# ca_row_engine

**ca_row_engine: sequential cells grouped by signal name**

Bar = 20 um. Other sequential cells in the stronger grey, the rest of the logic in the fainter grey.
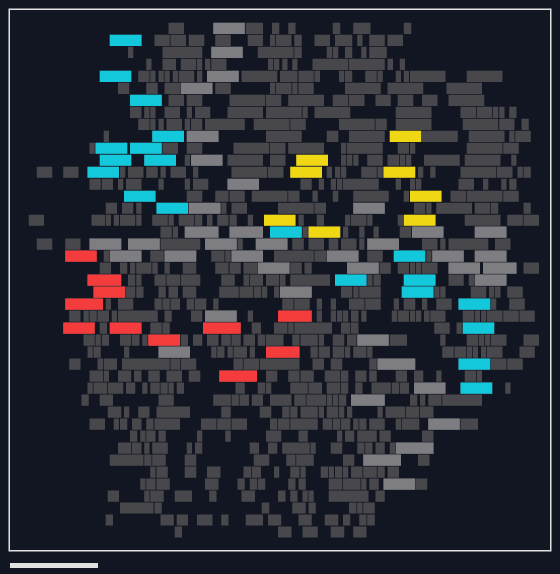
**ca_row_engine: I/O nets highlighted**

Bar = 20 um.
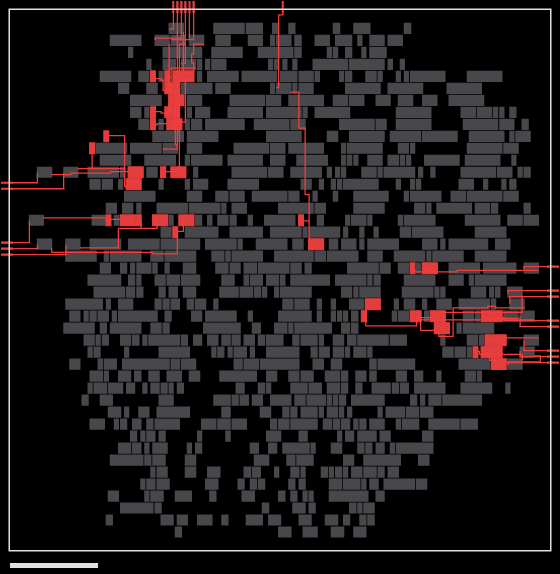
===== config.mk =====
export PLATFORM = sky130hd
export DESIGN_NAME = ca_row_engine
export DESIGN_NICKNAME = d
export VERILOG_FILES = /design/src/rtl/ca_row_engine.sv
export SDC_FILE = /design/constraint.sdc
export NUM_CORES = 1
export LEC_CHECK = 0
export CORE_MARGIN = 2
export CORE_UTILIZATION = 40
export CTS_CLUSTER_SIZE = 40
export DETAILED_ROUTE_END_ITERATION = 12
export GPL_TIMING_DRIVEN = 0
export HOLD_SLACK_MARGIN = 0.15
export PLACE_DENSITY = 0.69
export SLEW_MARGIN = 15
export SYNTH_ARGS = -nofsm -noshare
export SYNTH_HDL_FRONTEND = slang
export SYNTH_SLANG_ARGS = --single-unit

===== constraint.sdc =====
create_clock -name clk -period 2.36 [get_ports clk]
set_input_delay 0.354 -clock clk [delete_from_list [all_inputs] [get_ports clk]]
set_output_delay 0.354 -clock clk [all_outputs]
set_load 0.02 [all_outputs]

===== src/rtl/ca_row_engine.sv =====
// ca_row_engine
// Elementary 1-D cellular-automaton generator. Row 0 of the frame buffer is
// preloaded by the host. On start, rows 1..NUM_ROWS-1 are computed in order,
// each one from the row above, and written back through RAM port A.
//
// Ports:
//   clk, reset          system clock, synchronous active-low reset
//   start, rule         one-cycle start request (IDLE only), rule latched then
//   busy, done          busy while computing; done pulses once at the end
//   mem_address         port-A word address
//   mem_read/mem_write  command strobes (never both high)
//   mem_writedata       write data
//   mem_readdata        read data, valid one cycle after read acceptance
//   mem_waitrequest     stall: command not accepted this cycle
//
// Cell index k*WORD_W + j lives in word k, bit WORD_W-1-j (MSB is leftmost).
module ca_row_engine #(
    parameter int WORD_W        = 20,
    parameter int ADDR_W        = 16,
    parameter int WORDS_PER_ROW = 32,
    parameter int NUM_ROWS      = 480
) (
    input  logic              clk,
    input  logic              reset,
    input  logic              start,
    input  logic [7:0]        rule,
    output logic              busy,
    output logic              done,
    output logic [ADDR_W-1:0] mem_address,
    output logic              mem_read,
    output logic              mem_write,
    output logic [WORD_W-1:0] mem_writedata,
    input  logic [WORD_W-1:0] mem_readdata,
    input  logic              mem_waitrequest
);

    localparam int K_W = (WORDS_PER_ROW > 1) ? $clog2(WORDS_PER_ROW) : 1;
    localparam logic [ADDR_W-1:0] ROW_STEP = ADDR_W'(WORDS_PER_ROW);
    // Destination base of the final row; reaching it ends the screen.
    localparam logic [ADDR_W-1:0] LAST_DST = ADDR_W'((NUM_ROWS - 1) * WORDS_PER_ROW);
    // k value of the last word written from the WR state; the final word of
    // each row goes through LAST instead.
    localparam logic [K_W-1:0]    K_LAST   = K_W'(WORDS_PER_ROW - 2);

    typedef enum logic [2:0] {IDLE, RD0, CAP0, RD, CAP, WR, LAST, DONE} state_t;

    state_t            state, state_n;
    logic [7:0]        rule_q;
    logic [WORD_W-1:0] prev, cur, nxt;
    logic [K_W-1:0]    k;
    logic [ADDR_W-1:0] src, dst;

    logic [ADDR_W-1:0] rd_addr, wr_addr;
    logic              right_in;
    logic [WORD_W+1:0] win;
    logic [WORD_W-1:0] next_word;

    assign rd_addr = src + ADDR_W'(k) + ADDR_W'(1);
    assign wr_addr = dst + ADDR_W'(k);

    // Neighbourhood window: left neighbour of the MSB cell is bit 0 of the
    // previous word, right neighbour of the LSB cell is the MSB of the next
    // word. prev is cleared at row start and the right side is forced to 0
    // in LAST, which gives the fixed zero edges.
    assign right_in = (state == LAST) ? 1'b0 : nxt[WORD_W-1];
    assign win      = {prev[0], cur, right_in};

    for (genvar b = 0; b < WORD_W; b++) begin : g_cell
        assign next_word[b] = rule_q[win[b+2 -: 3]];
    end

    always_comb begin
        state_n       = state;
        busy          = 1'b0;
        done          = 1'b0;
        mem_read      = 1'b0;
        mem_write     = 1'b0;
        mem_address   = '0;
        mem_writedata = '0;
        case (state)
            IDLE: if (start) state_n = RD0;
            RD0: begin
                busy        = 1'b1;
                mem_read    = 1'b1;
                mem_address = src;
                if (!mem_waitrequest) state_n = CAP0;
            end
            CAP0: begin
                busy    = 1'b1;
                state_n = RD;
            end
            RD: begin
                busy        = 1'b1;
                mem_read    = 1'b1;
                mem_address = rd_addr;
                if (!mem_waitrequest) state_n = CAP;
            end
            CAP: begin
                busy    = 1'b1;
                state_n = WR;
            end
            WR: begin
                busy          = 1'b1;
                mem_write     = 1'b1;
                mem_address   = wr_addr;
                mem_writedata = next_word;
                if (!mem_waitrequest) state_n = (k == K_LAST) ? LAST : RD;
            end
            LAST: begin
                busy          = 1'b1;
                mem_write     = 1'b1;
                mem_address   = wr_addr;
                mem_writedata = next_word;
                if (!mem_waitrequest) state_n = (dst == LAST_DST) ? DONE : RD0;
            end
            DONE: begin
                done    = 1'b1;
                state_n = IDLE;
            end
            default: state_n = IDLE;
        endcase
    end

    always_ff @(posedge clk) begin
        if (!reset) begin
            state  <= IDLE;
            rule_q <= '0;
            prev   <= '0;
            cur    <= '0;
            nxt    <= '0;
            k      <= '0;
            src    <= '0;
            dst    <= '0;
        end else begin
            state <= state_n;
            case (state)
                IDLE: if (start) begin
                    rule_q <= rule;
                    src    <= '0;
                    dst    <= ROW_STEP;
                end
                CAP0: begin
                    cur  <= mem_readdata;
                    prev <= '0;
                    k    <= '0;
                end
                CAP: nxt <= mem_readdata;
                WR: if (!mem_waitrequest) begin
                    prev <= cur;
                    cur  <= nxt;
                    k    <= k + K_W'(1);
                end
                LAST: if (!mem_waitrequest) begin
                    // Row just written becomes the source of the next one.
                    src <= dst;
                    dst <= dst + ROW_STEP;
                end
                default: ;
            endcase
        end
    end

endmodule


==> reports/qor.yml <==
critical_path:
  cp-endpoint: "mem_writedata[3]"
  worstSetupEndpointType: "primary output"
  path_class: "reg2out"
  worst-r2r-cell-count: 5
  cp_slowest_stage_delay_ns: 0.52
  path_delay_family: "multiplexers"
min_path:
  worst_hold_path.num_cells: 3
synthesis:
  post_synth_regs: 79
  synthTopCellsByArea: "sky130_fd_sc_hd__dfxtp_1, sky130_fd_sc_hd__mux4_2, sky130_fd_sc_hd__mux2i_1"
  post_synth_fa_ha_maj_area_fraction_pct: 1.07
  syn_area_um2: 5620
status:
  status: "completed"
routing:
  post_drt_wl_per_cell_um: 19.1
  vias_per_cell: 5.95
final_timing:
  timing.final.max_slew_violations: 0
floorplan:
  core.rowCount: 43
  die_h_um: 122
global_routing:
  first_global_vias: 5114
  grt_start_max_net_pins: 15
  gr_busiest_metal: "met2"
  groute.layer.met2.usage_pct: 37.1
power:
  power.switching_fraction_pct: 27.5
clock_network:
  tritoncts_num_sinks: 79
  clock_insertion_delay_worst_skew_ns: 0.35
cells_and_area:
  layout_cells_sized_above_1_pct: 23.2
About 'sequential cells grouped by signal name' of ca_row_engine:
Key: src = red [placed flops 11, where west]; rule_q = yellow [placed flops 8]; nxt = cyan [placed flops 20]
Another 40 sequential cells are not coloured.

About 'I/O nets highlighted' of ca_row_engine:
Key: mem_readdata = red [bits 20, direction input, end cells 40, buffers 20, wire 719 um]

## timing repair
| action | 4_1_cts | 5_1_grt |
|---|---|---|
| endpoints found under the hold margin | 0 | 0 |
| setup endpoints to repair | 40 | 33 |
| cloned | 0 | 1 |
| pin swaps | 6 | 4 |
| buffers inserted | 9 | 1 |
| gates resized | 134 | 60 |
## through the flow
step,std cells,setup TNS [ns],setup WS [ns],hold WS (ns)
5_1_grt,894,-0.0418,-0.0183,0.413
3_3_place_gp,888,-6.63,-0.582,0.450
4_1_cts,892,0,0.00157,0.339
6_report,894,0,0.0242,0.355
2_1_floorplan,639,0,0.204,0.443
3_5_place_dp,888,-7.71,-0.607,0.457
## layout make-up
type                            count  area (um2)  area share, %
Multi-Input combinational cell    468        3760           54.2
Sequential cell                    79        1610           23.2
Timing Repair Buffer               79         651           9.38
Buffer                             63         358           5.16
Clock buffer                       10         229           3.30
Tap cell                          180         225           3.25
Clock inverter                      6        70.1           1.01
Inverter                            9        33.8          0.487
## power groups by stage
stage               registers [uW]  logic, uW  clock network (uW)
CTS                           1450        551                1420
global route                  1460        599                1480
global placement              1420        594                   0
detailed placement            1430        616                   0
finish                        1450        560                1400
floorplan                     1420        430                   0

# ifu_fetch_flat

<file path="src/rtl/ifu_fetch_if.sv">
// ifu_fetch_if: fetch-unit bus bundle (pipeline control, imem handshake, IF/ID output triple).
interface ifu_fetch_if #(
    parameter int PC_WIDTH    = 32,
    parameter int INSTR_WIDTH = 32
);
    logic                   stall_i;
    logic                   redirect_i;
    logic [PC_WIDTH-1:0]    redirect_pc_i;
    logic                   imem_req_valid_o;
    logic                   imem_req_ready_i;
    logic [PC_WIDTH-1:0]    imem_req_addr_o;
    logic                   imem_rsp_valid_i;
    logic [INSTR_WIDTH-1:0] imem_rsp_data_i;
    logic                   if_valid_o;
    logic [PC_WIDTH-1:0]    if_pc_o;
    logic [INSTR_WIDTH-1:0] if_instr_o;
    logic                   if_prdt_taken_o;

    modport master (
        input  stall_i, redirect_i, redirect_pc_i, imem_req_ready_i, imem_rsp_valid_i, imem_rsp_data_i,
        output imem_req_valid_o, imem_req_addr_o, if_valid_o, if_pc_o, if_instr_o, if_prdt_taken_o
    );

    modport slave (
        output stall_i, redirect_i, redirect_pc_i, imem_req_ready_i, imem_rsp_valid_i, imem_rsp_data_i,
        input  imem_req_valid_o, imem_req_addr_o, if_valid_o, if_pc_o, if_instr_o, if_prdt_taken_o
    );
endinterface

</file>
<file path="src/rtl/ifu_fetch.sv">
// ifu_fetch: single-outstanding instruction fetch with out reg + skid slot; IFU_STATIC_BPU_EN enables static prediction.
module ifu_fetch #(
    parameter int                  PC_WIDTH    = 32,
    parameter int                  INSTR_WIDTH = 32,
    parameter logic [PC_WIDTH-1:0] RESET_PC    = '0
) (
    input logic          clk,
    input logic          rst,
    ifu_fetch_if.master  f
);
    localparam logic [0:0] S_REQ  = 1'b0;
    localparam logic [0:0] S_WAIT = 1'b1;

    logic [0:0]             state_q, state_d;
    logic [PC_WIDTH-1:0]    fetch_pc_q, fetch_pc_d;
    logic                   drop_q, drop_d;
    logic                   out_v_q, out_v_d;
    logic [PC_WIDTH-1:0]    out_pc_q, out_pc_d;
    logic [INSTR_WIDTH-1:0] out_instr_q, out_instr_d;
    logic                   out_pred_q, out_pred_d;
    logic                   skid_v_q, skid_v_d;
    logic [PC_WIDTH-1:0]    skid_pc_q, skid_pc_d;
    logic [INSTR_WIDTH-1:0] skid_instr_q, skid_instr_d;
    logic                   skid_pred_q, skid_pred_d;
    logic                   req_v, req_fire, push, consume, pop_skid, push_out, push_skid;
    logic                   rsp_pred;
    logic [PC_WIDTH-1:0]    next_pc;

`ifdef IFU_STATIC_BPU_EN
    logic [INSTR_WIDTH-1:0] d;
    logic [PC_WIDTH-1:0]    j_imm, b_imm;
    logic                   is_jal, is_bwd;
    always_comb begin
        d        = f.imem_rsp_data_i;
        j_imm    = {{(PC_WIDTH-21){d[31]}}, d[31], d[19:12], d[20], d[30:21], 1'b0};
        b_imm    = {{(PC_WIDTH-13){d[31]}}, d[31], d[7], d[30:25], d[11:8], 1'b0};
        is_jal   = d[6:0] == 7'b1101111;
        is_bwd   = d[6:0] == 7'b1100011 && d[31];
        rsp_pred = is_jal | is_bwd;
        next_pc  = fetch_pc_q + (is_jal ? j_imm : is_bwd ? b_imm : PC_WIDTH'(4));
    end
`else
    assign rsp_pred = 1'b0;
    assign next_pc  = fetch_pc_q + PC_WIDTH'(4);
`endif

    always_comb begin
        req_v      = ~rst & (state_q == S_REQ) & ~skid_v_q & ~f.redirect_i;
        req_fire   = req_v & f.imem_req_ready_i;
        push       = (state_q == S_WAIT) & f.imem_rsp_valid_i & ~drop_q & ~f.redirect_i;
        consume    = out_v_q & ~f.stall_i;
        pop_skid   = consume & skid_v_q;
        push_out   = push & ~skid_v_q & (~out_v_q | consume);
        push_skid  = push & ~push_out;
        state_d    = state_q;
        fetch_pc_d = fetch_pc_q;
        drop_d     = drop_q;
        if (state_q == S_REQ) begin
            state_d = req_fire ? S_WAIT : S_REQ;
        end else if (f.imem_rsp_valid_i) begin
            state_d    = S_REQ;
            drop_d     = 1'b0;
            fetch_pc_d = drop_q ? fetch_pc_q : next_pc;
        end else if (f.redirect_i) begin
            drop_d = 1'b1;
        end
        // fetch_pc already holds the request address while waiting, so it tags the pushed entry
        if (f.redirect_i) fetch_pc_d = f.redirect_pc_i;
        out_v_d      = ~f.redirect_i & (pop_skid | push_out | (out_v_q & ~consume));
        out_pc_d     = pop_skid ? skid_pc_q : push_out ? fetch_pc_q : out_pc_q;
        out_instr_d  = pop_skid ? skid_instr_q : push_out ? f.imem_rsp_data_i : out_instr_q;
        out_pred_d   = pop_skid ? skid_pred_q : push_out ? rsp_pred : out_pred_q;
        skid_v_d     = ~f.redirect_i & (push_skid | (skid_v_q & ~pop_skid));
        skid_pc_d    = push_skid ? fetch_pc_q : skid_pc_q;
        skid_instr_d = push_skid ? f.imem_rsp_data_i : skid_instr_q;
        skid_pred_d  = push_skid ? rsp_pred : skid_pred_q;
    end

    always_ff @(posedge clk) begin
        if (rst) begin
            state_q      <= S_REQ;
            fetch_pc_q   <= RESET_PC;
            drop_q       <= 1'b0;
            out_v_q      <= 1'b0;
            out_pc_q     <= '0;
            out_instr_q  <= '0;
            out_pred_q   <= 1'b0;
            skid_v_q     <= 1'b0;
            skid_pc_q    <= '0;
            skid_instr_q <= '0;
            skid_pred_q  <= 1'b0;
        end else begin
            state_q      <= state_d;
            fetch_pc_q   <= fetch_pc_d;
            drop_q       <= drop_d;
            out_v_q      <= out_v_d;
            out_pc_q     <= out_pc_d;
            out_instr_q  <= out_instr_d;
            out_pred_q   <= out_pred_d;
            skid_v_q     <= skid_v_d;
            skid_pc_q    <= skid_pc_d;
            skid_instr_q <= skid_instr_d;
            skid_pred_q  <= skid_pred_d;
        end
    end

    assign f.imem_req_valid_o = req_v;
    assign f.imem_req_addr_o  = req_v ? fetch_pc_q : '0;
    assign f.if_valid_o       = out_v_q;
    assign f.if_pc_o          = out_pc_q;
    assign f.if_instr_o       = out_instr_q;
    assign f.if_prdt_taken_o  = out_pred_q;
endmodule

</file>
<file path="src/flat_wrapper.sv">
// flat-port wrapper written by rule: the top's interface ports become plain ports
module ifu_fetch_flat 
#(
    parameter int                  PC_WIDTH    = 32,
    parameter int                  INSTR_WIDTH = 32,
    parameter logic [PC_WIDTH-1:0] RESET_PC    = '0
)
  (clk, rst, f_stall_i, f_redirect_i, f_redirect_pc_i, f_imem_req_ready_i, f_imem_rsp_valid_i, f_imem_rsp_data_i, f_imem_req_valid_o, f_imem_req_addr_o, f_if_valid_o, f_if_pc_o, f_if_instr_o, f_if_prdt_taken_o);
  ifu_fetch_if #(.PC_WIDTH(PC_WIDTH), .INSTR_WIDTH(INSTR_WIDTH)) f_i ();
  input logic clk;
  input logic rst;
  input wire logic [$bits(f_i.stall_i)-1:0] f_stall_i;
  input wire logic [$bits(f_i.redirect_i)-1:0] f_redirect_i;
  input wire logic [$bits(f_i.redirect_pc_i)-1:0] f_redirect_pc_i;
  input wire logic [$bits(f_i.imem_req_ready_i)-1:0] f_imem_req_ready_i;
  input wire logic [$bits(f_i.imem_rsp_valid_i)-1:0] f_imem_rsp_valid_i;
  input wire logic [$bits(f_i.imem_rsp_data_i)-1:0] f_imem_rsp_data_i;
  output wire logic [$bits(f_i.imem_req_valid_o)-1:0] f_imem_req_valid_o;
  output wire logic [$bits(f_i.imem_req_addr_o)-1:0] f_imem_req_addr_o;
  output wire logic [$bits(f_i.if_valid_o)-1:0] f_if_valid_o;
  output wire logic [$bits(f_i.if_pc_o)-1:0] f_if_pc_o;
  output wire logic [$bits(f_i.if_instr_o)-1:0] f_if_instr_o;
  output wire logic [$bits(f_i.if_prdt_taken_o)-1:0] f_if_prdt_taken_o;
  assign f_i.stall_i = f_stall_i;
  assign f_i.redirect_i = f_redirect_i;
  assign f_i.redirect_pc_i = f_redirect_pc_i;
  assign f_i.imem_req_ready_i = f_imem_req_ready_i;
  assign f_i.imem_rsp_valid_i = f_imem_rsp_valid_i;
  assign f_i.imem_rsp_data_i = f_imem_rsp_data_i;
  assign f_imem_req_valid_o = f_i.imem_req_valid_o;
  assign f_imem_req_addr_o = f_i.imem_req_addr_o;
  assign f_if_valid_o = f_i.if_valid_o;
  assign f_if_pc_o = f_i.if_pc_o;
  assign f_if_instr_o = f_i.if_instr_o;
  assign f_if_prdt_taken_o = f_i.if_prdt_taken_o;
  ifu_fetch #(.PC_WIDTH(PC_WIDTH), .INSTR_WIDTH(INSTR_WIDTH), .RESET_PC(RESET_PC)) u_core (.clk(clk), .rst(rst), .f(f_i));
endmodule
</file>
<file path="config.mk">
export PLATFORM = sky130hd
export DESIGN_NAME = ifu_fetch_flat
export DESIGN_NICKNAME = d
export VERILOG_FILES = /design/src/rtl/ifu_fetch_if.sv /design/src/rtl/ifu_fetch.sv /design/src/flat_wrapper.sv
export SDC_FILE = /design/constraint.sdc
export NUM_CORES = 1
export LEC_CHECK = 0
export CORE_AREA = 2 2 146 148
export DETAILED_ROUTE_END_ITERATION = 16
export DIE_AREA = 0 0 148 150
export SLEW_MARGIN = 20
export SYNTH_ARGS = -nofsm -noshare
export SYNTH_HDL_FRONTEND = slang
export SYNTH_SLANG_ARGS = --single-unit
</file>
<file path="constraint.sdc">
create_clock -name clk -period 5.5 [get_ports clk]
set_clock_uncertainty 0.2 [all_clocks]
set_input_delay 1.65 -clock clk [delete_from_list [all_inputs] [get_ports clk]]
set_output_delay 1.65 -clock clk [all_outputs]
set_load 0.02 [all_outputs]
</file>
**ifu_fetch_flat: I/O nets highlighted**

Bar = 50 um.
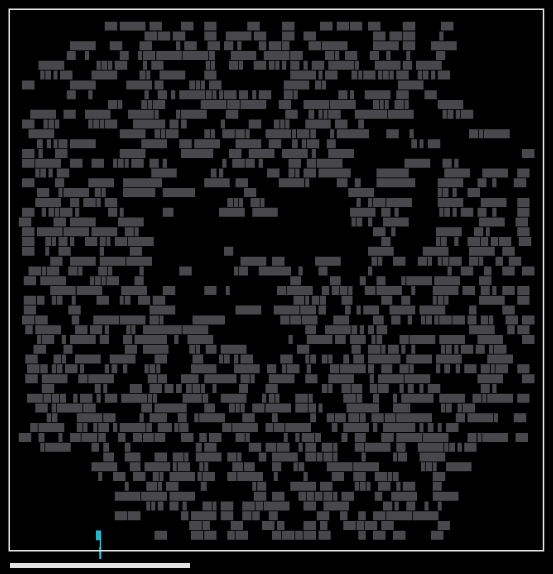
Key: f_if_prdt_taken_o = cyan [bits 1, direction output, end cells 1, buffers 0, wire 3.60 um]

**ifu_fetch_flat: wire density map**

The die is cut into 30 by 30 equal tiles; dark blue is low, red is high, scaled to the fullest tile. Values are wire area over tile area, all layers added.
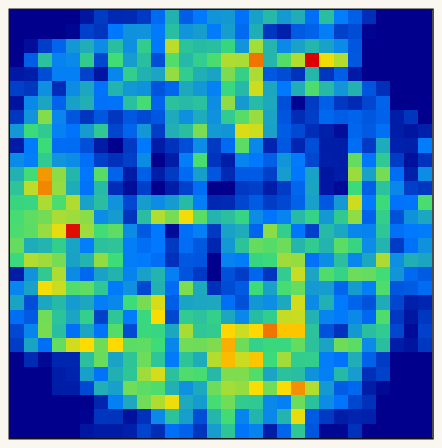
The mean over all tiles is 0.14. 11% of the tiles are nearly empty. The fullest tile reaches 0.47. The densest ninth of the die: south. The emptiest ninth of the die: north-east. 17% of the tiles are over half the peak.

**ifu_fetch_flat: a small window of the routed layout**

Region (17, 92) to (57, 132) um. Cells in grey, sequential cells in the stronger grey; small squares are vias.
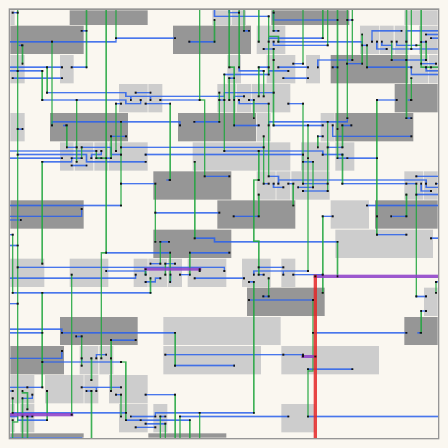
Key: M3 = purple; M2 = green; M4 = red; M1 = blue
74 logic cells have their middle in the window. Most frequent: dfxtp_1 (17), nand2_1 (15), a21oi_1 (10). Sequential cells in the window: 17. Netlist names of flops here include u_core.skid_instr_q (10), u_core.f.if_instr_o (7).

==> reports/qor.yml <==
status:
  status: "completed"
global_routing:
  gr-usage-met1_pct: 23.0
  first_global_vias: 5699
  antenna_violations_before_repair: 1
floorplan:
  fp_util_pct: 34.5
routing:
  met3_wirelength_um: 1050
  route.met2.wl_um: 9090
  dr.pass1.iters: 4
critical_path:
  crit_required_ns: 3.65
  timing.critical_path.fanout_max: 28
  worst_path_most_repeated_cell: "sky130_fd_sc_hd__clkdlybuf4s50_1"
synthesis:
  most_common_cell: "sky130_fd_sc_hd__dfxtp_1"
  ys_sh_simple_pct: 21.0
cells_and_area:
  final_layout_top_logic_cell: "sky130_fd_sc_hd__clkdlybuf4s50_1"
clock_network:
  post_cts_hold_buffer_count: 0
power:
  power.leakage_uw: 0.00357
power groups by stage:
stage               Clock [uW]  Combinational, uW  Sequential (uW)
floorplan                    0                112             1280
global placement             0                234             1280
detailed placement           0                235             1280
CTS                       1270                236             1250
global route              1320                257             1260
finish                    1240                236             1250
per-stage QoR:
step | cells | util (%) | total power (uW) | worst slack [ns] | hold slack (ns)
3_5_place_dp | 1220 | 43.5 | 1520 | 0.123 | 0.246
6_report | 1254 | 46.6 | 2730 | 0.121 | 0.252
3_3_place_gp | 1220 | 43.5 | 1520 | 0.152 | 0.241
4_1_cts | 1252 | 46.4 | 2760 | 0.115 | 0.255
2_1_floorplan | 841 | - | 1390 | 0.460 | 0.236
5_1_grt | 1253 | 46.6 | 2840 | 0.00563 | 0.270
critical path: cells and delay by family:
| kind | cells | cell delay [ns] |
|---|---|---|
| and+or+nand+nor | 3 | 0.64 |
| buffers and inverters | 3 | 1.23 |
final cells by class:
type,count,area (um2)
antenna,1,2.50
fill,2084,11100
clock buffer,20,457
clock inverter,12,155
timing repair buffer,180,1830
multi-input combinational,593,3530
inverter,9,33.8
tap,275,344
sequential,164,3280

# seq_shift_add_mult

**seq_shift_add_mult: clock routing**

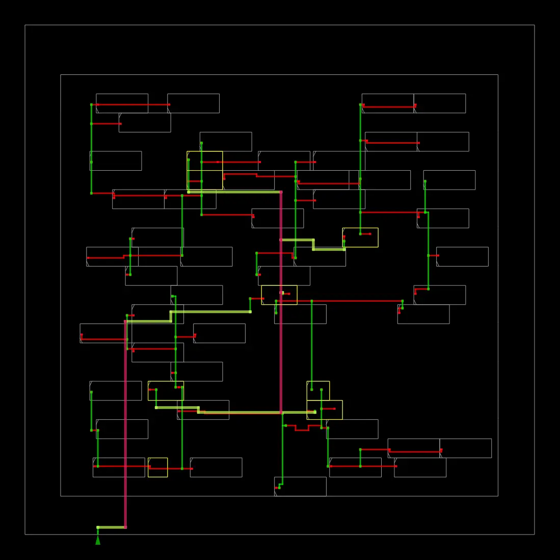
**seq_shift_add_mult: sequential cells grouped by signal name**

Bar = 20 um. Other sequential cells in the stronger grey, the rest of the logic in the fainter grey.
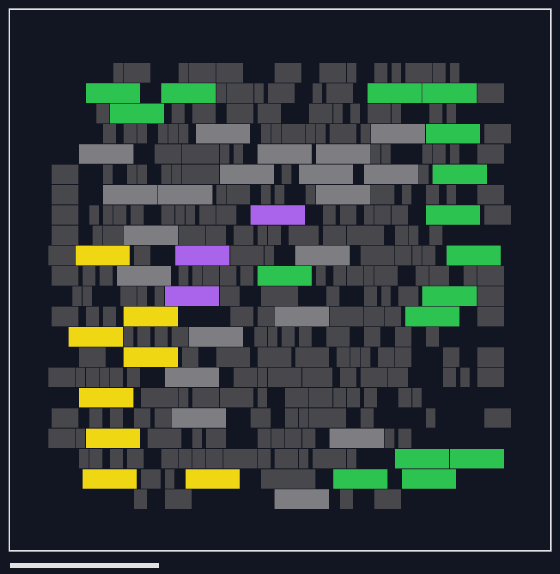
--- src/rtl/seq_shift_add_mult.sv ---
// rtl/seq_shift_add_mult.sv - sequential shift-and-add multiplier with start/done handshake
// Optional SEQ_MULT_SIGNED_EN adds signed_mode for two's-complement operands.
module seq_shift_add_mult #(
  parameter int WIDTH = 8
) (
  input  logic               clk,
  input  logic               rst_n,
  input  logic               start,
  input  logic [WIDTH-1:0]   a,
  input  logic [WIDTH-1:0]   b,
`ifdef SEQ_MULT_SIGNED_EN
  input  logic               signed_mode,
`endif
  output logic               busy,
  output logic               done,
  output logic [2*WIDTH-1:0] product
);

  localparam int CW = (WIDTH > 1) ? $clog2(WIDTH) : 1;
  localparam logic [CW-1:0] LAST = CW'(WIDTH - 1);

  typedef enum logic [1:0] {IDLE, RUN, DONE} state_t;

  state_t             state;
  logic [WIDTH-1:0]   mcand;
  // Upper half is the running sum; lower half doubles as the multiplier shift register.
  logic [2*WIDTH-1:0] acc;
  logic [CW-1:0]      cnt;

  logic [WIDTH:0]     sum;
  logic [2*WIDTH-1:0] acc_next;
  logic [2*WIDTH-1:0] result;
  logic [WIDTH-1:0]   a_load;
  logic [WIDTH-1:0]   b_load;

`ifdef SEQ_MULT_SIGNED_EN
  logic neg;
  logic neg_load;

  always_comb begin
    a_load   = (signed_mode && a[WIDTH-1]) ? (~a + WIDTH'(1)) : a;
    b_load   = (signed_mode && b[WIDTH-1]) ? (~b + WIDTH'(1)) : b;
    neg_load = signed_mode & (a[WIDTH-1] ^ b[WIDTH-1]);
  end
`else
  always_comb begin
    a_load = a;
    b_load = b;
  end
`endif

  always_comb begin
    sum      = {1'b0, acc[2*WIDTH-1:WIDTH]} + {1'b0, (acc[0] ? mcand : '0)};
    acc_next = {sum, acc[WIDTH-1:1]};
`ifdef SEQ_MULT_SIGNED_EN
    result   = neg ? (~acc_next + (2*WIDTH)'(1)) : acc_next;
`else
    result   = acc_next;
`endif
  end

  always_ff @(posedge clk) begin
    if (!rst_n) begin
      state   <= IDLE;
      busy    <= 1'b0;
      done    <= 1'b0;
      product <= '0;
      mcand   <= '0;
      acc     <= '0;
      cnt     <= '0;
`ifdef SEQ_MULT_SIGNED_EN
      neg     <= 1'b0;
`endif
    end else begin
      case (state)
        IDLE: begin
          done <= 1'b0;
          if (start) begin
            mcand <= a_load;
            acc   <= {{WIDTH{1'b0}}, b_load};
            cnt   <= '0;
`ifdef SEQ_MULT_SIGNED_EN
            neg   <= neg_load;
`endif
            busy  <= 1'b1;
            state <= RUN;
          end
        end
        RUN: begin
          acc <= acc_next;
          cnt <= cnt + CW'(1);
          if (cnt == LAST) begin
            product <= result;
            done    <= 1'b1;
            state   <= DONE;
          end
        end
        DONE: begin
          done  <= 1'b0;
          busy  <= 1'b0;
          state <= IDLE;
        end
        default: state <= IDLE;
      endcase
    end
  end

endmodule

--- config.mk ---
export PLATFORM = sky130hd
export DESIGN_NAME = seq_shift_add_mult
export DESIGN_NICKNAME = d
export VERILOG_FILES = /design/src/rtl/seq_shift_add_mult.sv
export SDC_FILE = /design/constraint.sdc
export NUM_CORES = 1
export LEC_CHECK = 0
export ABC_CLOCK_PERIOD_IN_PS = 3700
export CAP_MARGIN = 20
export CORE_MARGIN = 5
export CORE_UTILIZATION = 56
export DETAILED_ROUTE_END_ITERATION = 10
export PLACE_DENSITY = 0.84
export SETUP_SLACK_MARGIN = 0.05
export SLEW_MARGIN = 30
export SYNTH_ARGS = -nofsm -noshare
export SYNTH_HDL_FRONTEND = slang
export SYNTH_SLANG_ARGS = --single-unit
export TNS_END_PERCENT = 100
--- constraint.sdc ---
create_clock -name clk -period 3.7 [get_ports clk]
set_clock_uncertainty 0.05 [all_clocks]
set_input_delay 0.555 -clock clk [delete_from_list [all_inputs] [get_ports clk]]
set_output_delay 0.555 -clock clk [all_outputs]
set_load 0.01 [all_outputs]
==> reports/qor.yml <==
final_timing:
  max_clock_freq_ghz: 0.438
cells_and_area:
  most-common-layout-cells: "sky130_fd_sc_hd__nand2_1, sky130_fd_sc_hd__dfxtp_1, sky130_fd_sc_hd__clkdlybuf4s50_1, sky130_fd_sc_hd__a21oi_1, sky130_fd_sc_hd__nor2_1"
  reg_top3: "acc: 16 flops, product: 16 flops, mcand: 8 flops"
  n_antenna_cell: 0
power:
  power.internal_uw: 719
  clk-power_uw: 331
  seq_power_uw: 538
  pwr-share-comb_pct: 9.9
floorplan:
  core_area_um2: 3720
synthesis:
  avgSynthCellArea_um2: 8.18
  synth_warnings: 0
  post_synth_regs: 47
  most_common_cell: "sky130_fd_sc_hd__nand2_1"
  syn_area_um2: 2180
  top_area_share_pct: 43.2
routing:
  dr_total_vias: 1924
  topRoutingLayerUsed: "met4"
  route.met2.wl_um: 2170
  route.detailed.drc: 0
clock_network:
  clock_insertion_delay_worst_skew_ns: 0.30
  tritoncts: "built"
  clock_tree.htree_level_count: 2
critical_path:
  cp-start-kind: "register"
  path_delay_family: "simple AND/OR/NAND/NOR gates"
  crit_cells: 8
global_routing:
  grt_use_met3_pct: 4.29
  antenna_violations_before_repair: 0
  gr_busiest_metal: "met2"
placement:
  post-place-cells: 335
status:
  status: "completed"
## Picture notes: 'clock routing' of seq_shift_add_mult
clock sink total: 47
num sequential: 47

## Picture notes: 'sequential cells grouped by signal name' of seq_shift_add_mult
Key: product = green [placed flops 16]; cnt = purple [placed flops 3]; mcand = yellow [placed flops 8]

==> final cells by class <==
class,count,area (um2)
Tap cell,48,60.1
Clock buffer,6,82.6
Timing Repair Buffer,37,368
Sequential cell,47,941
Clock inverter,2,16.3
Fill cell,322,1100
Inverter,4,15.0
Multi-Input combinational cell,199,1140
==> worst paths after layout <==
| kind | endpoint | slack [ns] |
|---|---|---|
| worst max-delay path | acc[15] | 1.41 |
| worst min-delay path | product[3] | 0.41 |
| worst max register to register | acc[15] | 1.41 |
| worst min register to register | product[3] | 0.41 |
==> through the flow <==
step / hold slack [ns] / utilization, % / total power, uW
2_1_floorplan: 0.395 / - / 609
3_3_place_gp: 0.394 / 67.8 / 642
3_5_place_dp: 0.397 / 67.8 / 644
4_1_cts: 0.410 / 70.5 / 970
5_1_grt: 0.432 / 70.5 / 1000
6_report: 0.406 / 70.5 / 965
==> logic make-up after synthesis <==
logic type	count (synthesis)	synth area share (%)
flip-flops	47	43.2
AND/OR/NAND/NOR	117	24.9
adder cells (fa/ha/maj)	11	6.67
AND-OR/OR-AND	67	19.1
buffers and inverters	20	4.48
XOR/XNOR	4	1.61

# clint_vec

`src/rtl/clint_vec.sv`:
```
// Core-local trap controller: arbitrates exceptions, interrupts and mret,
// sequences the trap CSR writes and redirects fetch to the trap target.
module clint_vec #(
  parameter int unsigned      XLEN        = 64,
  parameter int unsigned      N_IRQ       = 12,
  parameter logic [N_IRQ-1:0] IRQ_MASK    = N_IRQ'(12'h888),
  parameter bit               VECTORED_EN = 1'b1
) (
  input  logic             clk,
  input  logic             rst,
  input  logic [N_IRQ-1:0] i_irq,
  input  logic [3:0]       i_expt_info,
  input  logic [XLEN-1:0]  i_instr_addr,
  input  logic [31:0]      i_instr,
  input  logic             i_branch_jump,
  input  logic [XLEN-1:0]  i_jump_addr,
  input  logic [XLEN-1:0]  i_csr_mstatus,
  input  logic [XLEN-1:0]  i_csr_mie,
  input  logic [XLEN-1:0]  i_csr_mtvec,
  input  logic [XLEN-1:0]  i_csr_mepc,
  input  logic             i_int_ready,
  output logic             o_int_valid,
  output logic [XLEN-1:0]  o_int_addr,
  output logic             o_hold,
  output logic             o_csr_wen,
  output logic [11:0]      o_csr_waddr,
  output logic [XLEN-1:0]  o_csr_wdata
);

  localparam int unsigned IdxW = (N_IRQ > 1) ? $clog2(N_IRQ) : 1;

  localparam logic [11:0] CsrMstatus = 12'h300;
  localparam logic [11:0] CsrMepc    = 12'h341;
  localparam logic [11:0] CsrMcause  = 12'h342;
  localparam logic [11:0] CsrMtval   = 12'h343;

  typedef enum logic [2:0] {
    StIdle, StMepc, StMcause, StMtval, StMstatus, StMret, StJump
  } state_e;

  state_e state_q, state_d;

  logic [XLEN-1:0] cause_q, cause_d;
  logic [XLEN-1:0] epc_q, epc_d;
  logic [XLEN-1:0] tval_q, tval_d;
  logic [XLEN-1:0] target_q, target_d;

  logic             ecall, ebreak, illegal, mret;
  logic [N_IRQ-1:0] irq_vec;
  logic             irq_req;
  logic [IdxW-1:0]  irq_idx;
  logic             trap_req;
  logic             sel_irq, sel_mret;
  logic [XLEN-1:0]  sel_cause, sel_tval, sel_epc;
  logic [XLEN-1:0]  mtvec_base, vec_off, trap_target;
  logic [XLEN-1:0]  ms_trap, ms_mret;

  // Upper mie bits have no interrupt line behind them.
  logic unused_mie;
  assign unused_mie = ^i_csr_mie[XLEN-1:N_IRQ];

  assign {ecall, ebreak, illegal, mret} = i_expt_info;

  assign irq_vec = i_irq & i_csr_mie[N_IRQ-1:0] & IRQ_MASK;
  assign irq_req = i_csr_mstatus[3] & (|irq_vec);

  // Highest pending enabled line wins: later iterations overwrite earlier ones.
  always_comb begin
    irq_idx = '0;
    for (int unsigned i = 0; i < N_IRQ; i++) begin
      if (irq_vec[i]) irq_idx = IdxW'(i);
    end
  end

  // Fixed-priority request select: ecall > ebreak > illegal > interrupt > mret.
  always_comb begin
    trap_req  = 1'b1;
    sel_irq   = 1'b0;
    sel_mret  = 1'b0;
    sel_cause = '0;
    sel_tval  = '0;
    if (ecall) begin
      sel_cause = XLEN'(11);
    end else if (ebreak) begin
      sel_cause = XLEN'(3);
      sel_tval  = i_instr_addr;
    end else if (illegal) begin
      sel_cause = XLEN'(2);
      sel_tval  = XLEN'(i_instr);
    end else if (irq_req) begin
      sel_irq   = 1'b1;
      sel_cause = {1'b1, (XLEN-1)'(irq_idx)};
    end else if (mret) begin
      sel_mret  = 1'b1;
    end else begin
      trap_req  = 1'b0;
    end
  end

  // An interrupt taken on a branch resumes at the branch target, not the branch itself.
  assign sel_epc = (sel_irq && i_branch_jump) ? i_jump_addr : i_instr_addr;

  // Trap vector: vectored offset only for interrupts with mtvec.MODE == 1.
  always_comb begin
    mtvec_base  = {i_csr_mtvec[XLEN-1:2], 2'b00};
    vec_off     = XLEN'(irq_idx) << 2;
    trap_target = mtvec_base;
    if (VECTORED_EN && sel_irq && (i_csr_mtvec[1:0] == 2'b01)) begin
      trap_target = mtvec_base + vec_off;
    end
  end

  // mstatus images for trap entry and mret.
  always_comb begin
    ms_trap        = i_csr_mstatus;
    ms_trap[7]     = i_csr_mstatus[3];
    ms_trap[3]     = 1'b0;
    ms_trap[12:11] = 2'b11;
    ms_mret        = i_csr_mstatus;
    ms_mret[3]     = i_csr_mstatus[7];
    ms_mret[7]     = 1'b1;
    ms_mret[12:11] = 2'b11;
  end

  // Next-state logic for the write sequence.
  always_comb begin
    state_d = state_q;
    unique case (state_q)
      StIdle: begin
        if (trap_req) state_d = sel_mret ? StMret : StMepc;
      end
      StMepc:    state_d = StMcause;
      StMcause:  state_d = StMtval;
      StMtval:   state_d = StMstatus;
      StMstatus: state_d = StJump;
      StMret:    state_d = StJump;
      StJump: begin
        if (i_int_ready) state_d = StIdle;
      end
      default:   state_d = StIdle;
    endcase
  end

  // Trap context is captured once on leaving IDLE; mret target is taken in MRET.
  always_comb begin
    cause_d  = cause_q;
    epc_d    = epc_q;
    tval_d   = tval_q;
    target_d = target_q;
    if (state_q == StIdle && trap_req) begin
      cause_d  = sel_cause;
      epc_d    = sel_epc;
      tval_d   = sel_tval;
      target_d = trap_target;
    end else if (state_q == StMret) begin
      target_d = i_csr_mepc;
    end
  end

  // State and context registers.
  always_ff @(posedge clk or posedge rst) begin
    if (rst) begin
      state_q  <= StIdle;
      cause_q  <= '0;
      epc_q    <= '0;
      tval_q   <= '0;
      target_q <= '0;
    end else begin
      state_q  <= state_d;
      cause_q  <= cause_d;
      epc_q    <= epc_d;
      tval_q   <= tval_d;
      target_q <= target_d;
    end
  end

  // Moore-decoded CSR write port and redirect request.
  always_comb begin
    o_csr_wen   = 1'b0;
    o_csr_waddr = '0;
    o_csr_wdata = '0;
    o_int_valid = 1'b0;
    o_int_addr  = '0;
    unique case (state_q)
      StMepc: begin
        o_csr_wen   = 1'b1;
        o_csr_waddr = CsrMepc;
        o_csr_wdata = epc_q;
      end
      StMcause: begin
        o_csr_wen   = 1'b1;
        o_csr_waddr = CsrMcause;
        o_csr_wdata = cause_q;
      end
      StMtval: begin
        o_csr_wen   = 1'b1;
        o_csr_waddr = CsrMtval;
        o_csr_wdata = tval_q;
      end
      StMstatus: begin
        o_csr_wen   = 1'b1;
        o_csr_waddr = CsrMstatus;
        o_csr_wdata = ms_trap;
      end
      StMret: begin
        o_csr_wen   = 1'b1;
        o_csr_waddr = CsrMstatus;
        o_csr_wdata = ms_mret;
      end
      StJump: begin
        o_int_valid = 1'b1;
        o_int_addr  = target_q;
      end
      default: ;
    endcase
  end

  // Stall the front end as soon as a request is seen and until the redirect is taken.
  assign o_hold = trap_req | (state_q != StIdle);

endmodule

```
`config.mk`:
```
export PLATFORM = sky130hd
export DESIGN_NAME = clint_vec
export DESIGN_NICKNAME = d
export VERILOG_FILES = /design/src/rtl/clint_vec.sv
export SDC_FILE = /design/constraint.sdc
export NUM_CORES = 1
export LEC_CHECK = 0
export CAP_MARGIN = 20
export CORE_AREA = 2 2 224 226
export CTS_CLUSTER_DIAMETER = 40
export CTS_CLUSTER_SIZE = 24
export DETAILED_ROUTE_END_ITERATION = 10
export DIE_AREA = 0 0 226 228
export MAX_ROUTING_LAYER = met4
export PLACE_DENSITY = 0.59
export REMOVE_ABC_BUFFERS = 1
export SLEW_MARGIN = 20
export SYNTH_ARGS = -nofsm -noshare
export SYNTH_HDL_FRONTEND = slang
export SYNTH_SLANG_ARGS = --single-unit
```
`constraint.sdc`:
```
create_clock -name clk -period 7 [get_ports clk]
set_input_delay 1.4 -clock clk [delete_from_list [all_inputs] [get_ports clk]]
set_output_delay 1.4 -clock clk [all_outputs]
set_load 0.02 [all_outputs]
```
**clint_vec: a small window of the routed layout**

Region (36, 151) to (76, 191) um. Cells in grey, sequential cells in the stronger grey; small squares are vias.
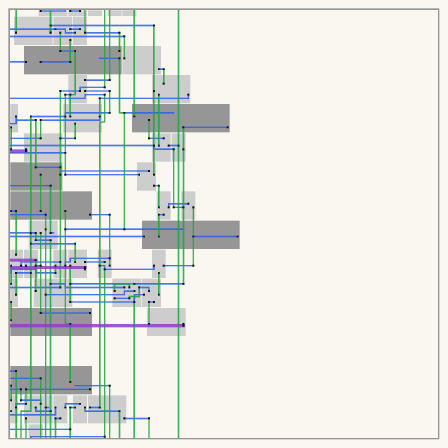
Key: M3 = purple; M1 = blue; M2 = green
Sequential cells in the window: 7. 37 logic cells have their middle in the window. Most frequent: nand2_1 (13), dfrtp_1 (7), clkdlybuf4s50_1 (6). Netlist names of flops here include epc_q (4), tval_q (3).

**clint_vec: I/O nets highlighted**

Bar = 50 um.
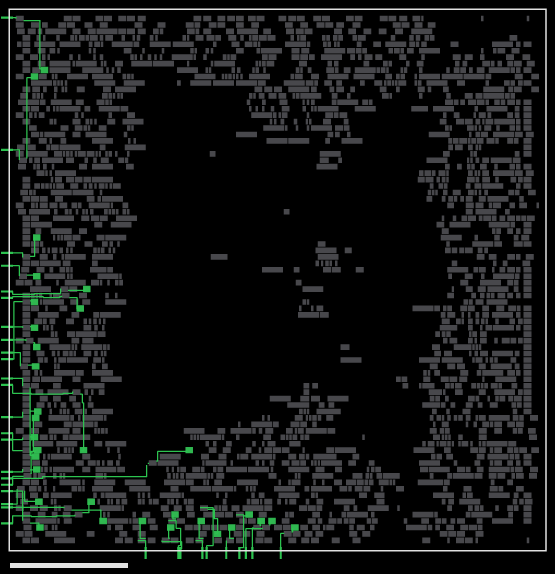
Key: i_instr = green [bits 32, direction input, end cells 32, buffers 32, wire 777 um]

==> reports/qor.yml <==
global_routing:
  grt_start_max_net_pins: 123
  remaining_overflow_grt: 0
clock_network:
  tritoncts_num_sinks: 200
  clock_insertion_delay_worst_skew_ns: 0.49
routing:
  dr_total_vias: 12300
  drt_first_iter_violations: 694
  post_drt_wl_per_cell_um: 19.4
  vias_per_cell: 4.86
critical_path:
  crit_slowest_cell: "sky130_fd_sc_hd__dfrtp_1"
  worst-r2r-cell-count: 6
  startpoint: "state_q[0]"
  path_class: "reg2out"
  rr_startpoint: "state_q[2]"
  path_delay_family: "buffers and inverters"
cells_and_area:
  reg_top3: "epc_q: 64 flops, target_q: 64 flops, tval_q: 64 flops"
  n_all_buffers: 517
final_timing:
  max_clock_freq_ghz: 0.194
synthesis:
  synthCells: 1444
  aoi_share_pct: 18.5
power:
  power.largest_group: "combinational cells"
  seq_power_uw: 2070
floorplan:
  die_area_um2: 51500
status:
  status: "completed"
synth_stat cells, drive strengths merged:
| cell type | n |
|---|---|
| xnor2 | 51 |
| a211oi | 55 |
| nor3 | 23 |
| ha | 4 |
| a21o | 2 |
| mux2 | 4 |
| dfrtp | 200 |
| a22oi | 56 |
| inv | 18 |
| nor3b | 1 |
| buf | 40 |
| nor2b | 1 |
| nor4bb | 1 |
| and2 | 71 |
| and2b | 1 |
| nand4b | 1 |
| o21a | 1 |
| nand3 | 54 |
| mux2i | 77 |
| conb | 1 |
| or4b | 1 |
| a32o | 2 |
| nor4b | 1 |
| fa | 1 |
| a22o | 1 |
| and3 | 62 |
| a21oi | 68 |
| nand2 | 236 |
| xor2 | 9 |
| o21bai | 1 |
| o21ai | 136 |
| a221oi | 36 |
| or2 | 1 |
| clkbuf | 89 |
| a222oi | 1 |
| nand4 | 15 |
| a31oi | 3 |
| or3 | 2 |
| nor2 | 92 |
| nand3b | 3 |
| nand2b | 5 |
| o22ai | 1 |
| nor4 | 16 |
logic make-up after synthesis:
group	count (synthesis)
buffers and inverters	147
other	1
AOI/OAI and AO/OA	363
adders and majority gates	5
xor gates and xnor gates	60
muxes	81
and+or+nand+nor	587
DFF	200

# if_id_fifo

**if_id_fifo: sequential cells grouped by signal name**

Bar = 50 um. Other sequential cells in the stronger grey, the rest of the logic in the fainter grey.
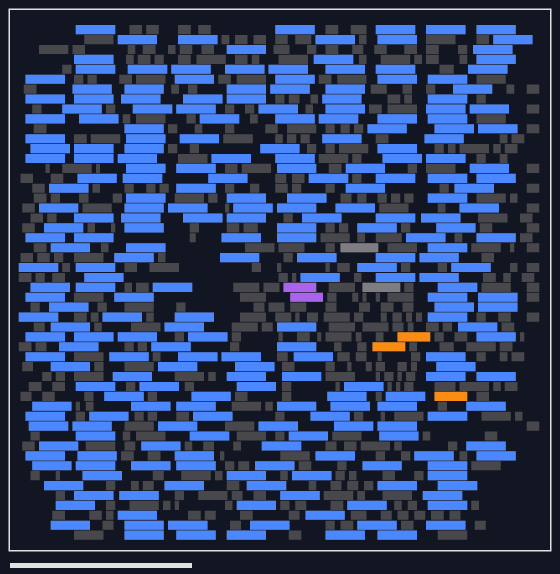
$ cat config.mk
export PLATFORM = sky130hd
export DESIGN_NAME = if_id_fifo
export DESIGN_NICKNAME = d
export VERILOG_FILES = /design/src/rtl/if_id_fifo_pkg.sv /design/src/rtl/if_id_fifo_ptr.sv /design/src/rtl/if_id_fifo.sv
export SDC_FILE = /design/constraint.sdc
export NUM_CORES = 1
export LEC_CHECK = 0
export CELL_PAD_IN_SITES_DETAIL_PLACEMENT = 1
export CELL_PAD_IN_SITES_GLOBAL_PLACEMENT = 1
export CORE_MARGIN = 2
export CORE_UTILIZATION = 49
export CTS_BUF_LIST = sky130_fd_sc_hd__clkbuf_4
export CTS_CLUSTER_DIAMETER = 120
export DETAILED_ROUTE_END_ITERATION = 6
export PLACE_DENSITY_LB_ADDON = 0.3
export SLEW_MARGIN = 20
export SYNTH_ARGS = -nofsm -noshare
export SYNTH_HDL_FRONTEND = slang
export SYNTH_SLANG_ARGS = --single-unit
$ cat constraint.sdc
create_clock -name clk_i -period 3.5 [get_ports clk_i]
set_input_delay 0.875 -clock clk_i [delete_from_list [all_inputs] [get_ports clk_i]]
set_output_delay 0.875 -clock clk_i [all_outputs]
set_load 0.005 [all_outputs]
$ cat src/rtl/if_id_fifo_pkg.sv
// Shared defaults and types for the IF->ID instruction queue.
// Included by the queue top and its pointer sub-module.
package if_id_fifo_pkg;

   localparam int unsigned DEF_ADDR_WIDTH = 32;
   localparam int unsigned DEF_DATA_WIDTH = 32;
   localparam logic [31:0] DEF_NOP        = 32'h0000_0013;

   // Encoding is {pop, push} so the op can be built straight from the handshake bits
   typedef enum logic [1:0] {
      Q_IDLE = 2'b00,
      Q_PUSH = 2'b01,
      Q_POP  = 2'b10,
      Q_BOTH = 2'b11
   } q_op_e;

endpackage

$ cat src/rtl/if_id_fifo_ptr.sv
// Wrap-around queue pointer with increment and synchronous clear.
// Wrap comes for free because the queue depth is a power of two.
module if_id_fifo_ptr #(
   parameter int unsigned WIDTH = 2
) (
   input  logic             clk_i,
   input  logic             rst_i,
   input  logic             inc_i,
   input  logic             clr_i,
   output logic [WIDTH-1:0] ptr_o
);

   logic [WIDTH-1:0] ptr_q;
   logic [WIDTH-1:0] ptr_d;

   always_comb begin
      ptr_d = ptr_q;
      if (clr_i) begin
         ptr_d = '0;
      end else if (inc_i) begin
         ptr_d = ptr_q + WIDTH'(1);
      end
   end

   always_ff @(posedge clk_i or posedge rst_i) begin
      if (rst_i) begin
         ptr_q <= '0;
      end else begin
         ptr_q <= ptr_d;
      end
   end

   assign ptr_o = ptr_q;

endmodule

$ cat src/rtl/if_id_fifo.sv
// IF->ID decoupling queue: DEPTH-entry instruction FIFO with valid/ready
// handshake, single-cycle flush, and a NOP bubble presented when empty.
module if_id_fifo
   import if_id_fifo_pkg::*;
#(
   parameter int unsigned ADDR_WIDTH = DEF_ADDR_WIDTH,
   parameter int unsigned DATA_WIDTH = DEF_DATA_WIDTH,
   parameter int unsigned DEPTH      = 4,
   parameter logic [DATA_WIDTH-1:0] NOP_INST = DATA_WIDTH'(DEF_NOP)
) (
   input  logic                    clk_i,
   input  logic                    rst_i,
   input  logic                    inst_valid_i,
   input  logic [ADDR_WIDTH-1:0]   inst_addr_i,
   input  logic [DATA_WIDTH-1:0]   inst_i,
   output logic                    inst_ready_o,
   output logic                    inst_valid_o,
   output logic [ADDR_WIDTH-1:0]   inst_addr_o,
   output logic [DATA_WIDTH-1:0]   inst_o,
   input  logic                    stall_i,
   input  logic                    flush_i,
   output logic [$clog2(DEPTH):0]  count_o
);

   localparam int unsigned PTR_W = $clog2(DEPTH);
   localparam int unsigned CNT_W = PTR_W + 1;
   localparam logic [CNT_W-1:0] DEPTH_C = CNT_W'(DEPTH);

   typedef struct packed {
      logic [ADDR_WIDTH-1:0] addr;
      logic [DATA_WIDTH-1:0] inst;
   } entry_t;

   entry_t           storage_q [DEPTH];
   entry_t           head;
   logic [PTR_W-1:0] wr_ptr;
   logic [PTR_W-1:0] rd_ptr;
   logic [CNT_W-1:0] count_q;
   logic [CNT_W-1:0] count_d;
   logic             push;
   logic             pop;
   q_op_e            op;

   // Handshake depends only on registered occupancy, never on this cycle's inputs
   assign inst_ready_o = (count_q < DEPTH_C);
   assign inst_valid_o = (count_q != '0);

   assign push = inst_valid_i & inst_ready_o & ~flush_i;
   assign pop  = inst_valid_o & ~stall_i & ~flush_i;
   assign op   = q_op_e'({pop, push});

   always_comb begin
      count_d = count_q;
      if (flush_i) begin
         count_d = '0;
      end else begin
         unique case (op)
            Q_PUSH:  count_d = count_q + CNT_W'(1);
            Q_POP:   count_d = count_q - CNT_W'(1);
            default: count_d = count_q;
         endcase
      end
   end

   always_ff @(posedge clk_i or posedge rst_i) begin
      if (rst_i) begin
         count_q <= '0;
      end else begin
         count_q <= count_d;
      end
   end

   // Payload storage carries no reset; the empty mux hides stale contents
   always_ff @(posedge clk_i) begin
      if (push) begin
         storage_q[wr_ptr] <= '{addr: inst_addr_i, inst: inst_i};
      end
   end

   if_id_fifo_ptr #(.WIDTH(PTR_W)) u_wr_ptr (
      .clk_i (clk_i),
      .rst_i (rst_i),
      .inc_i (push),
      .clr_i (flush_i),
      .ptr_o (wr_ptr)
   );

   if_id_fifo_ptr #(.WIDTH(PTR_W)) u_rd_ptr (
      .clk_i (clk_i),
      .rst_i (rst_i),
      .inc_i (pop),
      .clr_i (flush_i),
      .ptr_o (rd_ptr)
   );

   assign head        = storage_q[rd_ptr];
   assign inst_o      = inst_valid_o ? head.inst : NOP_INST;
   assign inst_addr_o = inst_valid_o ? head.addr : '0;
   assign count_o     = count_q;

endmodule

==> reports/qor.yml <==
synthesis:
  ys_cells: 467
  top_area_share_pct: 75.5
  fraction_of_synthesized_cell_area_in_xor_and_xnor_cells_pct: 0.430
routing:
  post_drt_wl_per_cell_um: 21.9
global_routing:
  remaining_overflow_grt: 0
critical_path:
  path_delay_family: "buffers and inverters"
  critical_path_cell_list: "buf_6 -> mux4_2 -> nor2b_1 -> clkdlybuf4s50_1"
  cp_slowest_stage_delay_ns: 0.54
status:
  status: "completed"
power:
  power_density_nw_per_um2: 548
  power.internal_uw: 5420
clock_network:
  clock_insertion_delay_worst_skew_ns: 0.63
cells_and_area:
  seq-cell-share_pct: 61.0
final_timing:
  hold-worst-slack_ns: 0.563
  timing.max_slew.rel_slack_pct: 64.0
  rsz_0062_raised_after_global_routing: "yes"
About 'sequential cells grouped by signal name' of if_id_fifo:
Key: u_wr_ptr.ptr_o = purple [placed flops 2]; storage_q = blue [placed flops 256, where all over the die]; count_o = orange [placed flops 3]
Another 2 sequential cells are not coloured.

-- path summary, 6_finish.rpt --
check                                    endpoint  slack, ns  cells after the start
worst max register to register         count_o[1]       1.45                      7
worst min-delay path                   count_o[0]       0.56                      2
min in group clk_i              u_wr_ptr.ptr_o[1]       0.62                      2
worst max-delay path               inst_addr_o[2]       0.09                      4
worst min register to register  u_wr_ptr.ptr_o[1]       0.62                      2
max in group asynchronous       u_rd_ptr.ptr_o[1]       2.64                      2
-- layer usage --
layer	up-vias	wire, um	GRT usage (%)
met2	161	11400	35.0
met3	28	1180	5.31
met1	2739	8700	25.2
met5	-	0	0
met4	0	371	7.90
li1	2332	-	-
-- sequential cells by signal (all words and copies together) (netlist names) --
register        count
count_o             3
storage_q         256
u_rd_ptr.ptr_o      2
u_wr_ptr.ptr_o      2
-- per-stage QoR --
stage / setup slack (ns) / total power (uW) / setup TNS [ns] / util, %
after floorplan: 0.319 / 4190 / 0 / -
after global placement: 0.502 / 4730 / 0 / 59.4
after detailed placement: 0.465 / 4770 / 0 / 59.4
after CTS: -0.0311 / 7170 / -0.0314 / 63.4
after global routing: -0.0422 / 7410 / -0.103 / 63.6
final: 0.0878 / 7070 / 0 / 63.6

# sar_search_ctrl

**sar_search_ctrl: sequential cells grouped by signal name**

Bar = 20 um. Other sequential cells in the stronger grey, the rest of the logic in the fainter grey.
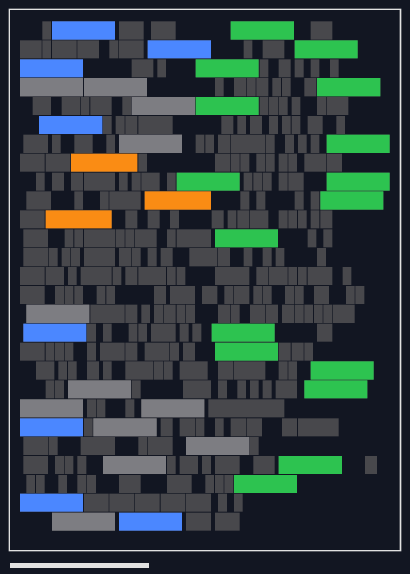
**sar_search_ctrl: clock routing**

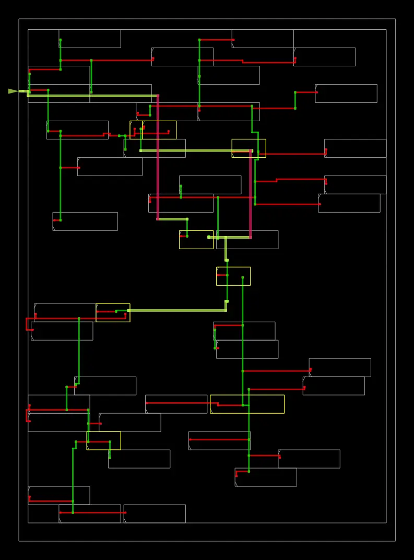
==> src/rtl/sar_pkg.sv <==
// Shared types and constants for the successive-approximation search controller.
package sar_pkg;

  typedef enum logic [1:0] {
    StIdle,
    StReq,
    StDone
  } sar_state_e;

  // One-hot comparator result encoding, ordered {gt, eq, lt}.
  localparam logic [2:0] CmpGt = 3'b100;
  localparam logic [2:0] CmpEq = 3'b010;
  localparam logic [2:0] CmpLt = 3'b001;

  // Width of the per-compare wait counter; TIMEOUT must not exceed 2**TmoCntW.
  localparam int unsigned TmoCntW = 16;

endpackage

==> src/rtl/sar_cmp_decode.sv <==
// Decodes the {gt, eq, lt} comparator result into keep-bit, exact-hit and invalid flags.
module sar_cmp_decode
  import sar_pkg::*;
(
  input  logic gt,
  input  logic eq,
  input  logic lt,
  output logic keep,
  output logic hit,
  output logic bad
);

  always_comb begin
    keep = 1'b0;
    hit  = 1'b0;
    bad  = 1'b0;
    case ({gt, eq, lt})
      CmpGt: keep = 1'b1;
      CmpEq: begin
        keep = 1'b1;
        hit  = 1'b1;
      end
      CmpLt: ;
      default: bad = 1'b1;
    endcase
  end

endmodule

==> src/rtl/sar_search_ctrl.sv <==
// Successive-approximation search controller driving an external magnitude comparator.
// Optional early exit on an exact match is enabled by defining SAR_EARLY_EXIT_EN.
module sar_search_ctrl
  import sar_pkg::*;
#(
  parameter int unsigned WIDTH   = 8,
  parameter int unsigned TIMEOUT = 16
) (
  input  logic             clk,
  input  logic             rst_n,
  input  logic             start,
  output logic             busy,
  output logic             done,
  output logic [WIDTH-1:0] result,
  output logic             err,
  output logic [WIDTH-1:0] trial,
  output logic             cmp_req,
  input  logic             cmp_gt,
  input  logic             cmp_eq,
  input  logic             cmp_lt,
  input  logic             cmp_valid
);

  localparam int unsigned         IdxW    = (WIDTH > 1) ? $clog2(WIDTH) : 1;
  localparam logic [IdxW-1:0]     IdxTop  = IdxW'(WIDTH - 1);
  localparam logic [TmoCntW-1:0]  TmoLast = TmoCntW'(TIMEOUT - 1);
`ifdef SAR_EARLY_EXIT_EN
  localparam bit EarlyExit = 1'b1;
`else
  localparam bit EarlyExit = 1'b0;
`endif

  sar_state_e         state_q, state_d;
  logic [WIDTH-1:0]   acc_q, acc_d;
  logic [IdxW-1:0]    idx_q, idx_d;
  logic [TmoCntW-1:0] tmo_q, tmo_d;
  logic [WIDTH-1:0]   result_q, result_d;
  logic               err_q, err_d;
  logic               done_q, done_d;

  logic               keep, hit, bad;
  logic [WIDTH-1:0]   trial_w, acc_bit, fin_val;
  logic               finish, fin_err;

  assign trial_w = acc_q | (WIDTH'(1) << idx_q);
  assign acc_bit = keep ? trial_w : acc_q;

  sar_cmp_decode u_decode (
    .gt   (cmp_gt),
    .eq   (cmp_eq),
    .lt   (cmp_lt),
    .keep (keep),
    .hit  (hit),
    .bad  (bad)
  );

  always_ff @(posedge clk or negedge rst_n) begin
    if (!rst_n) begin
      state_q  <= StIdle;
      acc_q    <= '0;
      idx_q    <= IdxTop;
      tmo_q    <= '0;
      result_q <= '0;
      err_q    <= 1'b0;
      done_q   <= 1'b0;
    end else begin
      state_q  <= state_d;
      acc_q    <= acc_d;
      idx_q    <= idx_d;
      tmo_q    <= tmo_d;
      result_q <= result_d;
      err_q    <= err_d;
      done_q   <= done_d;
    end
  end

  always_comb begin
    state_d  = state_q;
    acc_d    = acc_q;
    idx_d    = idx_q;
    tmo_d    = tmo_q;
    result_d = result_q;
    err_d    = err_q;
    done_d   = 1'b0;
    finish   = 1'b0;
    fin_err  = 1'b0;
    fin_val  = acc_q;

    unique case (state_q)
      StIdle, StDone: begin
        if (start) begin
          state_d = StReq;
          acc_d   = '0;
          idx_d   = IdxTop;
          tmo_d   = '0;
          err_d   = 1'b0;
        end
      end
      StReq: begin
        if (cmp_valid) begin
          tmo_d = '0;
          if (bad) begin
            // Undecided bits of the accumulator are still zero, so it is the partial result.
            finish  = 1'b1;
            fin_err = 1'b1;
          end else if (EarlyExit && hit) begin
            finish  = 1'b1;
            fin_val = trial_w;
          end else if (idx_q == '0) begin
            finish  = 1'b1;
            fin_val = acc_bit;
          end else begin
            acc_d = acc_bit;
            idx_d = idx_q - 1'b1;
          end
        end else if (TIMEOUT != 0 && tmo_q == TmoLast) begin
          finish  = 1'b1;
          fin_err = 1'b1;
        end else if (TIMEOUT != 0) begin
          tmo_d = tmo_q + 1'b1;
        end
      end
      default: state_d = StIdle;
    endcase

    if (finish) begin
      state_d  = StDone;
      result_d = fin_val;
      err_d    = fin_err;
      done_d   = 1'b1;
      idx_d    = IdxTop;
      tmo_d    = '0;
    end
  end

  always_comb begin
    busy    = (state_q == StReq);
    cmp_req = (state_q == StReq);
    trial   = (state_q == StReq) ? trial_w : '0;
    done    = done_q;
    result  = result_q;
    err     = err_q;
  end

endmodule

==> config.mk <==
export PLATFORM = sky130hd
export DESIGN_NAME = sar_search_ctrl
export DESIGN_NICKNAME = d
export VERILOG_FILES = /design/src/rtl/sar_pkg.sv /design/src/rtl/sar_cmp_decode.sv /design/src/rtl/sar_search_ctrl.sv
export SDC_FILE = /design/constraint.sdc
export NUM_CORES = 1
export LEC_CHECK = 0
export ABC_AREA = 1
export CORE_ASPECT_RATIO = 1.4
export CORE_UTILIZATION = 55
export CTS_BUF_LIST = sky130_fd_sc_hd__clkbuf_8
export CTS_CLUSTER_DIAMETER = 60
export CTS_CLUSTER_SIZE = 30
export DETAILED_ROUTE_END_ITERATION = 10
export PLACE_DENSITY = 0.81
export SLEW_MARGIN = 15
export SYNTH_ARGS = -nofsm -noshare
export SYNTH_HDL_FRONTEND = slang
export SYNTH_SLANG_ARGS = --single-unit
==> constraint.sdc <==
create_clock -name clk -period 3.4 [get_ports clk]
set_input_delay 0.34 -clock clk [delete_from_list [all_inputs] [get_ports clk]]
set_output_delay 0.34 -clock clk [all_outputs]
set_load 0.02 [all_outputs]
==> reports/qor.yml <==
global_routing:
  groute.usage.overall_pct: 23.7
  groute.layer.met2.usage_pct: 42.6
  gr_busiest_metal: "met2"
  remaining_overflow_grt: 0
final_timing:
  worstMarginPinSlew_ns: 0.879
  post-route-min-period_ns: 2.34
  layout_setup_ws_ns: 1.06
power:
  power.leakage_uw: 0.00125
  share_clk_of_total_power_pct: 22.4
  power_density_nw_per_um2: 697
critical_path:
  cp_data_arrival_time_ns: 2.00
  crit_required_ns: 3.06
cells_and_area:
  most-common-layout-cells: "sky130_fd_sc_hd__nand2_1, sky130_fd_sc_hd__nor2_1, sky130_fd_sc_hd__inv_1, sky130_fd_sc_hd__dfrtp_1, sky130_fd_sc_hd__clkdlybuf4s50_1"
synthesis:
  top_area_share_pct: 40.0
  logic_family: "simple AND/OR/NAND/NOR gates"
  post_synth_fa_ha_maj_area_fraction_pct: 3.33
  ys_sh_simple_pct: 32.0
  aoi_share_pct: 8.99
  async_flop_share_pct: 100
  yosys.area.top_type: "sky130_fd_sc_hd__dfrtp_1"
routing:
  topRoutingLayerUsed: "met4"
  wl_um: 4790
  route.detailed.drc: 0
floorplan:
  die_h_um: 77.8
status:
  status: "completed"
Notes on 'sequential cells grouped by signal name' of sar_search_ctrl above:
Key: tmo_q = green [placed flops 16]; idx_q = orange [placed flops 3]; result = blue [placed flops 8]
Another 12 sequential cells are not coloured.

Notes on 'clock routing' of sar_search_ctrl above:
power in the clock group: 411 uW
TritonCTS buffer count: 5
CLK BUF: 6

## sequential cells by signal, summed over array words and instances, names as in the netlist
register / cells
acc_q: 8
done: 1
err: 1
idx_q: 3
result: 8
state_q: 2
tmo_q: 16
## stage by stage
stage | hold slack, ns | instance area [um2] | util [%] | instances | power [uW]
6_report | 0.160 | 2620 | 67.0 | 357 | 1830
5_1_grt | 0.227 | 2620 | 67.0 | 357 | 1930
4_1_cts | 0.197 | 2620 | 67.0 | 357 | 1830
3_5_place_dp | 0.468 | 2510 | 64.0 | 349 | 1420
3_3_place_gp | 0.464 | 2510 | 64.0 | 349 | 1410
2_1_floorplan | 0.0444 | 2250 | - | 286 | 1220
## worst paths after layout
path	end	slack, ns	cells after the start
hold / removal	tmo_q[13]	0.16	1
hold reg to reg	result[3]	0.48	2
min in group clk	result[3]	0.48	2
max in group asynchronous	acc_q[4]	2.68	1
setup reg to reg	result[1]	1.61	10
setup / recovery	trial[0]	1.06	7
## area by class of cell
cell class	instances	area, um2	area share, %
well taps	43	53.8	2.05
inverters	39	149	5.67
clock buffers	6	82.6	3.15
flip-flops and latches	39	980	37.3
multi-input cells	202	1070	40.7
repair buffers	26	255	9.73
clock inverters	2	35.0	1.34

# mem_access_ctrl

**mem_access_ctrl: sequential cells grouped by signal name**

Bar = 50 um. Other sequential cells in the stronger grey, the rest of the logic in the fainter grey.
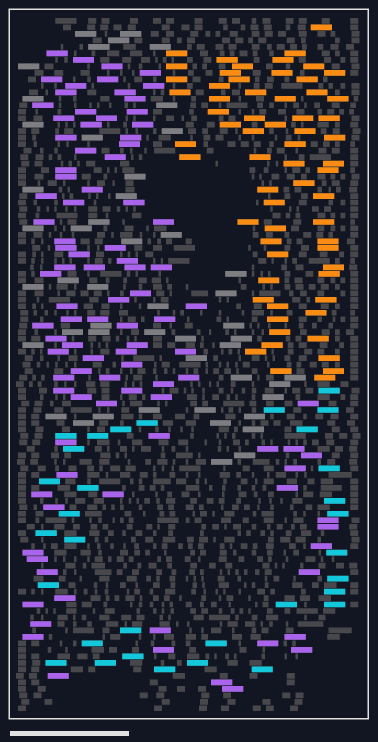
**mem_access_ctrl: signal wires by layer**

Two of the layers only.
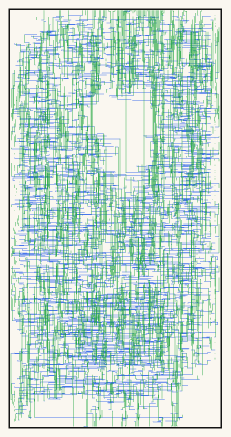
--- src/rtl/mem_ctrl_pkg.sv ---
// Shared types and constants for the RAM access sequencer.
package mem_ctrl_pkg;

    localparam logic [1:0] SIZE_BYTE  = 2'b00;
    localparam logic [1:0] SIZE_HALF  = 2'b01;
    localparam logic [1:0] SIZE_WORD  = 2'b10;
    localparam logic [1:0] SIZE_DWORD = 2'b11;

    typedef enum logic [2:0] {
        IDLE,
        CHECK,
        SETUP,
        ISSUE,
        WAIT_MOC,
        RELEASE,
        DONE
    } state_t;

    typedef enum logic {
        FETCH,
        DATA
    } grant_t;

    typedef struct packed {
        logic        we;
        logic [1:0]  size;
        logic [31:0] addr;
        logic [63:0] wdata;
    } req_t;

endpackage

--- src/rtl/mem_req_check.sv ---
// Combinational legality check of a request: alignment and end-byte range.
module mem_req_check
    import mem_ctrl_pkg::*;
#(
    parameter int unsigned MEM_BYTES = 512
) (
    input  logic [1:0]  size,
    input  logic [31:0] addr,
    output logic        misaligned,
    output logic        out_of_range
);

    logic [32:0] end_byte;

    always_comb begin
        misaligned = 1'b0;
        case (size)
            SIZE_HALF:  misaligned = addr[0];
            SIZE_WORD:  misaligned = |addr[1:0];
            SIZE_DWORD: misaligned = |addr[2:0];
            default:    misaligned = 1'b0;
        endcase
    end

    // 33-bit sum so a wrap past 2^32 shows up as bit 32 and is rejected
    assign end_byte     = {1'b0, addr} + ((33'd1 << size) - 33'd1);
    assign out_of_range = end_byte[32] || (end_byte[31:0] >= 32'(MEM_BYTES));

endmodule

--- src/rtl/mem_access_ctrl.sv ---
// Arbitrates fetch and data ports onto the RAM MOV/MOC handshake,
// splitting doublewords into two word accesses.
module mem_access_ctrl
    import mem_ctrl_pkg::*;
#(
    parameter int unsigned MEM_BYTES       = 512,
    parameter int unsigned TIMEOUT_CYCLES  = 16,
    parameter int unsigned MOC_SYNC_STAGES = 2
) (
    input  logic        clk,
    input  logic        rst_n,
    input  logic        if_req,
    input  logic [31:0] if_addr,
    output logic        if_ack,
    output logic        if_err,
    output logic [31:0] if_rdata,
    input  logic        d_req,
    input  logic        d_we,
    input  logic [1:0]  d_size,
    input  logic [31:0] d_addr,
    input  logic [63:0] d_wdata,
    output logic        d_ack,
    output logic        d_err,
    output logic [63:0] d_rdata,
    output logic        mem_mov,
    output logic        mem_rw,
    output logic [31:0] mem_addr,
    output logic [31:0] mem_din,
    output logic [1:0]  mem_datatype,
    input  logic        mem_moc,
    input  logic [31:0] mem_dout,
    output logic        busy
);

    localparam int TW = $clog2(TIMEOUT_CYCLES + 1);

    state_t                     state, state_nxt;
    grant_t                     grant_q, last_grant, grant_sel;
    req_t                       req_q;
    logic                       sec_q, err_q;
    logic [63:0]                rdata_q;
    logic [TW-1:0]              tcnt;
    logic [MOC_SYNC_STAGES-1:0] moc_sync;
    logic                       moc_s, misaligned, out_of_range, is_dword, timeout;
    logic [63:0]                rd_ext;

    mem_req_check #(.MEM_BYTES(MEM_BYTES)) u_check (
        .size         (req_q.size),
        .addr         (req_q.addr),
        .misaligned   (misaligned),
        .out_of_range (out_of_range)
    );

    assign moc_s    = moc_sync[MOC_SYNC_STAGES-1];
    assign is_dword = (req_q.size == SIZE_DWORD);
    assign timeout  = (tcnt >= TW'(TIMEOUT_CYCLES));

    always_ff @(posedge clk or negedge rst_n) begin
        if (!rst_n) begin
            moc_sync <= '0;
        end else begin
            moc_sync[0] <= mem_moc;
            for (int i = 1; i < int'(MOC_SYNC_STAGES); i++)
                moc_sync[i] <= moc_sync[i-1];
        end
    end

    always_comb begin
        grant_sel = FETCH;
        if (if_req && d_req)
            grant_sel = (last_grant == FETCH) ? DATA : FETCH;
        else if (d_req)
            grant_sel = DATA;
    end

    always_comb begin
        state_nxt = state;
        case (state)
            IDLE:     if (if_req || d_req) state_nxt = CHECK;
            CHECK:    state_nxt = (misaligned || out_of_range) ? DONE : SETUP;
            SETUP:    state_nxt = ISSUE;
            ISSUE:    state_nxt = WAIT_MOC;
            WAIT_MOC: begin
                if (timeout)    state_nxt = DONE;
                else if (moc_s) state_nxt = RELEASE;
            end
            RELEASE: begin
                if (timeout)     state_nxt = DONE;
                else if (!moc_s) state_nxt = (is_dword && !sec_q) ? SETUP : DONE;
            end
            DONE:     state_nxt = IDLE;
            default:  state_nxt = IDLE;
        endcase
    end

    always_ff @(posedge clk or negedge rst_n) begin
        if (!rst_n) state <= IDLE;
        else        state <= state_nxt;
    end

    // Sub-word reads are zero-extended regardless of what the RAM drives above
    always_comb begin
        case (req_q.size)
            SIZE_BYTE: rd_ext = {56'd0, mem_dout[7:0]};
            SIZE_HALF: rd_ext = {48'd0, mem_dout[15:0]};
            default:   rd_ext = {32'd0, mem_dout};
        endcase
    end

    always_ff @(posedge clk or negedge rst_n) begin
        if (!rst_n) begin
            grant_q      <= FETCH;
            last_grant   <= FETCH;
            req_q        <= '0;
            sec_q        <= 1'b0;
            err_q        <= 1'b0;
            rdata_q      <= '0;
            tcnt         <= '0;
            mem_rw       <= 1'b0;
            mem_addr     <= '0;
            mem_din      <= '0;
            mem_datatype <= '0;
        end else begin
            if (state == IDLE && (if_req || d_req)) begin
                grant_q <= grant_sel;
                req_q   <= (grant_sel == DATA)
                         ? '{we: d_we, size: d_size, addr: d_addr, wdata: d_wdata}
                         : '{we: 1'b0, size: SIZE_WORD, addr: if_addr, wdata: 64'd0};
                sec_q   <= 1'b0;
                err_q   <= 1'b0;
                rdata_q <= '0;
            end
            if (state == CHECK && (misaligned || out_of_range))
                err_q <= 1'b1;
            if (state_nxt == SETUP) begin
                mem_rw       <= ~req_q.we;
                mem_datatype <= is_dword ? SIZE_WORD : req_q.size;
                if (state == RELEASE) begin
                    sec_q    <= 1'b1;
                    mem_addr <= req_q.addr + 32'd4;
                    mem_din  <= req_q.wdata[31:0];
                end else begin
                    mem_addr <= req_q.addr;
                    mem_din  <= is_dword ? req_q.wdata[63:32] : req_q.wdata[31:0];
                end
            end
            if (state == ISSUE)
                tcnt <= '0;
            if (state == WAIT_MOC || state == RELEASE) begin
                tcnt <= tcnt + TW'(1);
                if (timeout) begin
                    err_q   <= 1'b1;
                    rdata_q <= '0;
                end
            end
            if (state == WAIT_MOC && moc_s && !timeout && !req_q.we) begin
                if (!is_dword)  rdata_q        <= rd_ext;
                else if (sec_q) rdata_q[31:0]  <= mem_dout;
                else            rdata_q[63:32] <= mem_dout;
            end
            if (state == DONE)
                last_grant <= grant_q;
        end
    end

    assign mem_mov  = (state == ISSUE) || (state == WAIT_MOC);
    assign busy     = (state != IDLE);
    assign if_ack   = (state == DONE) && (grant_q == FETCH);
    assign d_ack    = (state == DONE) && (grant_q == DATA);
    assign if_err   = if_ack & err_q;
    assign d_err    = d_ack & err_q;
    assign if_rdata = if_ack ? rdata_q[31:0] : 32'd0;
    assign d_rdata  = d_ack ? rdata_q : 64'd0;

endmodule

--- config.mk ---
export PLATFORM = sky130hd
export DESIGN_NAME = mem_access_ctrl
export DESIGN_NICKNAME = d
export VERILOG_FILES = /design/src/rtl/mem_ctrl_pkg.sv /design/src/rtl/mem_req_check.sv /design/src/rtl/mem_access_ctrl.sv
export SDC_FILE = /design/constraint.sdc
export NUM_CORES = 1
export LEC_CHECK = 0
export CAP_MARGIN = 25
export CELL_PAD_IN_SITES_DETAIL_PLACEMENT = 2
export CELL_PAD_IN_SITES_GLOBAL_PLACEMENT = 2
export CORE_AREA = 2 2 148 295
export DETAILED_ROUTE_END_ITERATION = 8
export DIE_AREA = 0 0 150 297
export GPL_TIMING_DRIVEN = 0
export PLACE_DENSITY = 0.81
export SYNTH_ARGS = -nofsm -noshare
export SYNTH_HDL_FRONTEND = slang
export SYNTH_SLANG_ARGS = --single-unit
--- constraint.sdc ---
create_clock -name clk -period 6.25 [get_ports clk]
set_clock_uncertainty 0.05 [all_clocks]
set_input_delay 1.25 -clock clk [delete_from_list [all_inputs] [get_ports clk]]
set_output_delay 1.25 -clock clk [all_outputs]
set_load 0.02 [all_outputs]
==> reports/qor.yml <==
critical_path:
  cp_slowest_stage_delay_ns: 0.52
  path_class: "reg2reg"
  crit_cells: 19
  cp-endpoint: "mem_addr[8]"
floorplan:
  die_area_um2: 44600
  tapCellCount: 545
clock_network:
  cts_buffer_depth: 3
  post_cts_hold_buffer_count: 0
  clock_transition_at_the_registers_of_the_reported_paths_ns: 0.07
min_path:
  hold-path-endpoint: "moc_sync[1]"
cells_and_area:
  multiInputGateArea_um2: 7070
  nNonClkInverters: 53
  biggestCellCategory: "multi-input combinational cells"
global_routing:
  grt_first_pass_wirelength_um: 77900
  groute.layer.met2.usage_pct: 39.2
power:
  power.leakage_uw: 0.00846
routing:
  ant_nets: 0
  topRoutingLayerUsed: "met5"
synthesis:
  enable_flop_cells: 0
  fraction_of_synthesized_cell_area_in_xor_and_xnor_cells_pct: 2.28
status:
  status: "completed"
Notes on 'sequential cells grouped by signal name' of mem_access_ctrl above:
Key: rdata_q = orange [placed flops 64, where north-east]; req_q = purple [placed flops 99, where all over the die]; mem_addr = cyan [placed flops 32]
Another 49 sequential cells are not coloured.

Notes on 'signal wires by layer' of mem_access_ctrl above:
Key: M2 = green [wire length 24.7 mm]; M1 = blue [wire length 19900 um]

## power by group
group,internal [uW],total [uW],switching [uW]
logic,2230,5310,3090
registers,2310,2900,586
clock network,827,1520,693
total,5370,9740,4370
## registers in the layout, indices dropped and copies added (netlist names), 2 cells and up
signal / flops
mem_addr: 32
moc_sync: 2
tcnt: 5
mem_datatype: 2
req_q: 99
mem_din: 32
state: 3
rdata_q: 64
## cell usage in the layout, fill, tap and decap left out, drive strengths merged, types with 9 or more instances in the layout
cell type	synthesis	routed
and2	102	102
o21ai	66	66
dfrtp	244	244
a22oi	33	33
nand3	82	82
mux2i	38	38
a21oi	32	32
nand2	227	227
nor2	69	69
xnor2	32	32
o211ai	9	9
clkbuf	66	98
nor3	9	9
buf	19	23
clkdlybuf4s50	0	335
and3	10	10
nand4	14	14
inv	53	54
mux2	98	98
ha	64	64
a22o	33	33
## metrics by stage
step                      hold slack (ns)  setup slack, ns
after global placement              0.285            -7.07
after detailed placement            0.294             1.14
after global routing                0.321            0.838
after floorplan                     0.281             2.03
after CTS                           0.302             1.10
final                               0.300             1.22

# logic_unit_arbiter

==> src/rtl/logic_unit_arbiter.sv <==
`default_nettype none
// +--------------------------------------------------------------------------+
// | logic_unit_arbiter                                                       |
// | Round-robin sequencer sharing one bitwise logic unit among requesters.   |
// | Revision: 1.0                                                            |
// +--------------------------------------------------------------------------+
module logic_unit_arbiter #(
  parameter int N_REQ = 4,
  parameter int WIDTH = 16
) (
  input  logic                   clk,
  input  logic                   reset_n,
  input  logic [N_REQ-1:0]       req_valid,
  input  logic [2*N_REQ-1:0]     req_op,
  input  logic [WIDTH*N_REQ-1:0] req_a,
  input  logic [WIDTH*N_REQ-1:0] req_b,
  output logic [N_REQ-1:0]       req_ready,
  output logic                   resp_valid,
  output logic [1:0]             resp_id,
  output logic [WIDTH-1:0]       resp_data,
  input  logic                   resp_ready,
  output logic                   busy
);

  typedef enum logic [1:0] {
    S_IDLE = 2'd0,
    S_EXEC = 2'd1,
    S_RESP = 2'd2
  } state_t;

  localparam logic [1:0] c_LAST = 2'(N_REQ - 1);
  localparam logic [2:0] c_NREQ = 3'(N_REQ);

  state_t           r_state;
  logic [1:0]       r_ptr;
  logic [1:0]       r_win;
  logic [1:0]       r_op;
  logic [WIDTH-1:0] r_a;
  logic [WIDTH-1:0] r_b;
  logic [1:0]       r_resp_id;
  logic [WIDTH-1:0] r_resp_data;
  logic             r_resp_valid;
  logic             r_busy;

  logic             w_found;
  logic [1:0]       w_win;
  logic [2:0]       w_idx;
  logic [WIDTH-1:0] w_result;

  // Scan upward from the rotating pointer, wrapping at N_REQ.
  always_comb begin
    w_found = 1'b0;
    w_win   = 2'd0;
    w_idx   = 3'd0;
    for (int k = 0; k < N_REQ; k++) begin
      w_idx = {1'b0, r_ptr} + 3'(k);
      if (w_idx >= c_NREQ) begin
        w_idx = w_idx - c_NREQ;
      end
      if (!w_found && req_valid[w_idx[1:0]]) begin
        w_found = 1'b1;
        w_win   = w_idx[1:0];
      end
    end
  end

  // Gated by reset_n so the grant vanishes the moment reset is asserted.
  always_comb begin
    req_ready = '0;
    if (reset_n && (r_state == S_IDLE) && w_found) begin
      req_ready[w_win] = 1'b1;
    end
  end

  always_comb begin
    w_result = '0;
    case (r_op)
      2'd0:    w_result = ~r_a;
      2'd1:    w_result = r_a & r_b;
      2'd2:    w_result = r_a | r_b;
      default: w_result = {{(WIDTH-1){1'b0}}, |r_a};
    endcase
  end

  always_ff @(posedge clk or negedge reset_n) begin
    if (!reset_n) begin
      r_state      <= S_IDLE;
      r_ptr        <= 2'd0;
      r_win        <= 2'd0;
      r_op         <= 2'd0;
      r_a          <= '0;
      r_b          <= '0;
      r_resp_id    <= 2'd0;
      r_resp_data  <= '0;
      r_resp_valid <= 1'b0;
      r_busy       <= 1'b0;
    end else begin
      case (r_state)
        S_IDLE: begin
          if (w_found) begin
            r_win   <= w_win;
            r_op    <= req_op[2*int'(w_win) +: 2];
            r_a     <= req_a[WIDTH*int'(w_win) +: WIDTH];
            r_b     <= req_b[WIDTH*int'(w_win) +: WIDTH];
            r_ptr   <= (w_win == c_LAST) ? 2'd0 : w_win + 2'd1;
            r_busy  <= 1'b1;
            r_state <= S_EXEC;
          end
        end
        S_EXEC: begin
          r_resp_data  <= w_result;
          r_resp_id    <= r_win;
          r_resp_valid <= 1'b1;
          r_state      <= S_RESP;
        end
        S_RESP: begin
          if (resp_ready) begin
            r_resp_valid <= 1'b0;
            r_busy       <= 1'b0;
            r_state      <= S_IDLE;
          end
        end
        default: begin
          r_resp_valid <= 1'b0;
          r_busy       <= 1'b0;
          r_state      <= S_IDLE;
        end
      endcase
    end
  end

  assign resp_valid = r_resp_valid;
  assign resp_id    = r_resp_id;
  assign resp_data  = r_resp_data;
  assign busy       = r_busy;

endmodule
`default_nettype wire

==> config.mk <==
export PLATFORM = sky130hd
export DESIGN_NAME = logic_unit_arbiter
export DESIGN_NICKNAME = d
export VERILOG_FILES = /design/src/rtl/logic_unit_arbiter.sv
export SDC_FILE = /design/constraint.sdc
export NUM_CORES = 1
export LEC_CHECK = 0
export CORE_ASPECT_RATIO = 0.75
export CORE_UTILIZATION = 45
export CTS_CLUSTER_SIZE = 40
export DETAILED_ROUTE_END_ITERATION = 7
export DONT_BUFFER_PORTS = 1
export SLEW_MARGIN = 0
export SYNTH_ARGS = -nofsm -noshare
export SYNTH_HDL_FRONTEND = slang
export SYNTH_SLANG_ARGS = --single-unit
==> constraint.sdc <==
create_clock -name clk -period 2.3 [get_ports clk]
set_input_delay 0.46 -clock clk [delete_from_list [all_inputs] [get_ports clk]]
set_output_delay 0.46 -clock clk [all_outputs]
set_load 0.02 [all_outputs]
**logic_unit_arbiter: sequential cells grouped by signal name**

Bar = 20 um. Other sequential cells in the stronger grey, the rest of the logic in the fainter grey.
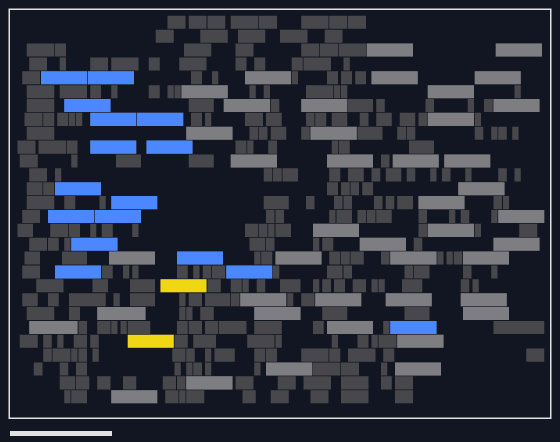
Key: r_b = blue [placed flops 16]; r_state = yellow [placed flops 2]

**logic_unit_arbiter: signal wires by layer**

Two of the layers only.
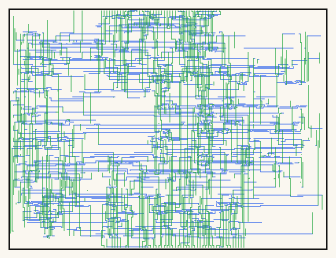
Key: M2 = green [wire length 4550 um]; M1 = blue [wire length 4550 um]

==> reports/qor.yml <==
routing:
  route.detailed.drc: 0
  post_drt_wl_per_cell_um: 21.7
  dr_total_vias: 3048
global_routing:
  first_global_vias: 2888
  remaining_overflow_grt: 0
synthesis:
  post_synth_fa_ha_maj_area_fraction_pct: 0.687
  syn-num-nets: 516
  yosys.area.top_type: "sky130_fd_sc_hd__dfrtp_1"
final_timing:
  skew_ns: 0.00693
  final-setup-viol-count: 0
  report.final.hold_viol_count: 0
critical_path:
  crit_slowest_cell: "sky130_fd_sc_hd__dfrtp_2"
floorplan:
  fp_util_pct: 46.2
status:
  status: "completed"
clock_network:
  cts-resized-gates: 1
  clock_tree.htree_level_count: 3
flip-flops by register name, indices dropped and copies added, names as in the netlist:
signal and flops:
resp_id 2, r_a 16, r_b 16, r_state 2, resp_data 16, r_op 2
r_win 2, resp_valid 1, busy 1, r_ptr 2
power by group:
group          total, uW  switching [uW]  internal (uW)
combinational       2850            1700           1150
sequential          2350             756           1590
clock                855             391            464
layout make-up:
class	instances	area (um2)	area share, %
multi-input combinational	271	1960	50.0
sequential	60	1500	38.5
clock buffer	12	165	4.22
tap	105	131	3.36
timing repair buffer	13	120	3.07
inverter	6	23.8	0.608
clock inverter	2	10.0	0.256
layer usage:
| metal | part of all wire [%] | global-route usage [%] |
|---|---|---|
| met4 | 1.1 | 7.08 |
| met3 | 9.5 | 7.67 |
| met1 | 45 | 34.4 |
| met5 | 0 | 0 |
| met2 | 45 | 36.0 |
path summary, 6_finish.rpt:
kind,startpoint,to,slack [ns]
hold reg to reg,r_win[0],r_win[0],0.48
setup reg to reg,r_ptr[0],r_b[3],0.27
setup / recovery,r_ptr[1],req_ready[2],0.04
min in group asynchronous,reset_n,r_win[1],0.66
max in group asynchronous,reset_n,r_ptr[0],1.36
hold / removal,resp_ready,r_state[1],0.31

# forward_history_buffer

$ cat config.mk
export PLATFORM = sky130hd
export DESIGN_NAME = forward_history_buffer
export DESIGN_NICKNAME = d
export VERILOG_FILES = /design/src/rtl/fwd_pkg.sv /design/src/rtl/forward_history_stage.sv /design/src/rtl/forward_history_buffer.sv
export SDC_FILE = /design/constraint.sdc
export NUM_CORES = 1
export LEC_CHECK = 0
export CORE_UTILIZATION = 35
export CTS_BUF_LIST = sky130_fd_sc_hd__clkbuf_4
export CTS_CLUSTER_DIAMETER = 80
export CTS_CLUSTER_SIZE = 8
export DETAILED_ROUTE_END_ITERATION = 16
export DONT_BUFFER_PORTS = 1
export GPL_ROUTABILITY_DRIVEN = 0
export HOLD_SLACK_MARGIN = 0.03
export PLACE_DENSITY = 0.61
export REMOVE_ABC_BUFFERS = 1
export SYNTH_ARGS = -nofsm -noshare
export SYNTH_HDL_FRONTEND = slang
export SYNTH_HIERARCHICAL = 1
export SYNTH_SLANG_ARGS = --single-unit
$ cat constraint.sdc
create_clock -name clk -period 3.3 [get_ports clk]
set_clock_uncertainty 0.1 [all_clocks]
set_input_delay 0.825 -clock clk [delete_from_list [all_inputs] [get_ports clk]]
set_output_delay 0.825 -clock clk [all_outputs]
set_load 0.01 [all_outputs]
$ cat src/rtl/fwd_pkg.sv
// Shared types and helpers for the forward history buffer.
// Holds the record struct that one history stage stores for one table,
// and the one-hot test used to validate slot selects.
package fwd_pkg;

    localparam int FWD_KEY_WIDTH   = 4;
    localparam int FWD_DATA_WIDTH  = 8;
    localparam int FWD_BUCKET_SIZE = 2;
    localparam int FWD_ADR_WIDTH   = 3;

    // One forwarding record; updated_mem == 0 marks an empty record.
    typedef struct packed {
        logic [FWD_ADR_WIDTH-1:0]   adr;
        logic [FWD_DATA_WIDTH-1:0]  data;
        logic [FWD_KEY_WIDTH-1:0]   key;
        logic [FWD_BUCKET_SIZE-1:0] updated_mem;
        logic [FWD_BUCKET_SIZE-1:0] valid;
    } fwd_record_t;

    // True when exactly one bit of the slot select is set.
    function automatic logic is_onehot(input logic [FWD_BUCKET_SIZE-1:0] v);
        logic [FWD_BUCKET_SIZE-1:0] v_minus_one;
        v_minus_one = v - {{(FWD_BUCKET_SIZE-1){1'b0}}, 1'b1};
        return (v != {FWD_BUCKET_SIZE{1'b0}}) &&
               ((v & v_minus_one) == {FWD_BUCKET_SIZE{1'b0}});
    endfunction

endpackage

$ cat src/rtl/forward_history_stage.sv
// One history stage for one table: a single record register.
// On an enabled edge it loads the incoming record (optionally emptied by a
// flush, optionally with a superseded slot masked out). With the enable low
// it holds, except that a flush still empties it.
module forward_history_stage
    import fwd_pkg::*;
(
    input  logic                       clk,
    input  logic                       reset,
    input  logic                       i_clk_en,
    input  logic                       i_flush,
    input  logic                       i_clear_incoming,
    input  fwd_record_t                i_rec,
    input  logic [FWD_BUCKET_SIZE-1:0] i_drop_mask,
    output fwd_record_t                o_rec
);

    fwd_record_t r_rec;
    fwd_record_t w_next;

    // Shape the record about to be loaded: empty it on flush, else mask dropped slots.
    always_comb begin
        w_next = i_rec;
        if (i_clear_incoming) begin
            w_next.updated_mem = {FWD_BUCKET_SIZE{1'b0}};
            w_next.valid       = {FWD_BUCKET_SIZE{1'b0}};
        end else begin
            w_next.updated_mem = i_rec.updated_mem & ~i_drop_mask;
            w_next.valid       = i_rec.valid & ~i_drop_mask;
        end
    end

    // Record register: reset, shift on enable, flush-only clear while stalled.
    always_ff @(posedge clk) begin
        if (reset) begin
            r_rec <= '0;
        end else if (i_clk_en) begin
            r_rec <= w_next;
        end else if (i_flush) begin
            r_rec.updated_mem <= {FWD_BUCKET_SIZE{1'b0}};
            r_rec.valid       <= {FWD_BUCKET_SIZE{1'b0}};
        end else begin
            r_rec <= r_rec;
        end
    end

    assign o_rec = r_rec;

endmodule

$ cat src/rtl/forward_history_buffer.sv
// Forward history buffer: records every committed bucket-slot write per
// table and keeps it for FORWARDED_CLOCK_CYCLES enabled edges. Stage 0 is
// the youngest write. Flattened outputs place stage k / table t at index
// (k*NUMBER_OF_TABLES + t) of each field.
// Optional feature macro: FWD_HISTORY_COLLAPSE_EN -- when defined, a new
// write clears the same slot in older records of the same table and address.
module forward_history_buffer
    import fwd_pkg::*;
#(
    parameter int KEY_WIDTH              = FWD_KEY_WIDTH,
    parameter int DATA_WIDTH             = FWD_DATA_WIDTH,
    parameter int NUMBER_OF_TABLES       = 3,
    parameter int BUCKET_SIZE            = FWD_BUCKET_SIZE,
    parameter int FORWARDED_CLOCK_CYCLES = 2,
    parameter int MAX_HASH_ADR_WIDTH     = FWD_ADR_WIDTH
) (
    input  logic                                                          clk,
    input  logic                                                          reset,
    input  logic                                                          clk_en,
    input  logic                                                          flush_i,
    input  logic [NUMBER_OF_TABLES-1:0]                                   wr_en_i,
    input  logic [MAX_HASH_ADR_WIDTH*NUMBER_OF_TABLES-1:0]                wr_hash_adr_i,
    input  logic [BUCKET_SIZE*NUMBER_OF_TABLES-1:0]                       wr_slot_i,
    input  logic [DATA_WIDTH*NUMBER_OF_TABLES-1:0]                        wr_data_i,
    input  logic [KEY_WIDTH*NUMBER_OF_TABLES-1:0]                         wr_key_i,
    input  logic [NUMBER_OF_TABLES-1:0]                                   wr_valid_i,
    output logic [MAX_HASH_ADR_WIDTH*NUMBER_OF_TABLES*FORWARDED_CLOCK_CYCLES-1:0] fwd_hash_adr_o,
    output logic [DATA_WIDTH*NUMBER_OF_TABLES*FORWARDED_CLOCK_CYCLES-1:0]         fwd_data_o,
    output logic [KEY_WIDTH*NUMBER_OF_TABLES*FORWARDED_CLOCK_CYCLES-1:0]          fwd_key_o,
    output logic [BUCKET_SIZE*NUMBER_OF_TABLES*FORWARDED_CLOCK_CYCLES-1:0]        fwd_updated_mem_o,
    output logic [BUCKET_SIZE*NUMBER_OF_TABLES*FORWARDED_CLOCK_CYCLES-1:0]        fwd_valid_o,
    output logic                                                          slot_err_o
);

    fwd_record_t                w_new      [NUMBER_OF_TABLES];
    fwd_record_t                w_rec      [FORWARDED_CLOCK_CYCLES][NUMBER_OF_TABLES];
    logic [BUCKET_SIZE-1:0]     w_live_slot[NUMBER_OF_TABLES];
    logic [NUMBER_OF_TABLES-1:0] w_bad;
    logic                       r_slot_err;

    // Build the stage-0 candidate record of each table; malformed slots are dropped.
    for (genvar t = 0; t < NUMBER_OF_TABLES; t++) begin : g_new
        logic [BUCKET_SIZE-1:0] w_slot;
        assign w_slot         = wr_slot_i[t*BUCKET_SIZE +: BUCKET_SIZE];
        assign w_bad[t]       = wr_en_i[t] && !is_onehot(w_slot);
        assign w_live_slot[t] = (wr_en_i[t] && is_onehot(w_slot)) ? w_slot : {BUCKET_SIZE{1'b0}};
        assign w_new[t].adr         = wr_hash_adr_i[t*MAX_HASH_ADR_WIDTH +: MAX_HASH_ADR_WIDTH];
        assign w_new[t].data        = wr_data_i[t*DATA_WIDTH +: DATA_WIDTH];
        assign w_new[t].key         = wr_key_i[t*KEY_WIDTH +: KEY_WIDTH];
        assign w_new[t].updated_mem = w_live_slot[t];
        assign w_new[t].valid       = wr_valid_i[t] ? w_live_slot[t] : {BUCKET_SIZE{1'b0}};
    end

    for (genvar k = 0; k < FORWARDED_CLOCK_CYCLES; k++) begin : g_stage
        for (genvar t = 0; t < NUMBER_OF_TABLES; t++) begin : g_tbl
            if (k == 0) begin : g_head
                // Stage 0 takes the new write, which survives a same-cycle flush.
                forward_history_stage u_stage (
                    .clk              (clk),
                    .reset            (reset),
                    .i_clk_en         (clk_en),
                    .i_flush          (flush_i),
                    .i_clear_incoming (1'b0),
                    .i_rec            (w_new[t]),
                    .i_drop_mask      ({BUCKET_SIZE{1'b0}}),
                    .o_rec            (w_rec[k][t])
                );
            end else begin : g_tail
                logic [BUCKET_SIZE-1:0] w_drop;
`ifdef FWD_HISTORY_COLLAPSE_EN
                // An older record at the freshly written address loses that slot.
                assign w_drop = (w_rec[k-1][t].adr == w_new[t].adr) ?
                                w_live_slot[t] : {BUCKET_SIZE{1'b0}};
`else
                assign w_drop = {BUCKET_SIZE{1'b0}};
`endif
                forward_history_stage u_stage (
                    .clk              (clk),
                    .reset            (reset),
                    .i_clk_en         (clk_en),
                    .i_flush          (flush_i),
                    .i_clear_incoming (flush_i),
                    .i_rec            (w_rec[k-1][t]),
                    .i_drop_mask      (w_drop),
                    .o_rec            (w_rec[k][t])
                );
            end

            assign fwd_hash_adr_o[(k*NUMBER_OF_TABLES+t)*MAX_HASH_ADR_WIDTH +: MAX_HASH_ADR_WIDTH] = w_rec[k][t].adr;
            assign fwd_data_o[(k*NUMBER_OF_TABLES+t)*DATA_WIDTH +: DATA_WIDTH]          = w_rec[k][t].data;
            assign fwd_key_o[(k*NUMBER_OF_TABLES+t)*KEY_WIDTH +: KEY_WIDTH]             = w_rec[k][t].key;
            assign fwd_updated_mem_o[(k*NUMBER_OF_TABLES+t)*BUCKET_SIZE +: BUCKET_SIZE] = w_rec[k][t].updated_mem;
            assign fwd_valid_o[(k*NUMBER_OF_TABLES+t)*BUCKET_SIZE +: BUCKET_SIZE]       = w_rec[k][t].valid;
        end
    end

    // Sticky malformed-slot flag; it updates whether or not the history advances.
    always_ff @(posedge clk) begin
        if (reset) begin
            r_slot_err <= 1'b0;
        end else begin
            r_slot_err <= r_slot_err | (|w_bad);
        end
    end

    assign slot_err_o = r_slot_err;

endmodule

**forward_history_buffer: a small window of the routed layout**

Region (9, 67) to (49, 107) um. Cells in grey, sequential cells in the stronger grey; small squares are vias.
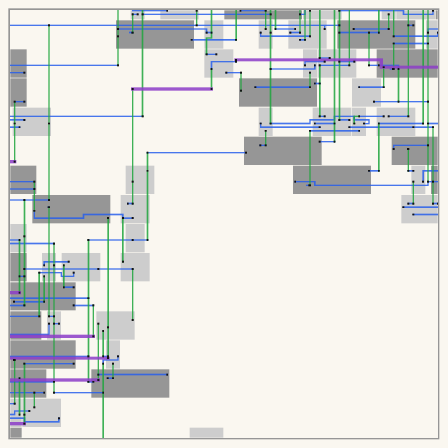
Key: M1 = blue; M2 = green; M3 = purple
Netlist names of flops here include g_stage.g_tbl.g_tail.u_stage/o_rec (6), g_stage.g_tbl.g_head.u_stage/o_rec (5). 37 logic cells have their middle in the window. Most frequent: dfxtp_1 (11), nor2_1 (10), mux2i_1 (9). Sequential cells in the window: 11.

==> reports/qor.yml <==
cells_and_area:
  num_sequential: 115
  layout_cells_sized_above_1_pct: 13.3
  clk_share_pct: 5.27
  biggestCellCategory: "flip-flops and latches"
  final-nonclk-buf-share_pct: 0
min_path:
  worst_hold_path.num_cells: 1
  hold_path.class: "in2reg"
routing:
  dr.pass1.iters: 4
  dr_total_vias: 2963
job:
  warning_count: 29
synthesis:
  ys_cells: 417
  avgSynthCellArea_um2: 11.0
  synth_cell_types: 20
  post_synth_fa_ha_maj_area_fraction_pct: 0
final_timing:
  timing.final.max_slew_violations: 0
floorplan:
  tapCellCount: 172
  floorplan.die.width_um: 116
clock_network:
  post-cts-setup-buffers: 0
  post_cts_hold_buffer_count: 0
  tritoncts_num_sinks: 115
global_routing:
  first_global_vias: 2726
critical_path:
  crit_required_ns: 2.37
  cp-start-kind: "register"
status:
  status: "completed"
placement:
  buffer_ports.inserted: 0
[where the power goes]
part / internal [uW] / switching (uW)
clock: 462 / 509
combinational: 69.8 / 40.1
sequential: 1440 / 68.9
[registers in the layout (all words and copies together), names as in the netlist]
signal / flops
g_stage.g_tbl.g_head.u_stage/o_rec: 57
g_stage.g_tbl.g_tail.u_stage/o_rec: 57
slot_err_o: 1
[worst max path at each step]
stage                                                       from                                          end  slack, ns  depth (start not counted)
global placement                                    wr_slot_i[4]  g_stage[0].g_tbl[2].g_head.u_stage/o_rec[1]       1.40                          4
detailed placement                                    wr_en_i[0]  g_stage[0].g_tbl[0].g_head.u_stage/o_rec[1]       1.37                          4
floorplan                                           wr_slot_i[4]  g_stage[0].g_tbl[2].g_head.u_stage/o_rec[1]       1.43                          4
finish              g_stage[0].g_tbl[0].g_head.u_stage/o_rec[10]                                fwd_data_o[2]       1.43                          0
global route        g_stage[0].g_tbl[1].g_head.u_stage/o_rec[15]                               fwd_data_o[15]       1.32                          0
CTS                  g_stage[0].g_tbl[1].g_head.u_stage/o_rec[0]                               fwd_valid_o[2]       1.35                          0

# add_pipe

--- config.mk ---
export PLATFORM = sky130hd
export DESIGN_NAME = add_pipe
export DESIGN_NICKNAME = d
export VERILOG_FILES = /design/src/rtl/add_pkg.sv /design/src/rtl/add_seg.sv /design/src/rtl/add_pipe.sv
export SDC_FILE = /design/constraint.sdc
export NUM_CORES = 1
export LEC_CHECK = 0
export ABC_AREA = 0
export ABC_CLOCK_PERIOD_IN_PS = 8100
export CORE_MARGIN = 2
export CORE_UTILIZATION = 55
export DETAILED_ROUTE_END_ITERATION = 8
export PLACE_DENSITY = 0.77
export SETUP_SLACK_MARGIN = 0.15
export SLEW_MARGIN = 20
export SYNTH_ARGS = -nofsm -noshare
export SYNTH_HDL_FRONTEND = slang
export SYNTH_SLANG_ARGS = --single-unit
--- constraint.sdc ---
create_clock -name clk -period 8.1 [get_ports clk]
set_input_delay 1.62 -clock clk [delete_from_list [all_inputs] [get_ports clk]]
set_output_delay 1.62 -clock clk [all_outputs]
set_load 0.005 [all_outputs]
--- src/rtl/add_pkg.sv ---
// Shared definitions for the pipelined adder library: op encoding,
// stage-count derivation and the WIDTH/SEG legality rule.
package add_pkg;

    // Value of the sub input selecting each operation.
    localparam logic OP_ADD = 1'b0;
    localparam logic OP_SUB = 1'b1;

    // Number of SEG-bit pipeline stages needed for a WIDTH-bit operation.
    function automatic int unsigned calc_nseg(input int unsigned width, input int unsigned seg);
        return (seg == 0) ? 1 : width / seg;
    endfunction

    // A legal configuration splits WIDTH into at least one whole segment.
    function automatic bit seg_legal(input int unsigned width, input int unsigned seg);
        return (seg != 0) && (width >= seg) && ((width % seg) == 0);
    endfunction

endpackage

--- src/rtl/add_seg.sv ---
// Combinational SEG-bit ripple-carry adder built from per-bit full-adder
// equations.
//   a, b : SEG-bit operands
//   cin  : carry into bit 0
//   s    : SEG-bit sum
//   cout : carry out of bit SEG-1
module add_seg #(
    parameter int unsigned SEG = 8
) (
    input  logic [SEG-1:0] a,
    input  logic [SEG-1:0] b,
    input  logic           cin,
    output logic [SEG-1:0] s,
    output logic           cout
);

    logic [SEG:0] c;

    // Ripple chain: c[i] is the carry into bit i.
    always_comb begin
        c    = '0;
        s    = '0;
        c[0] = cin;
        for (int i = 0; i < SEG; i++) begin
            s[i]   = a[i] ^ b[i] ^ c[i];
            c[i+1] = (a[i] & b[i]) | (b[i] & c[i]) | (a[i] & c[i]);
        end
    end

    assign cout = c[SEG];

endmodule

--- src/rtl/add_pipe.sv ---
// Pipelined WIDTH-bit adder/subtractor, one SEG-bit segment per stage with
// the carry handed from stage to stage. All stages advance together under
// a single valid/ready handshake; empty stages shift like full ones.
//   clk, rst_n          : clock, asynchronous active-low reset
//   in_valid / in_ready : operand handshake (in_ready = !out_valid || out_ready)
//   a, b, cin, sub      : operands; sub=1 computes a-b and ignores cin
//   out_valid/out_ready : result handshake
//   sum, cout, ovf      : registered result, MSB carry (sub: 1 = no borrow),
//                         signed overflow
module add_pipe #(
    parameter int unsigned WIDTH = 32,
    parameter int unsigned SEG   = 8
) (
    input  logic             clk,
    input  logic             rst_n,
    input  logic             in_valid,
    output logic             in_ready,
    input  logic [WIDTH-1:0] a,
    input  logic [WIDTH-1:0] b,
    input  logic             cin,
    input  logic             sub,
    output logic             out_valid,
    input  logic             out_ready,
    output logic [WIDTH-1:0] sum,
    output logic             cout,
    output logic             ovf
);
    import add_pkg::*;

    localparam int unsigned NSEG = calc_nseg(WIDTH, SEG);
    localparam int unsigned LAST = NSEG - 1;

    if (!seg_legal(WIDTH, SEG)) begin : g_bad_cfg
        $error("add_pipe: WIDTH (%0d) must be a nonzero multiple of SEG (%0d)", WIDTH, SEG);
    end

    logic             adv;

    // Stage inputs: what stage k sees this cycle.
    logic [WIDTH-1:0] st_a   [NSEG];
    logic [WIDTH-1:0] st_b   [NSEG];
    logic [WIDTH-1:0] st_s   [NSEG];
    logic             st_c   [NSEG];
    logic             st_v   [NSEG];

    // Segment adder results and the partial sum they extend.
    logic [SEG-1:0]   seg_s  [NSEG];
    logic             seg_co [NSEG];
    logic [WIDTH-1:0] nx_s   [NSEG];

    // Stage registers.
    logic [WIDTH-1:0] q_a    [NSEG];
    logic [WIDTH-1:0] q_b    [NSEG];
    logic [WIDTH-1:0] q_s    [NSEG];
    logic             q_c    [NSEG];
    logic             q_v    [NSEG];

    logic             ovf_c;
    logic             ovf_q;

    // Whole pipeline moves unless a held result is blocking the output.
    assign adv      = !out_valid || out_ready;
    assign in_ready = adv;

    for (genvar k = 0; k < NSEG; k++) begin : g_stage
        if (k == 0) begin : g_front
            // Subtract as a + ~b + 1.
            assign st_a[k] = a;
            assign st_b[k] = (sub == OP_SUB) ? ~b : b;
            assign st_c[k] = (sub == OP_ADD) ? cin : 1'b1;
            assign st_s[k] = '0;
            assign st_v[k] = in_valid;
        end else begin : g_link
            assign st_a[k] = q_a[k-1];
            assign st_b[k] = q_b[k-1];
            assign st_c[k] = q_c[k-1];
            assign st_s[k] = q_s[k-1];
            assign st_v[k] = q_v[k-1];
        end

        add_seg #(
            .SEG (SEG)
        ) u_seg (
            .a    (st_a[k][k*SEG +: SEG]),
            .b    (st_b[k][k*SEG +: SEG]),
            .cin  (st_c[k]),
            .s    (seg_s[k]),
            .cout (seg_co[k])
        );

        // Bits at and above segment k are still zero in st_s, so OR merges.
        assign nx_s[k] = st_s[k] | (WIDTH'(seg_s[k]) << (k*SEG));

        // Stage register, bubbles included.
        always_ff @(posedge clk or negedge rst_n) begin
            if (!rst_n) begin
                q_v[k] <= 1'b0;
                q_c[k] <= 1'b0;
                q_s[k] <= '0;
                q_a[k] <= '0;
                q_b[k] <= '0;
            end else if (adv) begin
                q_v[k] <= st_v[k];
                q_c[k] <= seg_co[k];
                q_s[k] <= nx_s[k];
                q_a[k] <= st_a[k];
                q_b[k] <= st_b[k];
            end
        end
    end

    // Carry into the MSB is recovered as a^b^s at that bit.
    assign ovf_c = st_a[LAST][WIDTH-1] ^ st_b[LAST][WIDTH-1]
                 ^ nx_s[LAST][WIDTH-1] ^ seg_co[LAST];

    // Overflow flag registered alongside the final stage.
    always_ff @(posedge clk or negedge rst_n) begin
        if (!rst_n) begin
            ovf_q <= 1'b0;
        end else if (adv) begin
            ovf_q <= ovf_c;
        end
    end

    assign out_valid = q_v[LAST];
    assign sum       = q_s[LAST];
    assign cout      = q_c[LAST];
    assign ovf       = ovf_q;

endmodule

==> reports/qor.yml <==
synthesis:
  ys_sh_simple_pct: 1.43
  syn-num-nets: 611
  logic_family: "multiplexers"
  register_share_after_synthesis_pct: 54.7
  mux_share_pct: 27.9
  synthTopCellsByArea: "sky130_fd_sc_hd__dfrtp_1, sky130_fd_sc_hd__mux2_4, sky130_fd_sc_hd__fa_1"
routing:
  ant_nets: 0
  route.met2.wl_um: 6790
  dr.pass1.iters: 4
  post_drt_wl_per_cell_um: 17.3
final_timing:
  post-route-min-period_ns: 5.71
  timing.final.max_slew_violations: 0
  totalNegativeSetupSlack_ns: 0
  report.final.hold_viol_count: 0
global_routing:
  grt_use_met3_pct: 3.80
cells_and_area:
  final_layout_top_logic_cell: "sky130_fd_sc_hd__dfrtp_1"
  biggestCellCategory: "flip-flops and latches"
  clockBufferCount: 20
  final-nonclk-buf-share_pct: 10.6
  final_cell_count_no_fill: 810
  utilization_pct: 67.2
critical_path:
  reg2reg_slack_ns: 3.83
  cp_slowest_stage_delay_ns: 0.91
clock_network:
  cts_buffer_depth: 2
  ctsRootBufferMaster: "sky130_fd_sc_hd__clkbuf_16"
status:
  status: "completed"
floorplan:
  tapCellCount: 188
job:
  max_cap_violations: 0
min_path:
  hold-path-endpoint: "out_valid"
placement:
  post-place-cells: 778
cell usage after synthesis:
| cell | instances |
|---|---|
| sky130_fd_sc_hd__nand2b_1 | 2 |
| sky130_fd_sc_hd__ha_1 | 1 |
| sky130_fd_sc_hd__xor3_1 | 1 |
| sky130_fd_sc_hd__mux2_2 | 46 |
| sky130_fd_sc_hd__inv_1 | 29 |
| sky130_fd_sc_hd__mux2_4 | 120 |
| sky130_fd_sc_hd__buf_2 | 11 |
| sky130_fd_sc_hd__mux2i_1 | 4 |
| sky130_fd_sc_hd__buf_6 | 14 |
| sky130_fd_sc_hd__dfrtp_1 | 185 |
| sky130_fd_sc_hd__fa_1 | 32 |
| sky130_fd_sc_hd__clkbuf_1 | 2 |
| sky130_fd_sc_hd__nor2_1 | 1 |
| sky130_fd_sc_hd__xnor2_1 | 9 |
| sky130_fd_sc_hd__a21oi_1 | 14 |
| sky130_fd_sc_hd__xor2_1 | 23 |
| sky130_fd_sc_hd__nor3b_1 | 14 |
report_power, final:
group	switching, uW	internal, uW	total, uW
Clock	345	501	846
Combinational	511	1050	1560
Sequential	265	1350	1610
Total	1120	2900	4020
**add_pipe: clock routing**

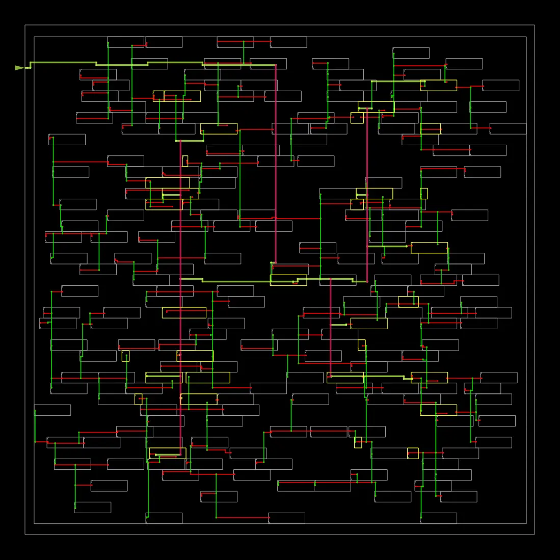
clock sink total: 185
clock tree skew after final layout: 0.00822 ns

**add_pipe: sequential cells grouped by signal name**

Bar = 50 um. Other sequential cells in the stronger grey, the rest of the logic in the fainter grey.
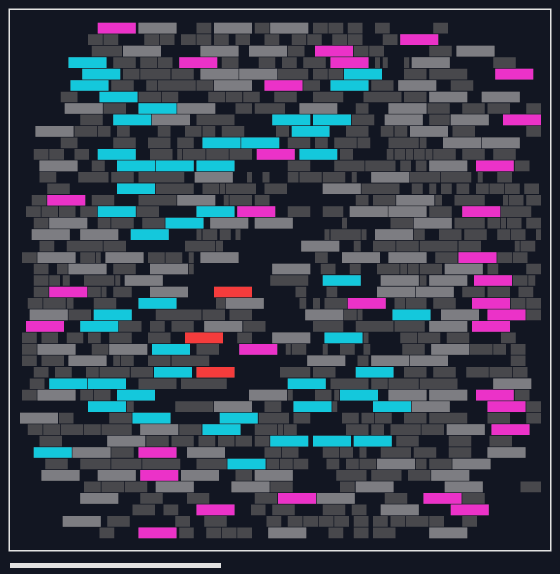
Key: sum = magenta [placed flops 32, where all over the die]; q_v = red [placed flops 3]; q_b = cyan [placed flops 48]

**add_pipe: I/O nets highlighted**

Bar = 50 um.
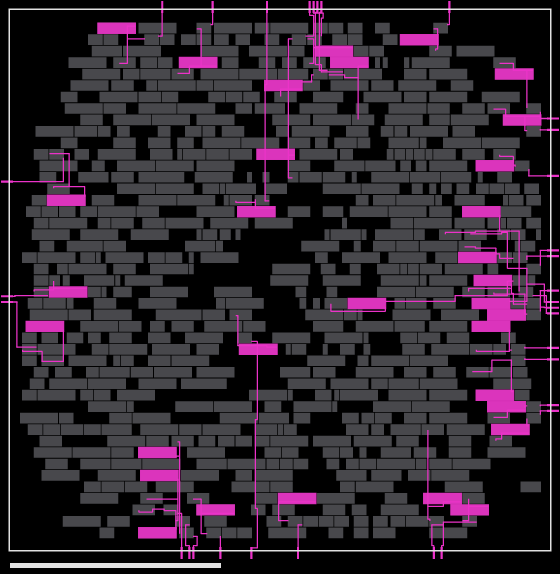
Key: sum = magenta [bits 32, direction output, end cells 32, buffers 32, wire 940 um]


# odd_even_sort_engine_flat

**odd_even_sort_engine_flat: I/O nets highlighted**

Bar = 50 um.
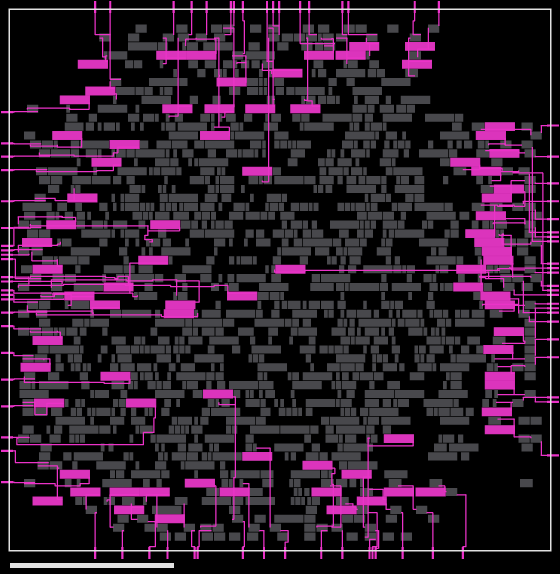
**odd_even_sort_engine_flat: sequential cells grouped by signal name**

Bar = 50 um. Other sequential cells in the stronger grey, the rest of the logic in the fainter grey.
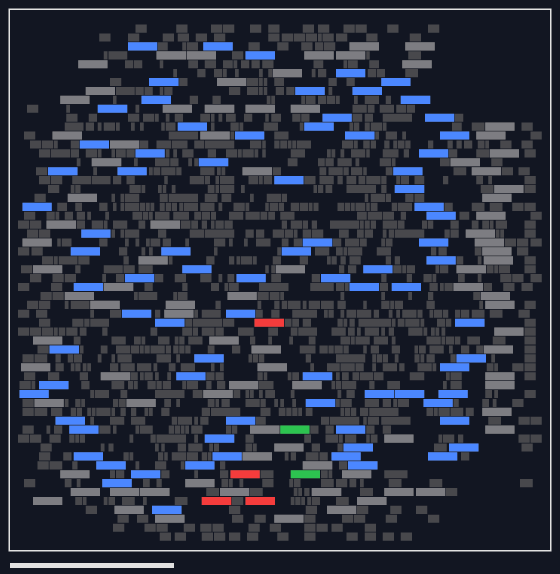
**odd_even_sort_engine_flat: signal wires by layer**

Two of the layers only.
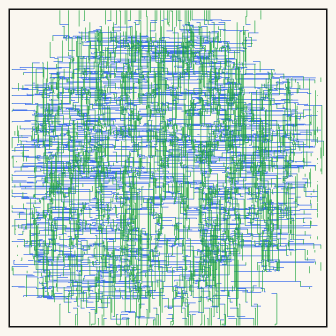
File: config.mk
export PLATFORM = sky130hd
export DESIGN_NAME = odd_even_sort_engine_flat
export DESIGN_NICKNAME = d
export VERILOG_FILES = /design/src/rtl/odd_even_sort_engine_if.sv /design/src/rtl/odd_even_sort_engine.sv /design/src/flat_wrapper.sv
export SDC_FILE = /design/constraint.sdc
export NUM_CORES = 1
export LEC_CHECK = 0
export CORE_MARGIN = 2
export CORE_UTILIZATION = 40
export DETAILED_ROUTE_END_ITERATION = 8
export HOLD_SLACK_MARGIN = 0.08
export SLEW_MARGIN = 15
export SYNTH_ARGS = -nofsm -noshare
export SYNTH_HDL_FRONTEND = slang
export SYNTH_SLANG_ARGS = --single-unit
File: constraint.sdc
create_clock -name clk -period 5 [get_ports clk]
set_input_delay 0.5 -clock clk [delete_from_list [all_inputs] [get_ports clk]]
set_output_delay 0.5 -clock clk [all_outputs]
set_load 0.01 [all_outputs]
File: src/rtl/odd_even_sort_engine_if.sv
// Handshake and data bundle for odd_even_sort_engine.
//
// Ports (slave = engine side):
//   valid_in     upstream offers an array
//   in_ready     engine can accept an array this edge
//   array_in     packed input, element i at [(i+1)*DATAWIDTH-1 : i*DATAWIDTH]
//   descending   sort order captured with array_in (1 = largest at element 0)
//   array_out    last completed result, same packing as array_in
//   valid_out    array_out holds a result not yet taken downstream
//   out_ready    downstream takes the result
//   busy         a sort is running
//   phases_used  phases executed to produce the current result
interface odd_even_sort_engine_if #(
  parameter int DATAWIDTH   = 8,
  parameter int ARRAYLENGTH = 10
);
  localparam int PHASEW = $clog2(ARRAYLENGTH + 1);

  logic                             valid_in;
  logic                             in_ready;
  logic [DATAWIDTH*ARRAYLENGTH-1:0] array_in;
  logic                             descending;
  logic [DATAWIDTH*ARRAYLENGTH-1:0] array_out;
  logic                             valid_out;
  logic                             out_ready;
  logic                             busy;
  logic [PHASEW-1:0]                phases_used;

  modport master (
    output valid_in, array_in, descending, out_ready,
    input  in_ready, array_out, valid_out, busy, phases_used
  );

  modport slave (
    input  valid_in, array_in, descending, out_ready,
    output in_ready, array_out, valid_out, busy, phases_used
  );
endinterface

File: src/rtl/odd_even_sort_engine.sv
// Odd-even transposition sorter: one compare/swap phase per clock.
//
// Ports:
//   clk    sole clock, rising edge
//   rst_n  asynchronous active-low reset
//   bus    odd_even_sort_engine_if slave modport (handshake, data, status)
//
// Parameters:
//   DATAWIDTH    bits per element
//   ARRAYLENGTH  element count (2..64)
//   SIGNED       1 = two's-complement compare, 0 = unsigned
//   EARLY_EXIT   1 = finish after two consecutive swap-free phases
module odd_even_sort_engine #(
  parameter int DATAWIDTH   = 8,
  parameter int ARRAYLENGTH = 10,
  parameter int SIGNED      = 0,
  parameter int EARLY_EXIT  = 1
) (
  input logic                    clk,
  input logic                    rst_n,
  odd_even_sort_engine_if.slave  bus
);
  localparam int PHASEW = $clog2(ARRAYLENGTH + 1);

  typedef enum logic [1:0] {IDLE, SORT, DONE} state_t;

  state_t                                state;
  logic [ARRAYLENGTH-1:0][DATAWIDTH-1:0] work;
  logic [ARRAYLENGTH-1:0][DATAWIDTH-1:0] next_work;
  logic [ARRAYLENGTH-1:0][DATAWIDTH-1:0] array_out_r;
  logic                                  desc_r;
  logic [PHASEW-1:0]                     phase_cnt;
  logic [PHASEW-1:0]                     phases_used_r;
  logic                                  prev_clean;
  logic                                  valid_out_r;
  logic                                  busy_r;
  logic                                  any_swap;
  logic                                  last_phase;
  logic                                  sort_exit;
  logic                                  in_ready_c;
  logic                                  accept;

  // True when the pair (a, b) violates the requested order; equal values
  // never count as a violation, so duplicates keep their positions.
  function automatic logic out_of_order(input logic [DATAWIDTH-1:0] a,
                                        input logic [DATAWIDTH-1:0] b,
                                        input logic                 desc);
    logic gt;
    logic lt;
    if (SIGNED != 0) begin
      gt = $signed(a) > $signed(b);
      lt = $signed(a) < $signed(b);
    end else begin
      gt = a > b;
      lt = a < b;
    end
    return desc ? lt : gt;
  endfunction

  // One phase of the compare/swap network. The low bit of the phase counter
  // selects even pairs (0,1),(2,3).. or odd pairs (1,2),(3,4)..; the pairs
  // in a phase are disjoint, so every swap reads the registered array.
  // An unpaired end element simply has no active pair and passes through.
  always_comb begin
    next_work = work;
    any_swap  = 1'b0;
    for (int i = 0; i < ARRAYLENGTH - 1; i++) begin
      if ((i[0] == phase_cnt[0]) && out_of_order(work[i], work[i+1], desc_r)) begin
        next_work[i]   = work[i+1];
        next_work[i+1] = work[i];
        any_swap       = 1'b1;
      end
    end
  end

  // A swap-free even phase followed by a swap-free odd phase (in either
  // order) proves every adjacent pair is ordered, so the sort can stop.
  // prev_clean is cleared on accept, which enforces the two-phase minimum.
  assign last_phase = (phase_cnt == PHASEW'(ARRAYLENGTH - 1));
  assign sort_exit  = last_phase || ((EARLY_EXIT != 0) && !any_swap && prev_clean);

  // Accept from IDLE, or from DONE in the same edge the result is taken.
  assign in_ready_c = (state == IDLE) || ((state == DONE) && bus.out_ready);
  assign accept     = bus.valid_in && in_ready_c;

  // Control FSM plus datapath registers. array_out/phases_used are only
  // written on SORT exit so they keep the last result through IDLE and SORT.
  always_ff @(posedge clk or negedge rst_n) begin
    if (!rst_n) begin
      state         <= IDLE;
      work          <= '0;
      desc_r        <= 1'b0;
      phase_cnt     <= '0;
      prev_clean    <= 1'b0;
      array_out_r   <= '0;
      phases_used_r <= '0;
      valid_out_r   <= 1'b0;
      busy_r        <= 1'b0;
    end else begin
      case (state)
        IDLE: begin
          if (accept) begin
            work       <= bus.array_in;
            desc_r     <= bus.descending;
            phase_cnt  <= '0;
            prev_clean <= 1'b0;
            busy_r     <= 1'b1;
            state      <= SORT;
          end
        end
        SORT: begin
          work       <= next_work;
          phase_cnt  <= phase_cnt + 1'b1;
          prev_clean <= !any_swap;
          if (sort_exit) begin
            array_out_r   <= next_work;
            phases_used_r <= phase_cnt + 1'b1;
            valid_out_r   <= 1'b1;
            busy_r        <= 1'b0;
            state         <= DONE;
          end
        end
        DONE: begin
          if (bus.out_ready) begin
            valid_out_r <= 1'b0;
            if (accept) begin
              work       <= bus.array_in;
              desc_r     <= bus.descending;
              phase_cnt  <= '0;
              prev_clean <= 1'b0;
              busy_r     <= 1'b1;
              state      <= SORT;
            end else begin
              state <= IDLE;
            end
          end
        end
        default: begin
          state       <= IDLE;
          valid_out_r <= 1'b0;
          busy_r      <= 1'b0;
        end
      endcase
    end
  end

  assign bus.in_ready    = in_ready_c;
  assign bus.array_out   = array_out_r;
  assign bus.valid_out   = valid_out_r;
  assign bus.busy        = busy_r;
  assign bus.phases_used = phases_used_r;
endmodule

File: src/flat_wrapper.sv
// flat-port wrapper written by rule: the top's interface ports become plain ports
module odd_even_sort_engine_flat 
#(
  parameter int DATAWIDTH   = 8,
  parameter int ARRAYLENGTH = 10,
  parameter int SIGNED      = 0,
  parameter int EARLY_EXIT  = 1
)
  (clk, rst_n, bus_valid_in, bus_array_in, bus_descending, bus_out_ready, bus_in_ready, bus_array_out, bus_valid_out, bus_busy, bus_phases_used);
  odd_even_sort_engine_if #(.DATAWIDTH(DATAWIDTH), .ARRAYLENGTH(ARRAYLENGTH)) bus_i ();
  input logic clk;
  input logic rst_n;
  input wire logic [$bits(bus_i.valid_in)-1:0] bus_valid_in;
  input wire logic [$bits(bus_i.array_in)-1:0] bus_array_in;
  input wire logic [$bits(bus_i.descending)-1:0] bus_descending;
  input wire logic [$bits(bus_i.out_ready)-1:0] bus_out_ready;
  output wire logic [$bits(bus_i.in_ready)-1:0] bus_in_ready;
  output wire logic [$bits(bus_i.array_out)-1:0] bus_array_out;
  output wire logic [$bits(bus_i.valid_out)-1:0] bus_valid_out;
  output wire logic [$bits(bus_i.busy)-1:0] bus_busy;
  output wire logic [$bits(bus_i.phases_used)-1:0] bus_phases_used;
  assign bus_i.valid_in = bus_valid_in;
  assign bus_i.array_in = bus_array_in;
  assign bus_i.descending = bus_descending;
  assign bus_i.out_ready = bus_out_ready;
  assign bus_in_ready = bus_i.in_ready;
  assign bus_array_out = bus_i.array_out;
  assign bus_valid_out = bus_i.valid_out;
  assign bus_busy = bus_i.busy;
  assign bus_phases_used = bus_i.phases_used;
  odd_even_sort_engine #(.DATAWIDTH(DATAWIDTH), .ARRAYLENGTH(ARRAYLENGTH), .SIGNED(SIGNED), .EARLY_EXIT(EARLY_EXIT)) u_core (.clk(clk), .rst_n(rst_n), .bus(bus_i));
endmodule
==> reports/qor.yml <==
floorplan:
  tapCellCount: 330
  core_area_um2: 25300
critical_path:
  path_delay_family: "simple AND/OR/NAND/NOR gates"
  worstSetupEndpointType: "register"
  cp-start-kind: "register"
global_routing:
  grt_use_met3_pct: 3.29
  groute.layer.met2.usage_pct: 40.1
cells_and_area:
  nNonClkInverters: 95
  final-nonclk-buf-share_pct: 14.6
  nFillCells: 2354
  num_sequential: 174
status:
  status: "completed"
synthesis:
  post_synth_fa_ha_maj_area_fraction_pct: 8.95
  avgSynthCellArea_um2: 9.45
  synth_warnings: 0
  yosysChipArea_um2: 10300
  top_area_share_pct: 42.1
final_timing:
  totalNegativeSetupSlack_ns: 0
  rsz_0062_raised_after_global_routing: "no"
routing:
  dr.pass1.iters: 6
clock_network:
  cts-resized-gates: 0
power:
  pwr-share-seq_pct: 26.3
Notes on 'I/O nets highlighted' of odd_even_sort_engine_flat above:
Key: bus_array_out = magenta [bits 80, direction output, end cells 80, buffers 80, wire 2610 um]

Notes on 'sequential cells grouped by signal name' of odd_even_sort_engine_flat above:
Key: u_core.state = green [placed flops 2]; u_core.bus.phases_used = red [placed flops 4, where south]; u_core.work = blue [placed flops 80, where all over the die]
Another 88 sequential cells are not coloured.

Notes on 'signal wires by layer' of odd_even_sort_engine_flat above:
Key: M2 = green [wire length 15500 um]; M1 = blue [wire length 15100 um]

-- metrics by stage --
| step | area, um2 | hold WS, ns | total power (uW) | util (%) |
|---|---|---|---|---|
| global placement | 12400 | 0.491 | 9600 | 49.0 |
| global route | 12900 | 0.181 | 12000 | 51.2 |
| CTS | 12900 | 0.157 | 11000 | 51.2 |
| finish | 12900 | 0.102 | 11000 | 51.2 |
| detailed placement | 12400 | 0.492 | 9700 | 49.0 |
| floorplan | 10300 | 0.204 | 7260 | - |
-- sequential cells by signal (all words and copies together), names as in the netlist --
name and flops:
u_core.work 80, u_core.bus.valid_out 1, u_core.desc_r 1, u_core.phase_cnt 4, u_core.bus.array_out 80, u_core.bus.busy 1, u_core.prev_clean 1, u_core.state 2
u_core.bus.phases_used 4
-- layer usage --
layer  vias up  part of all wire, %
met5         -                    0
met2       346                   47
met3        43                  6.1
met1      4559                   46
li1       4318                    -
met4         0                  1.5
-- power groups by stage --
stage	Combinational [uW]	Sequential [uW]	Clock (uW)
2_1_floorplan	4520	2740	0
3_3_place_gp	6690	2910	0
3_5_place_dp	6800	2910	0
4_1_cts	6840	2890	1320
5_1_grt	7630	3000	1380
6_report	6820	2910	1310


## Gallery

Signal wires by layer.
Two of the layers only.
panel A
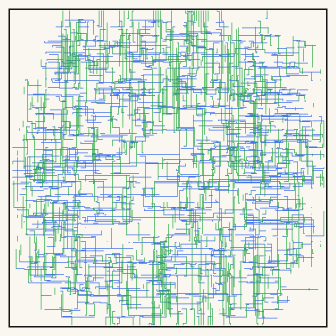
panel B
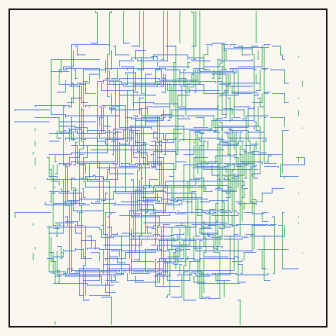
panel C
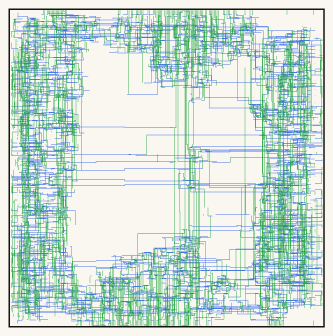
panel D
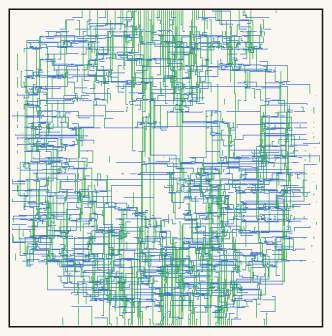
panel E
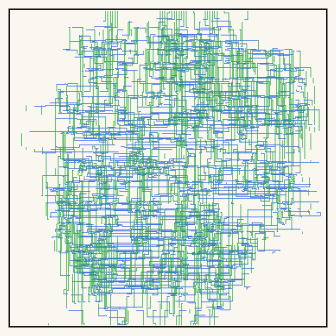
panel F
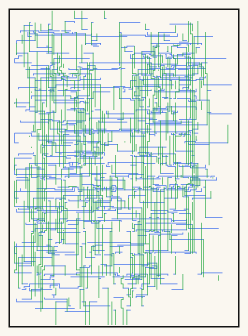
- panel E = ca_row_engine
- panel D = ifu_fetch_flat
- panel B = seq_shift_add_mult
- panel F = sar_search_ctrl
- panel C = clint_vec
- panel A = add_pipe


==> screenshots <==
I/O nets highlighted.
shot_01.png
Bar = 50 um.
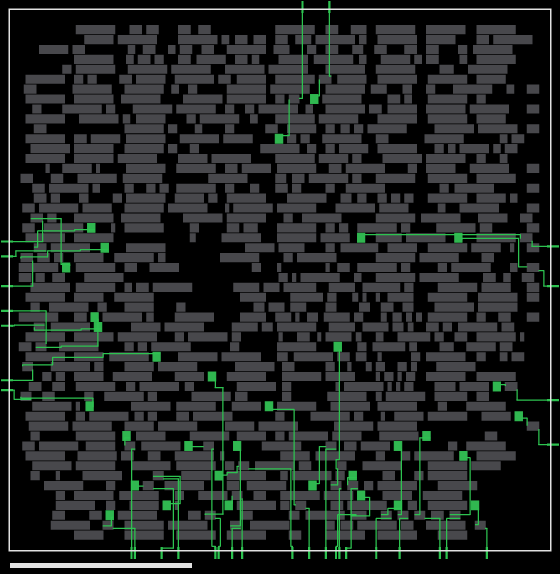
shot_02.png
Bar = 20 um.
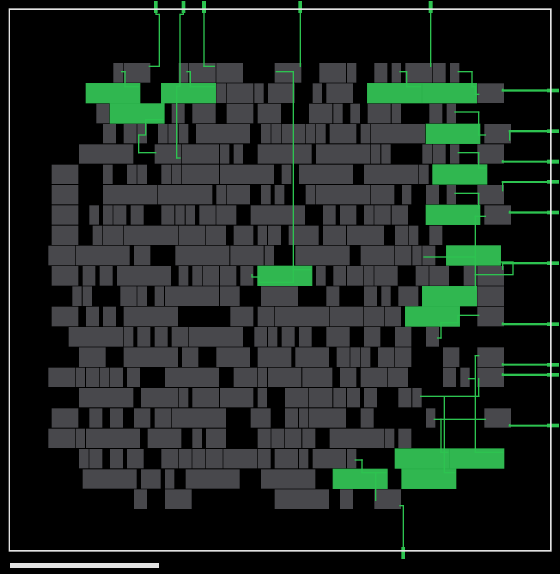
shot_03.png
Bar = 20 um.
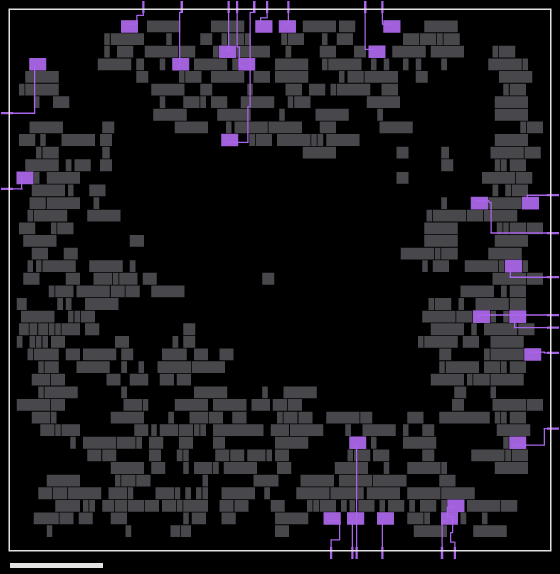
shot_04.png
Bar = 20 um.
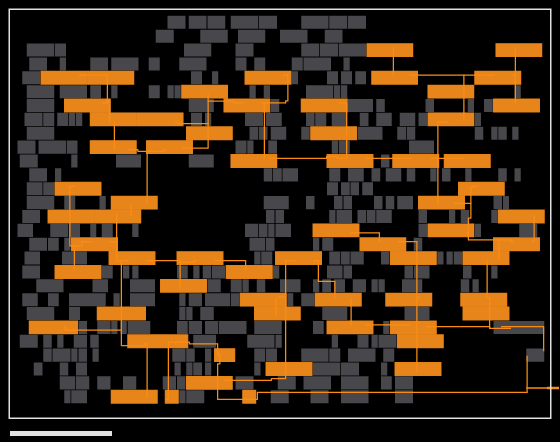
shot_05.png
Bar = 50 um.
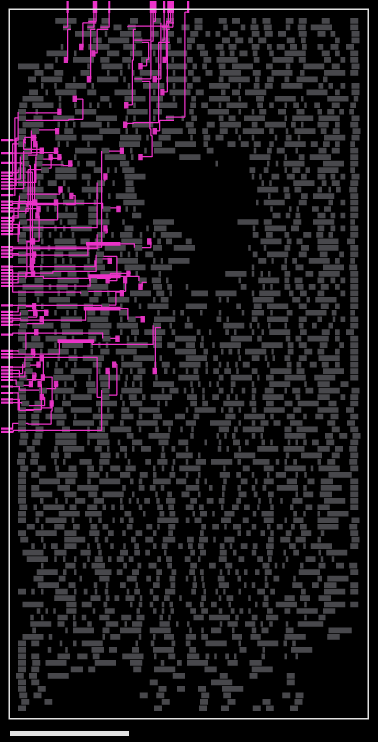
shot_06.png
Bar = 20 um.
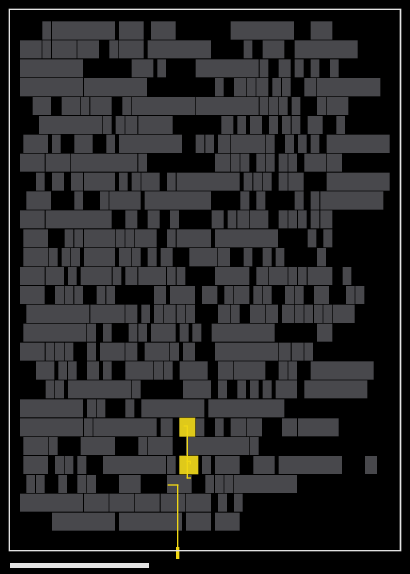
shot_01.png is if_id_fifo.
shot_02.png is seq_shift_add_mult.
shot_03.png is forward_history_buffer.
shot_06.png is sar_search_ctrl.
shot_04.png is logic_unit_arbiter.
shot_05.png is mem_access_ctrl.
- most cells: shot_05.png
- largest die: shot_05.png

Power is estimated from default activity; no workload was simulated.
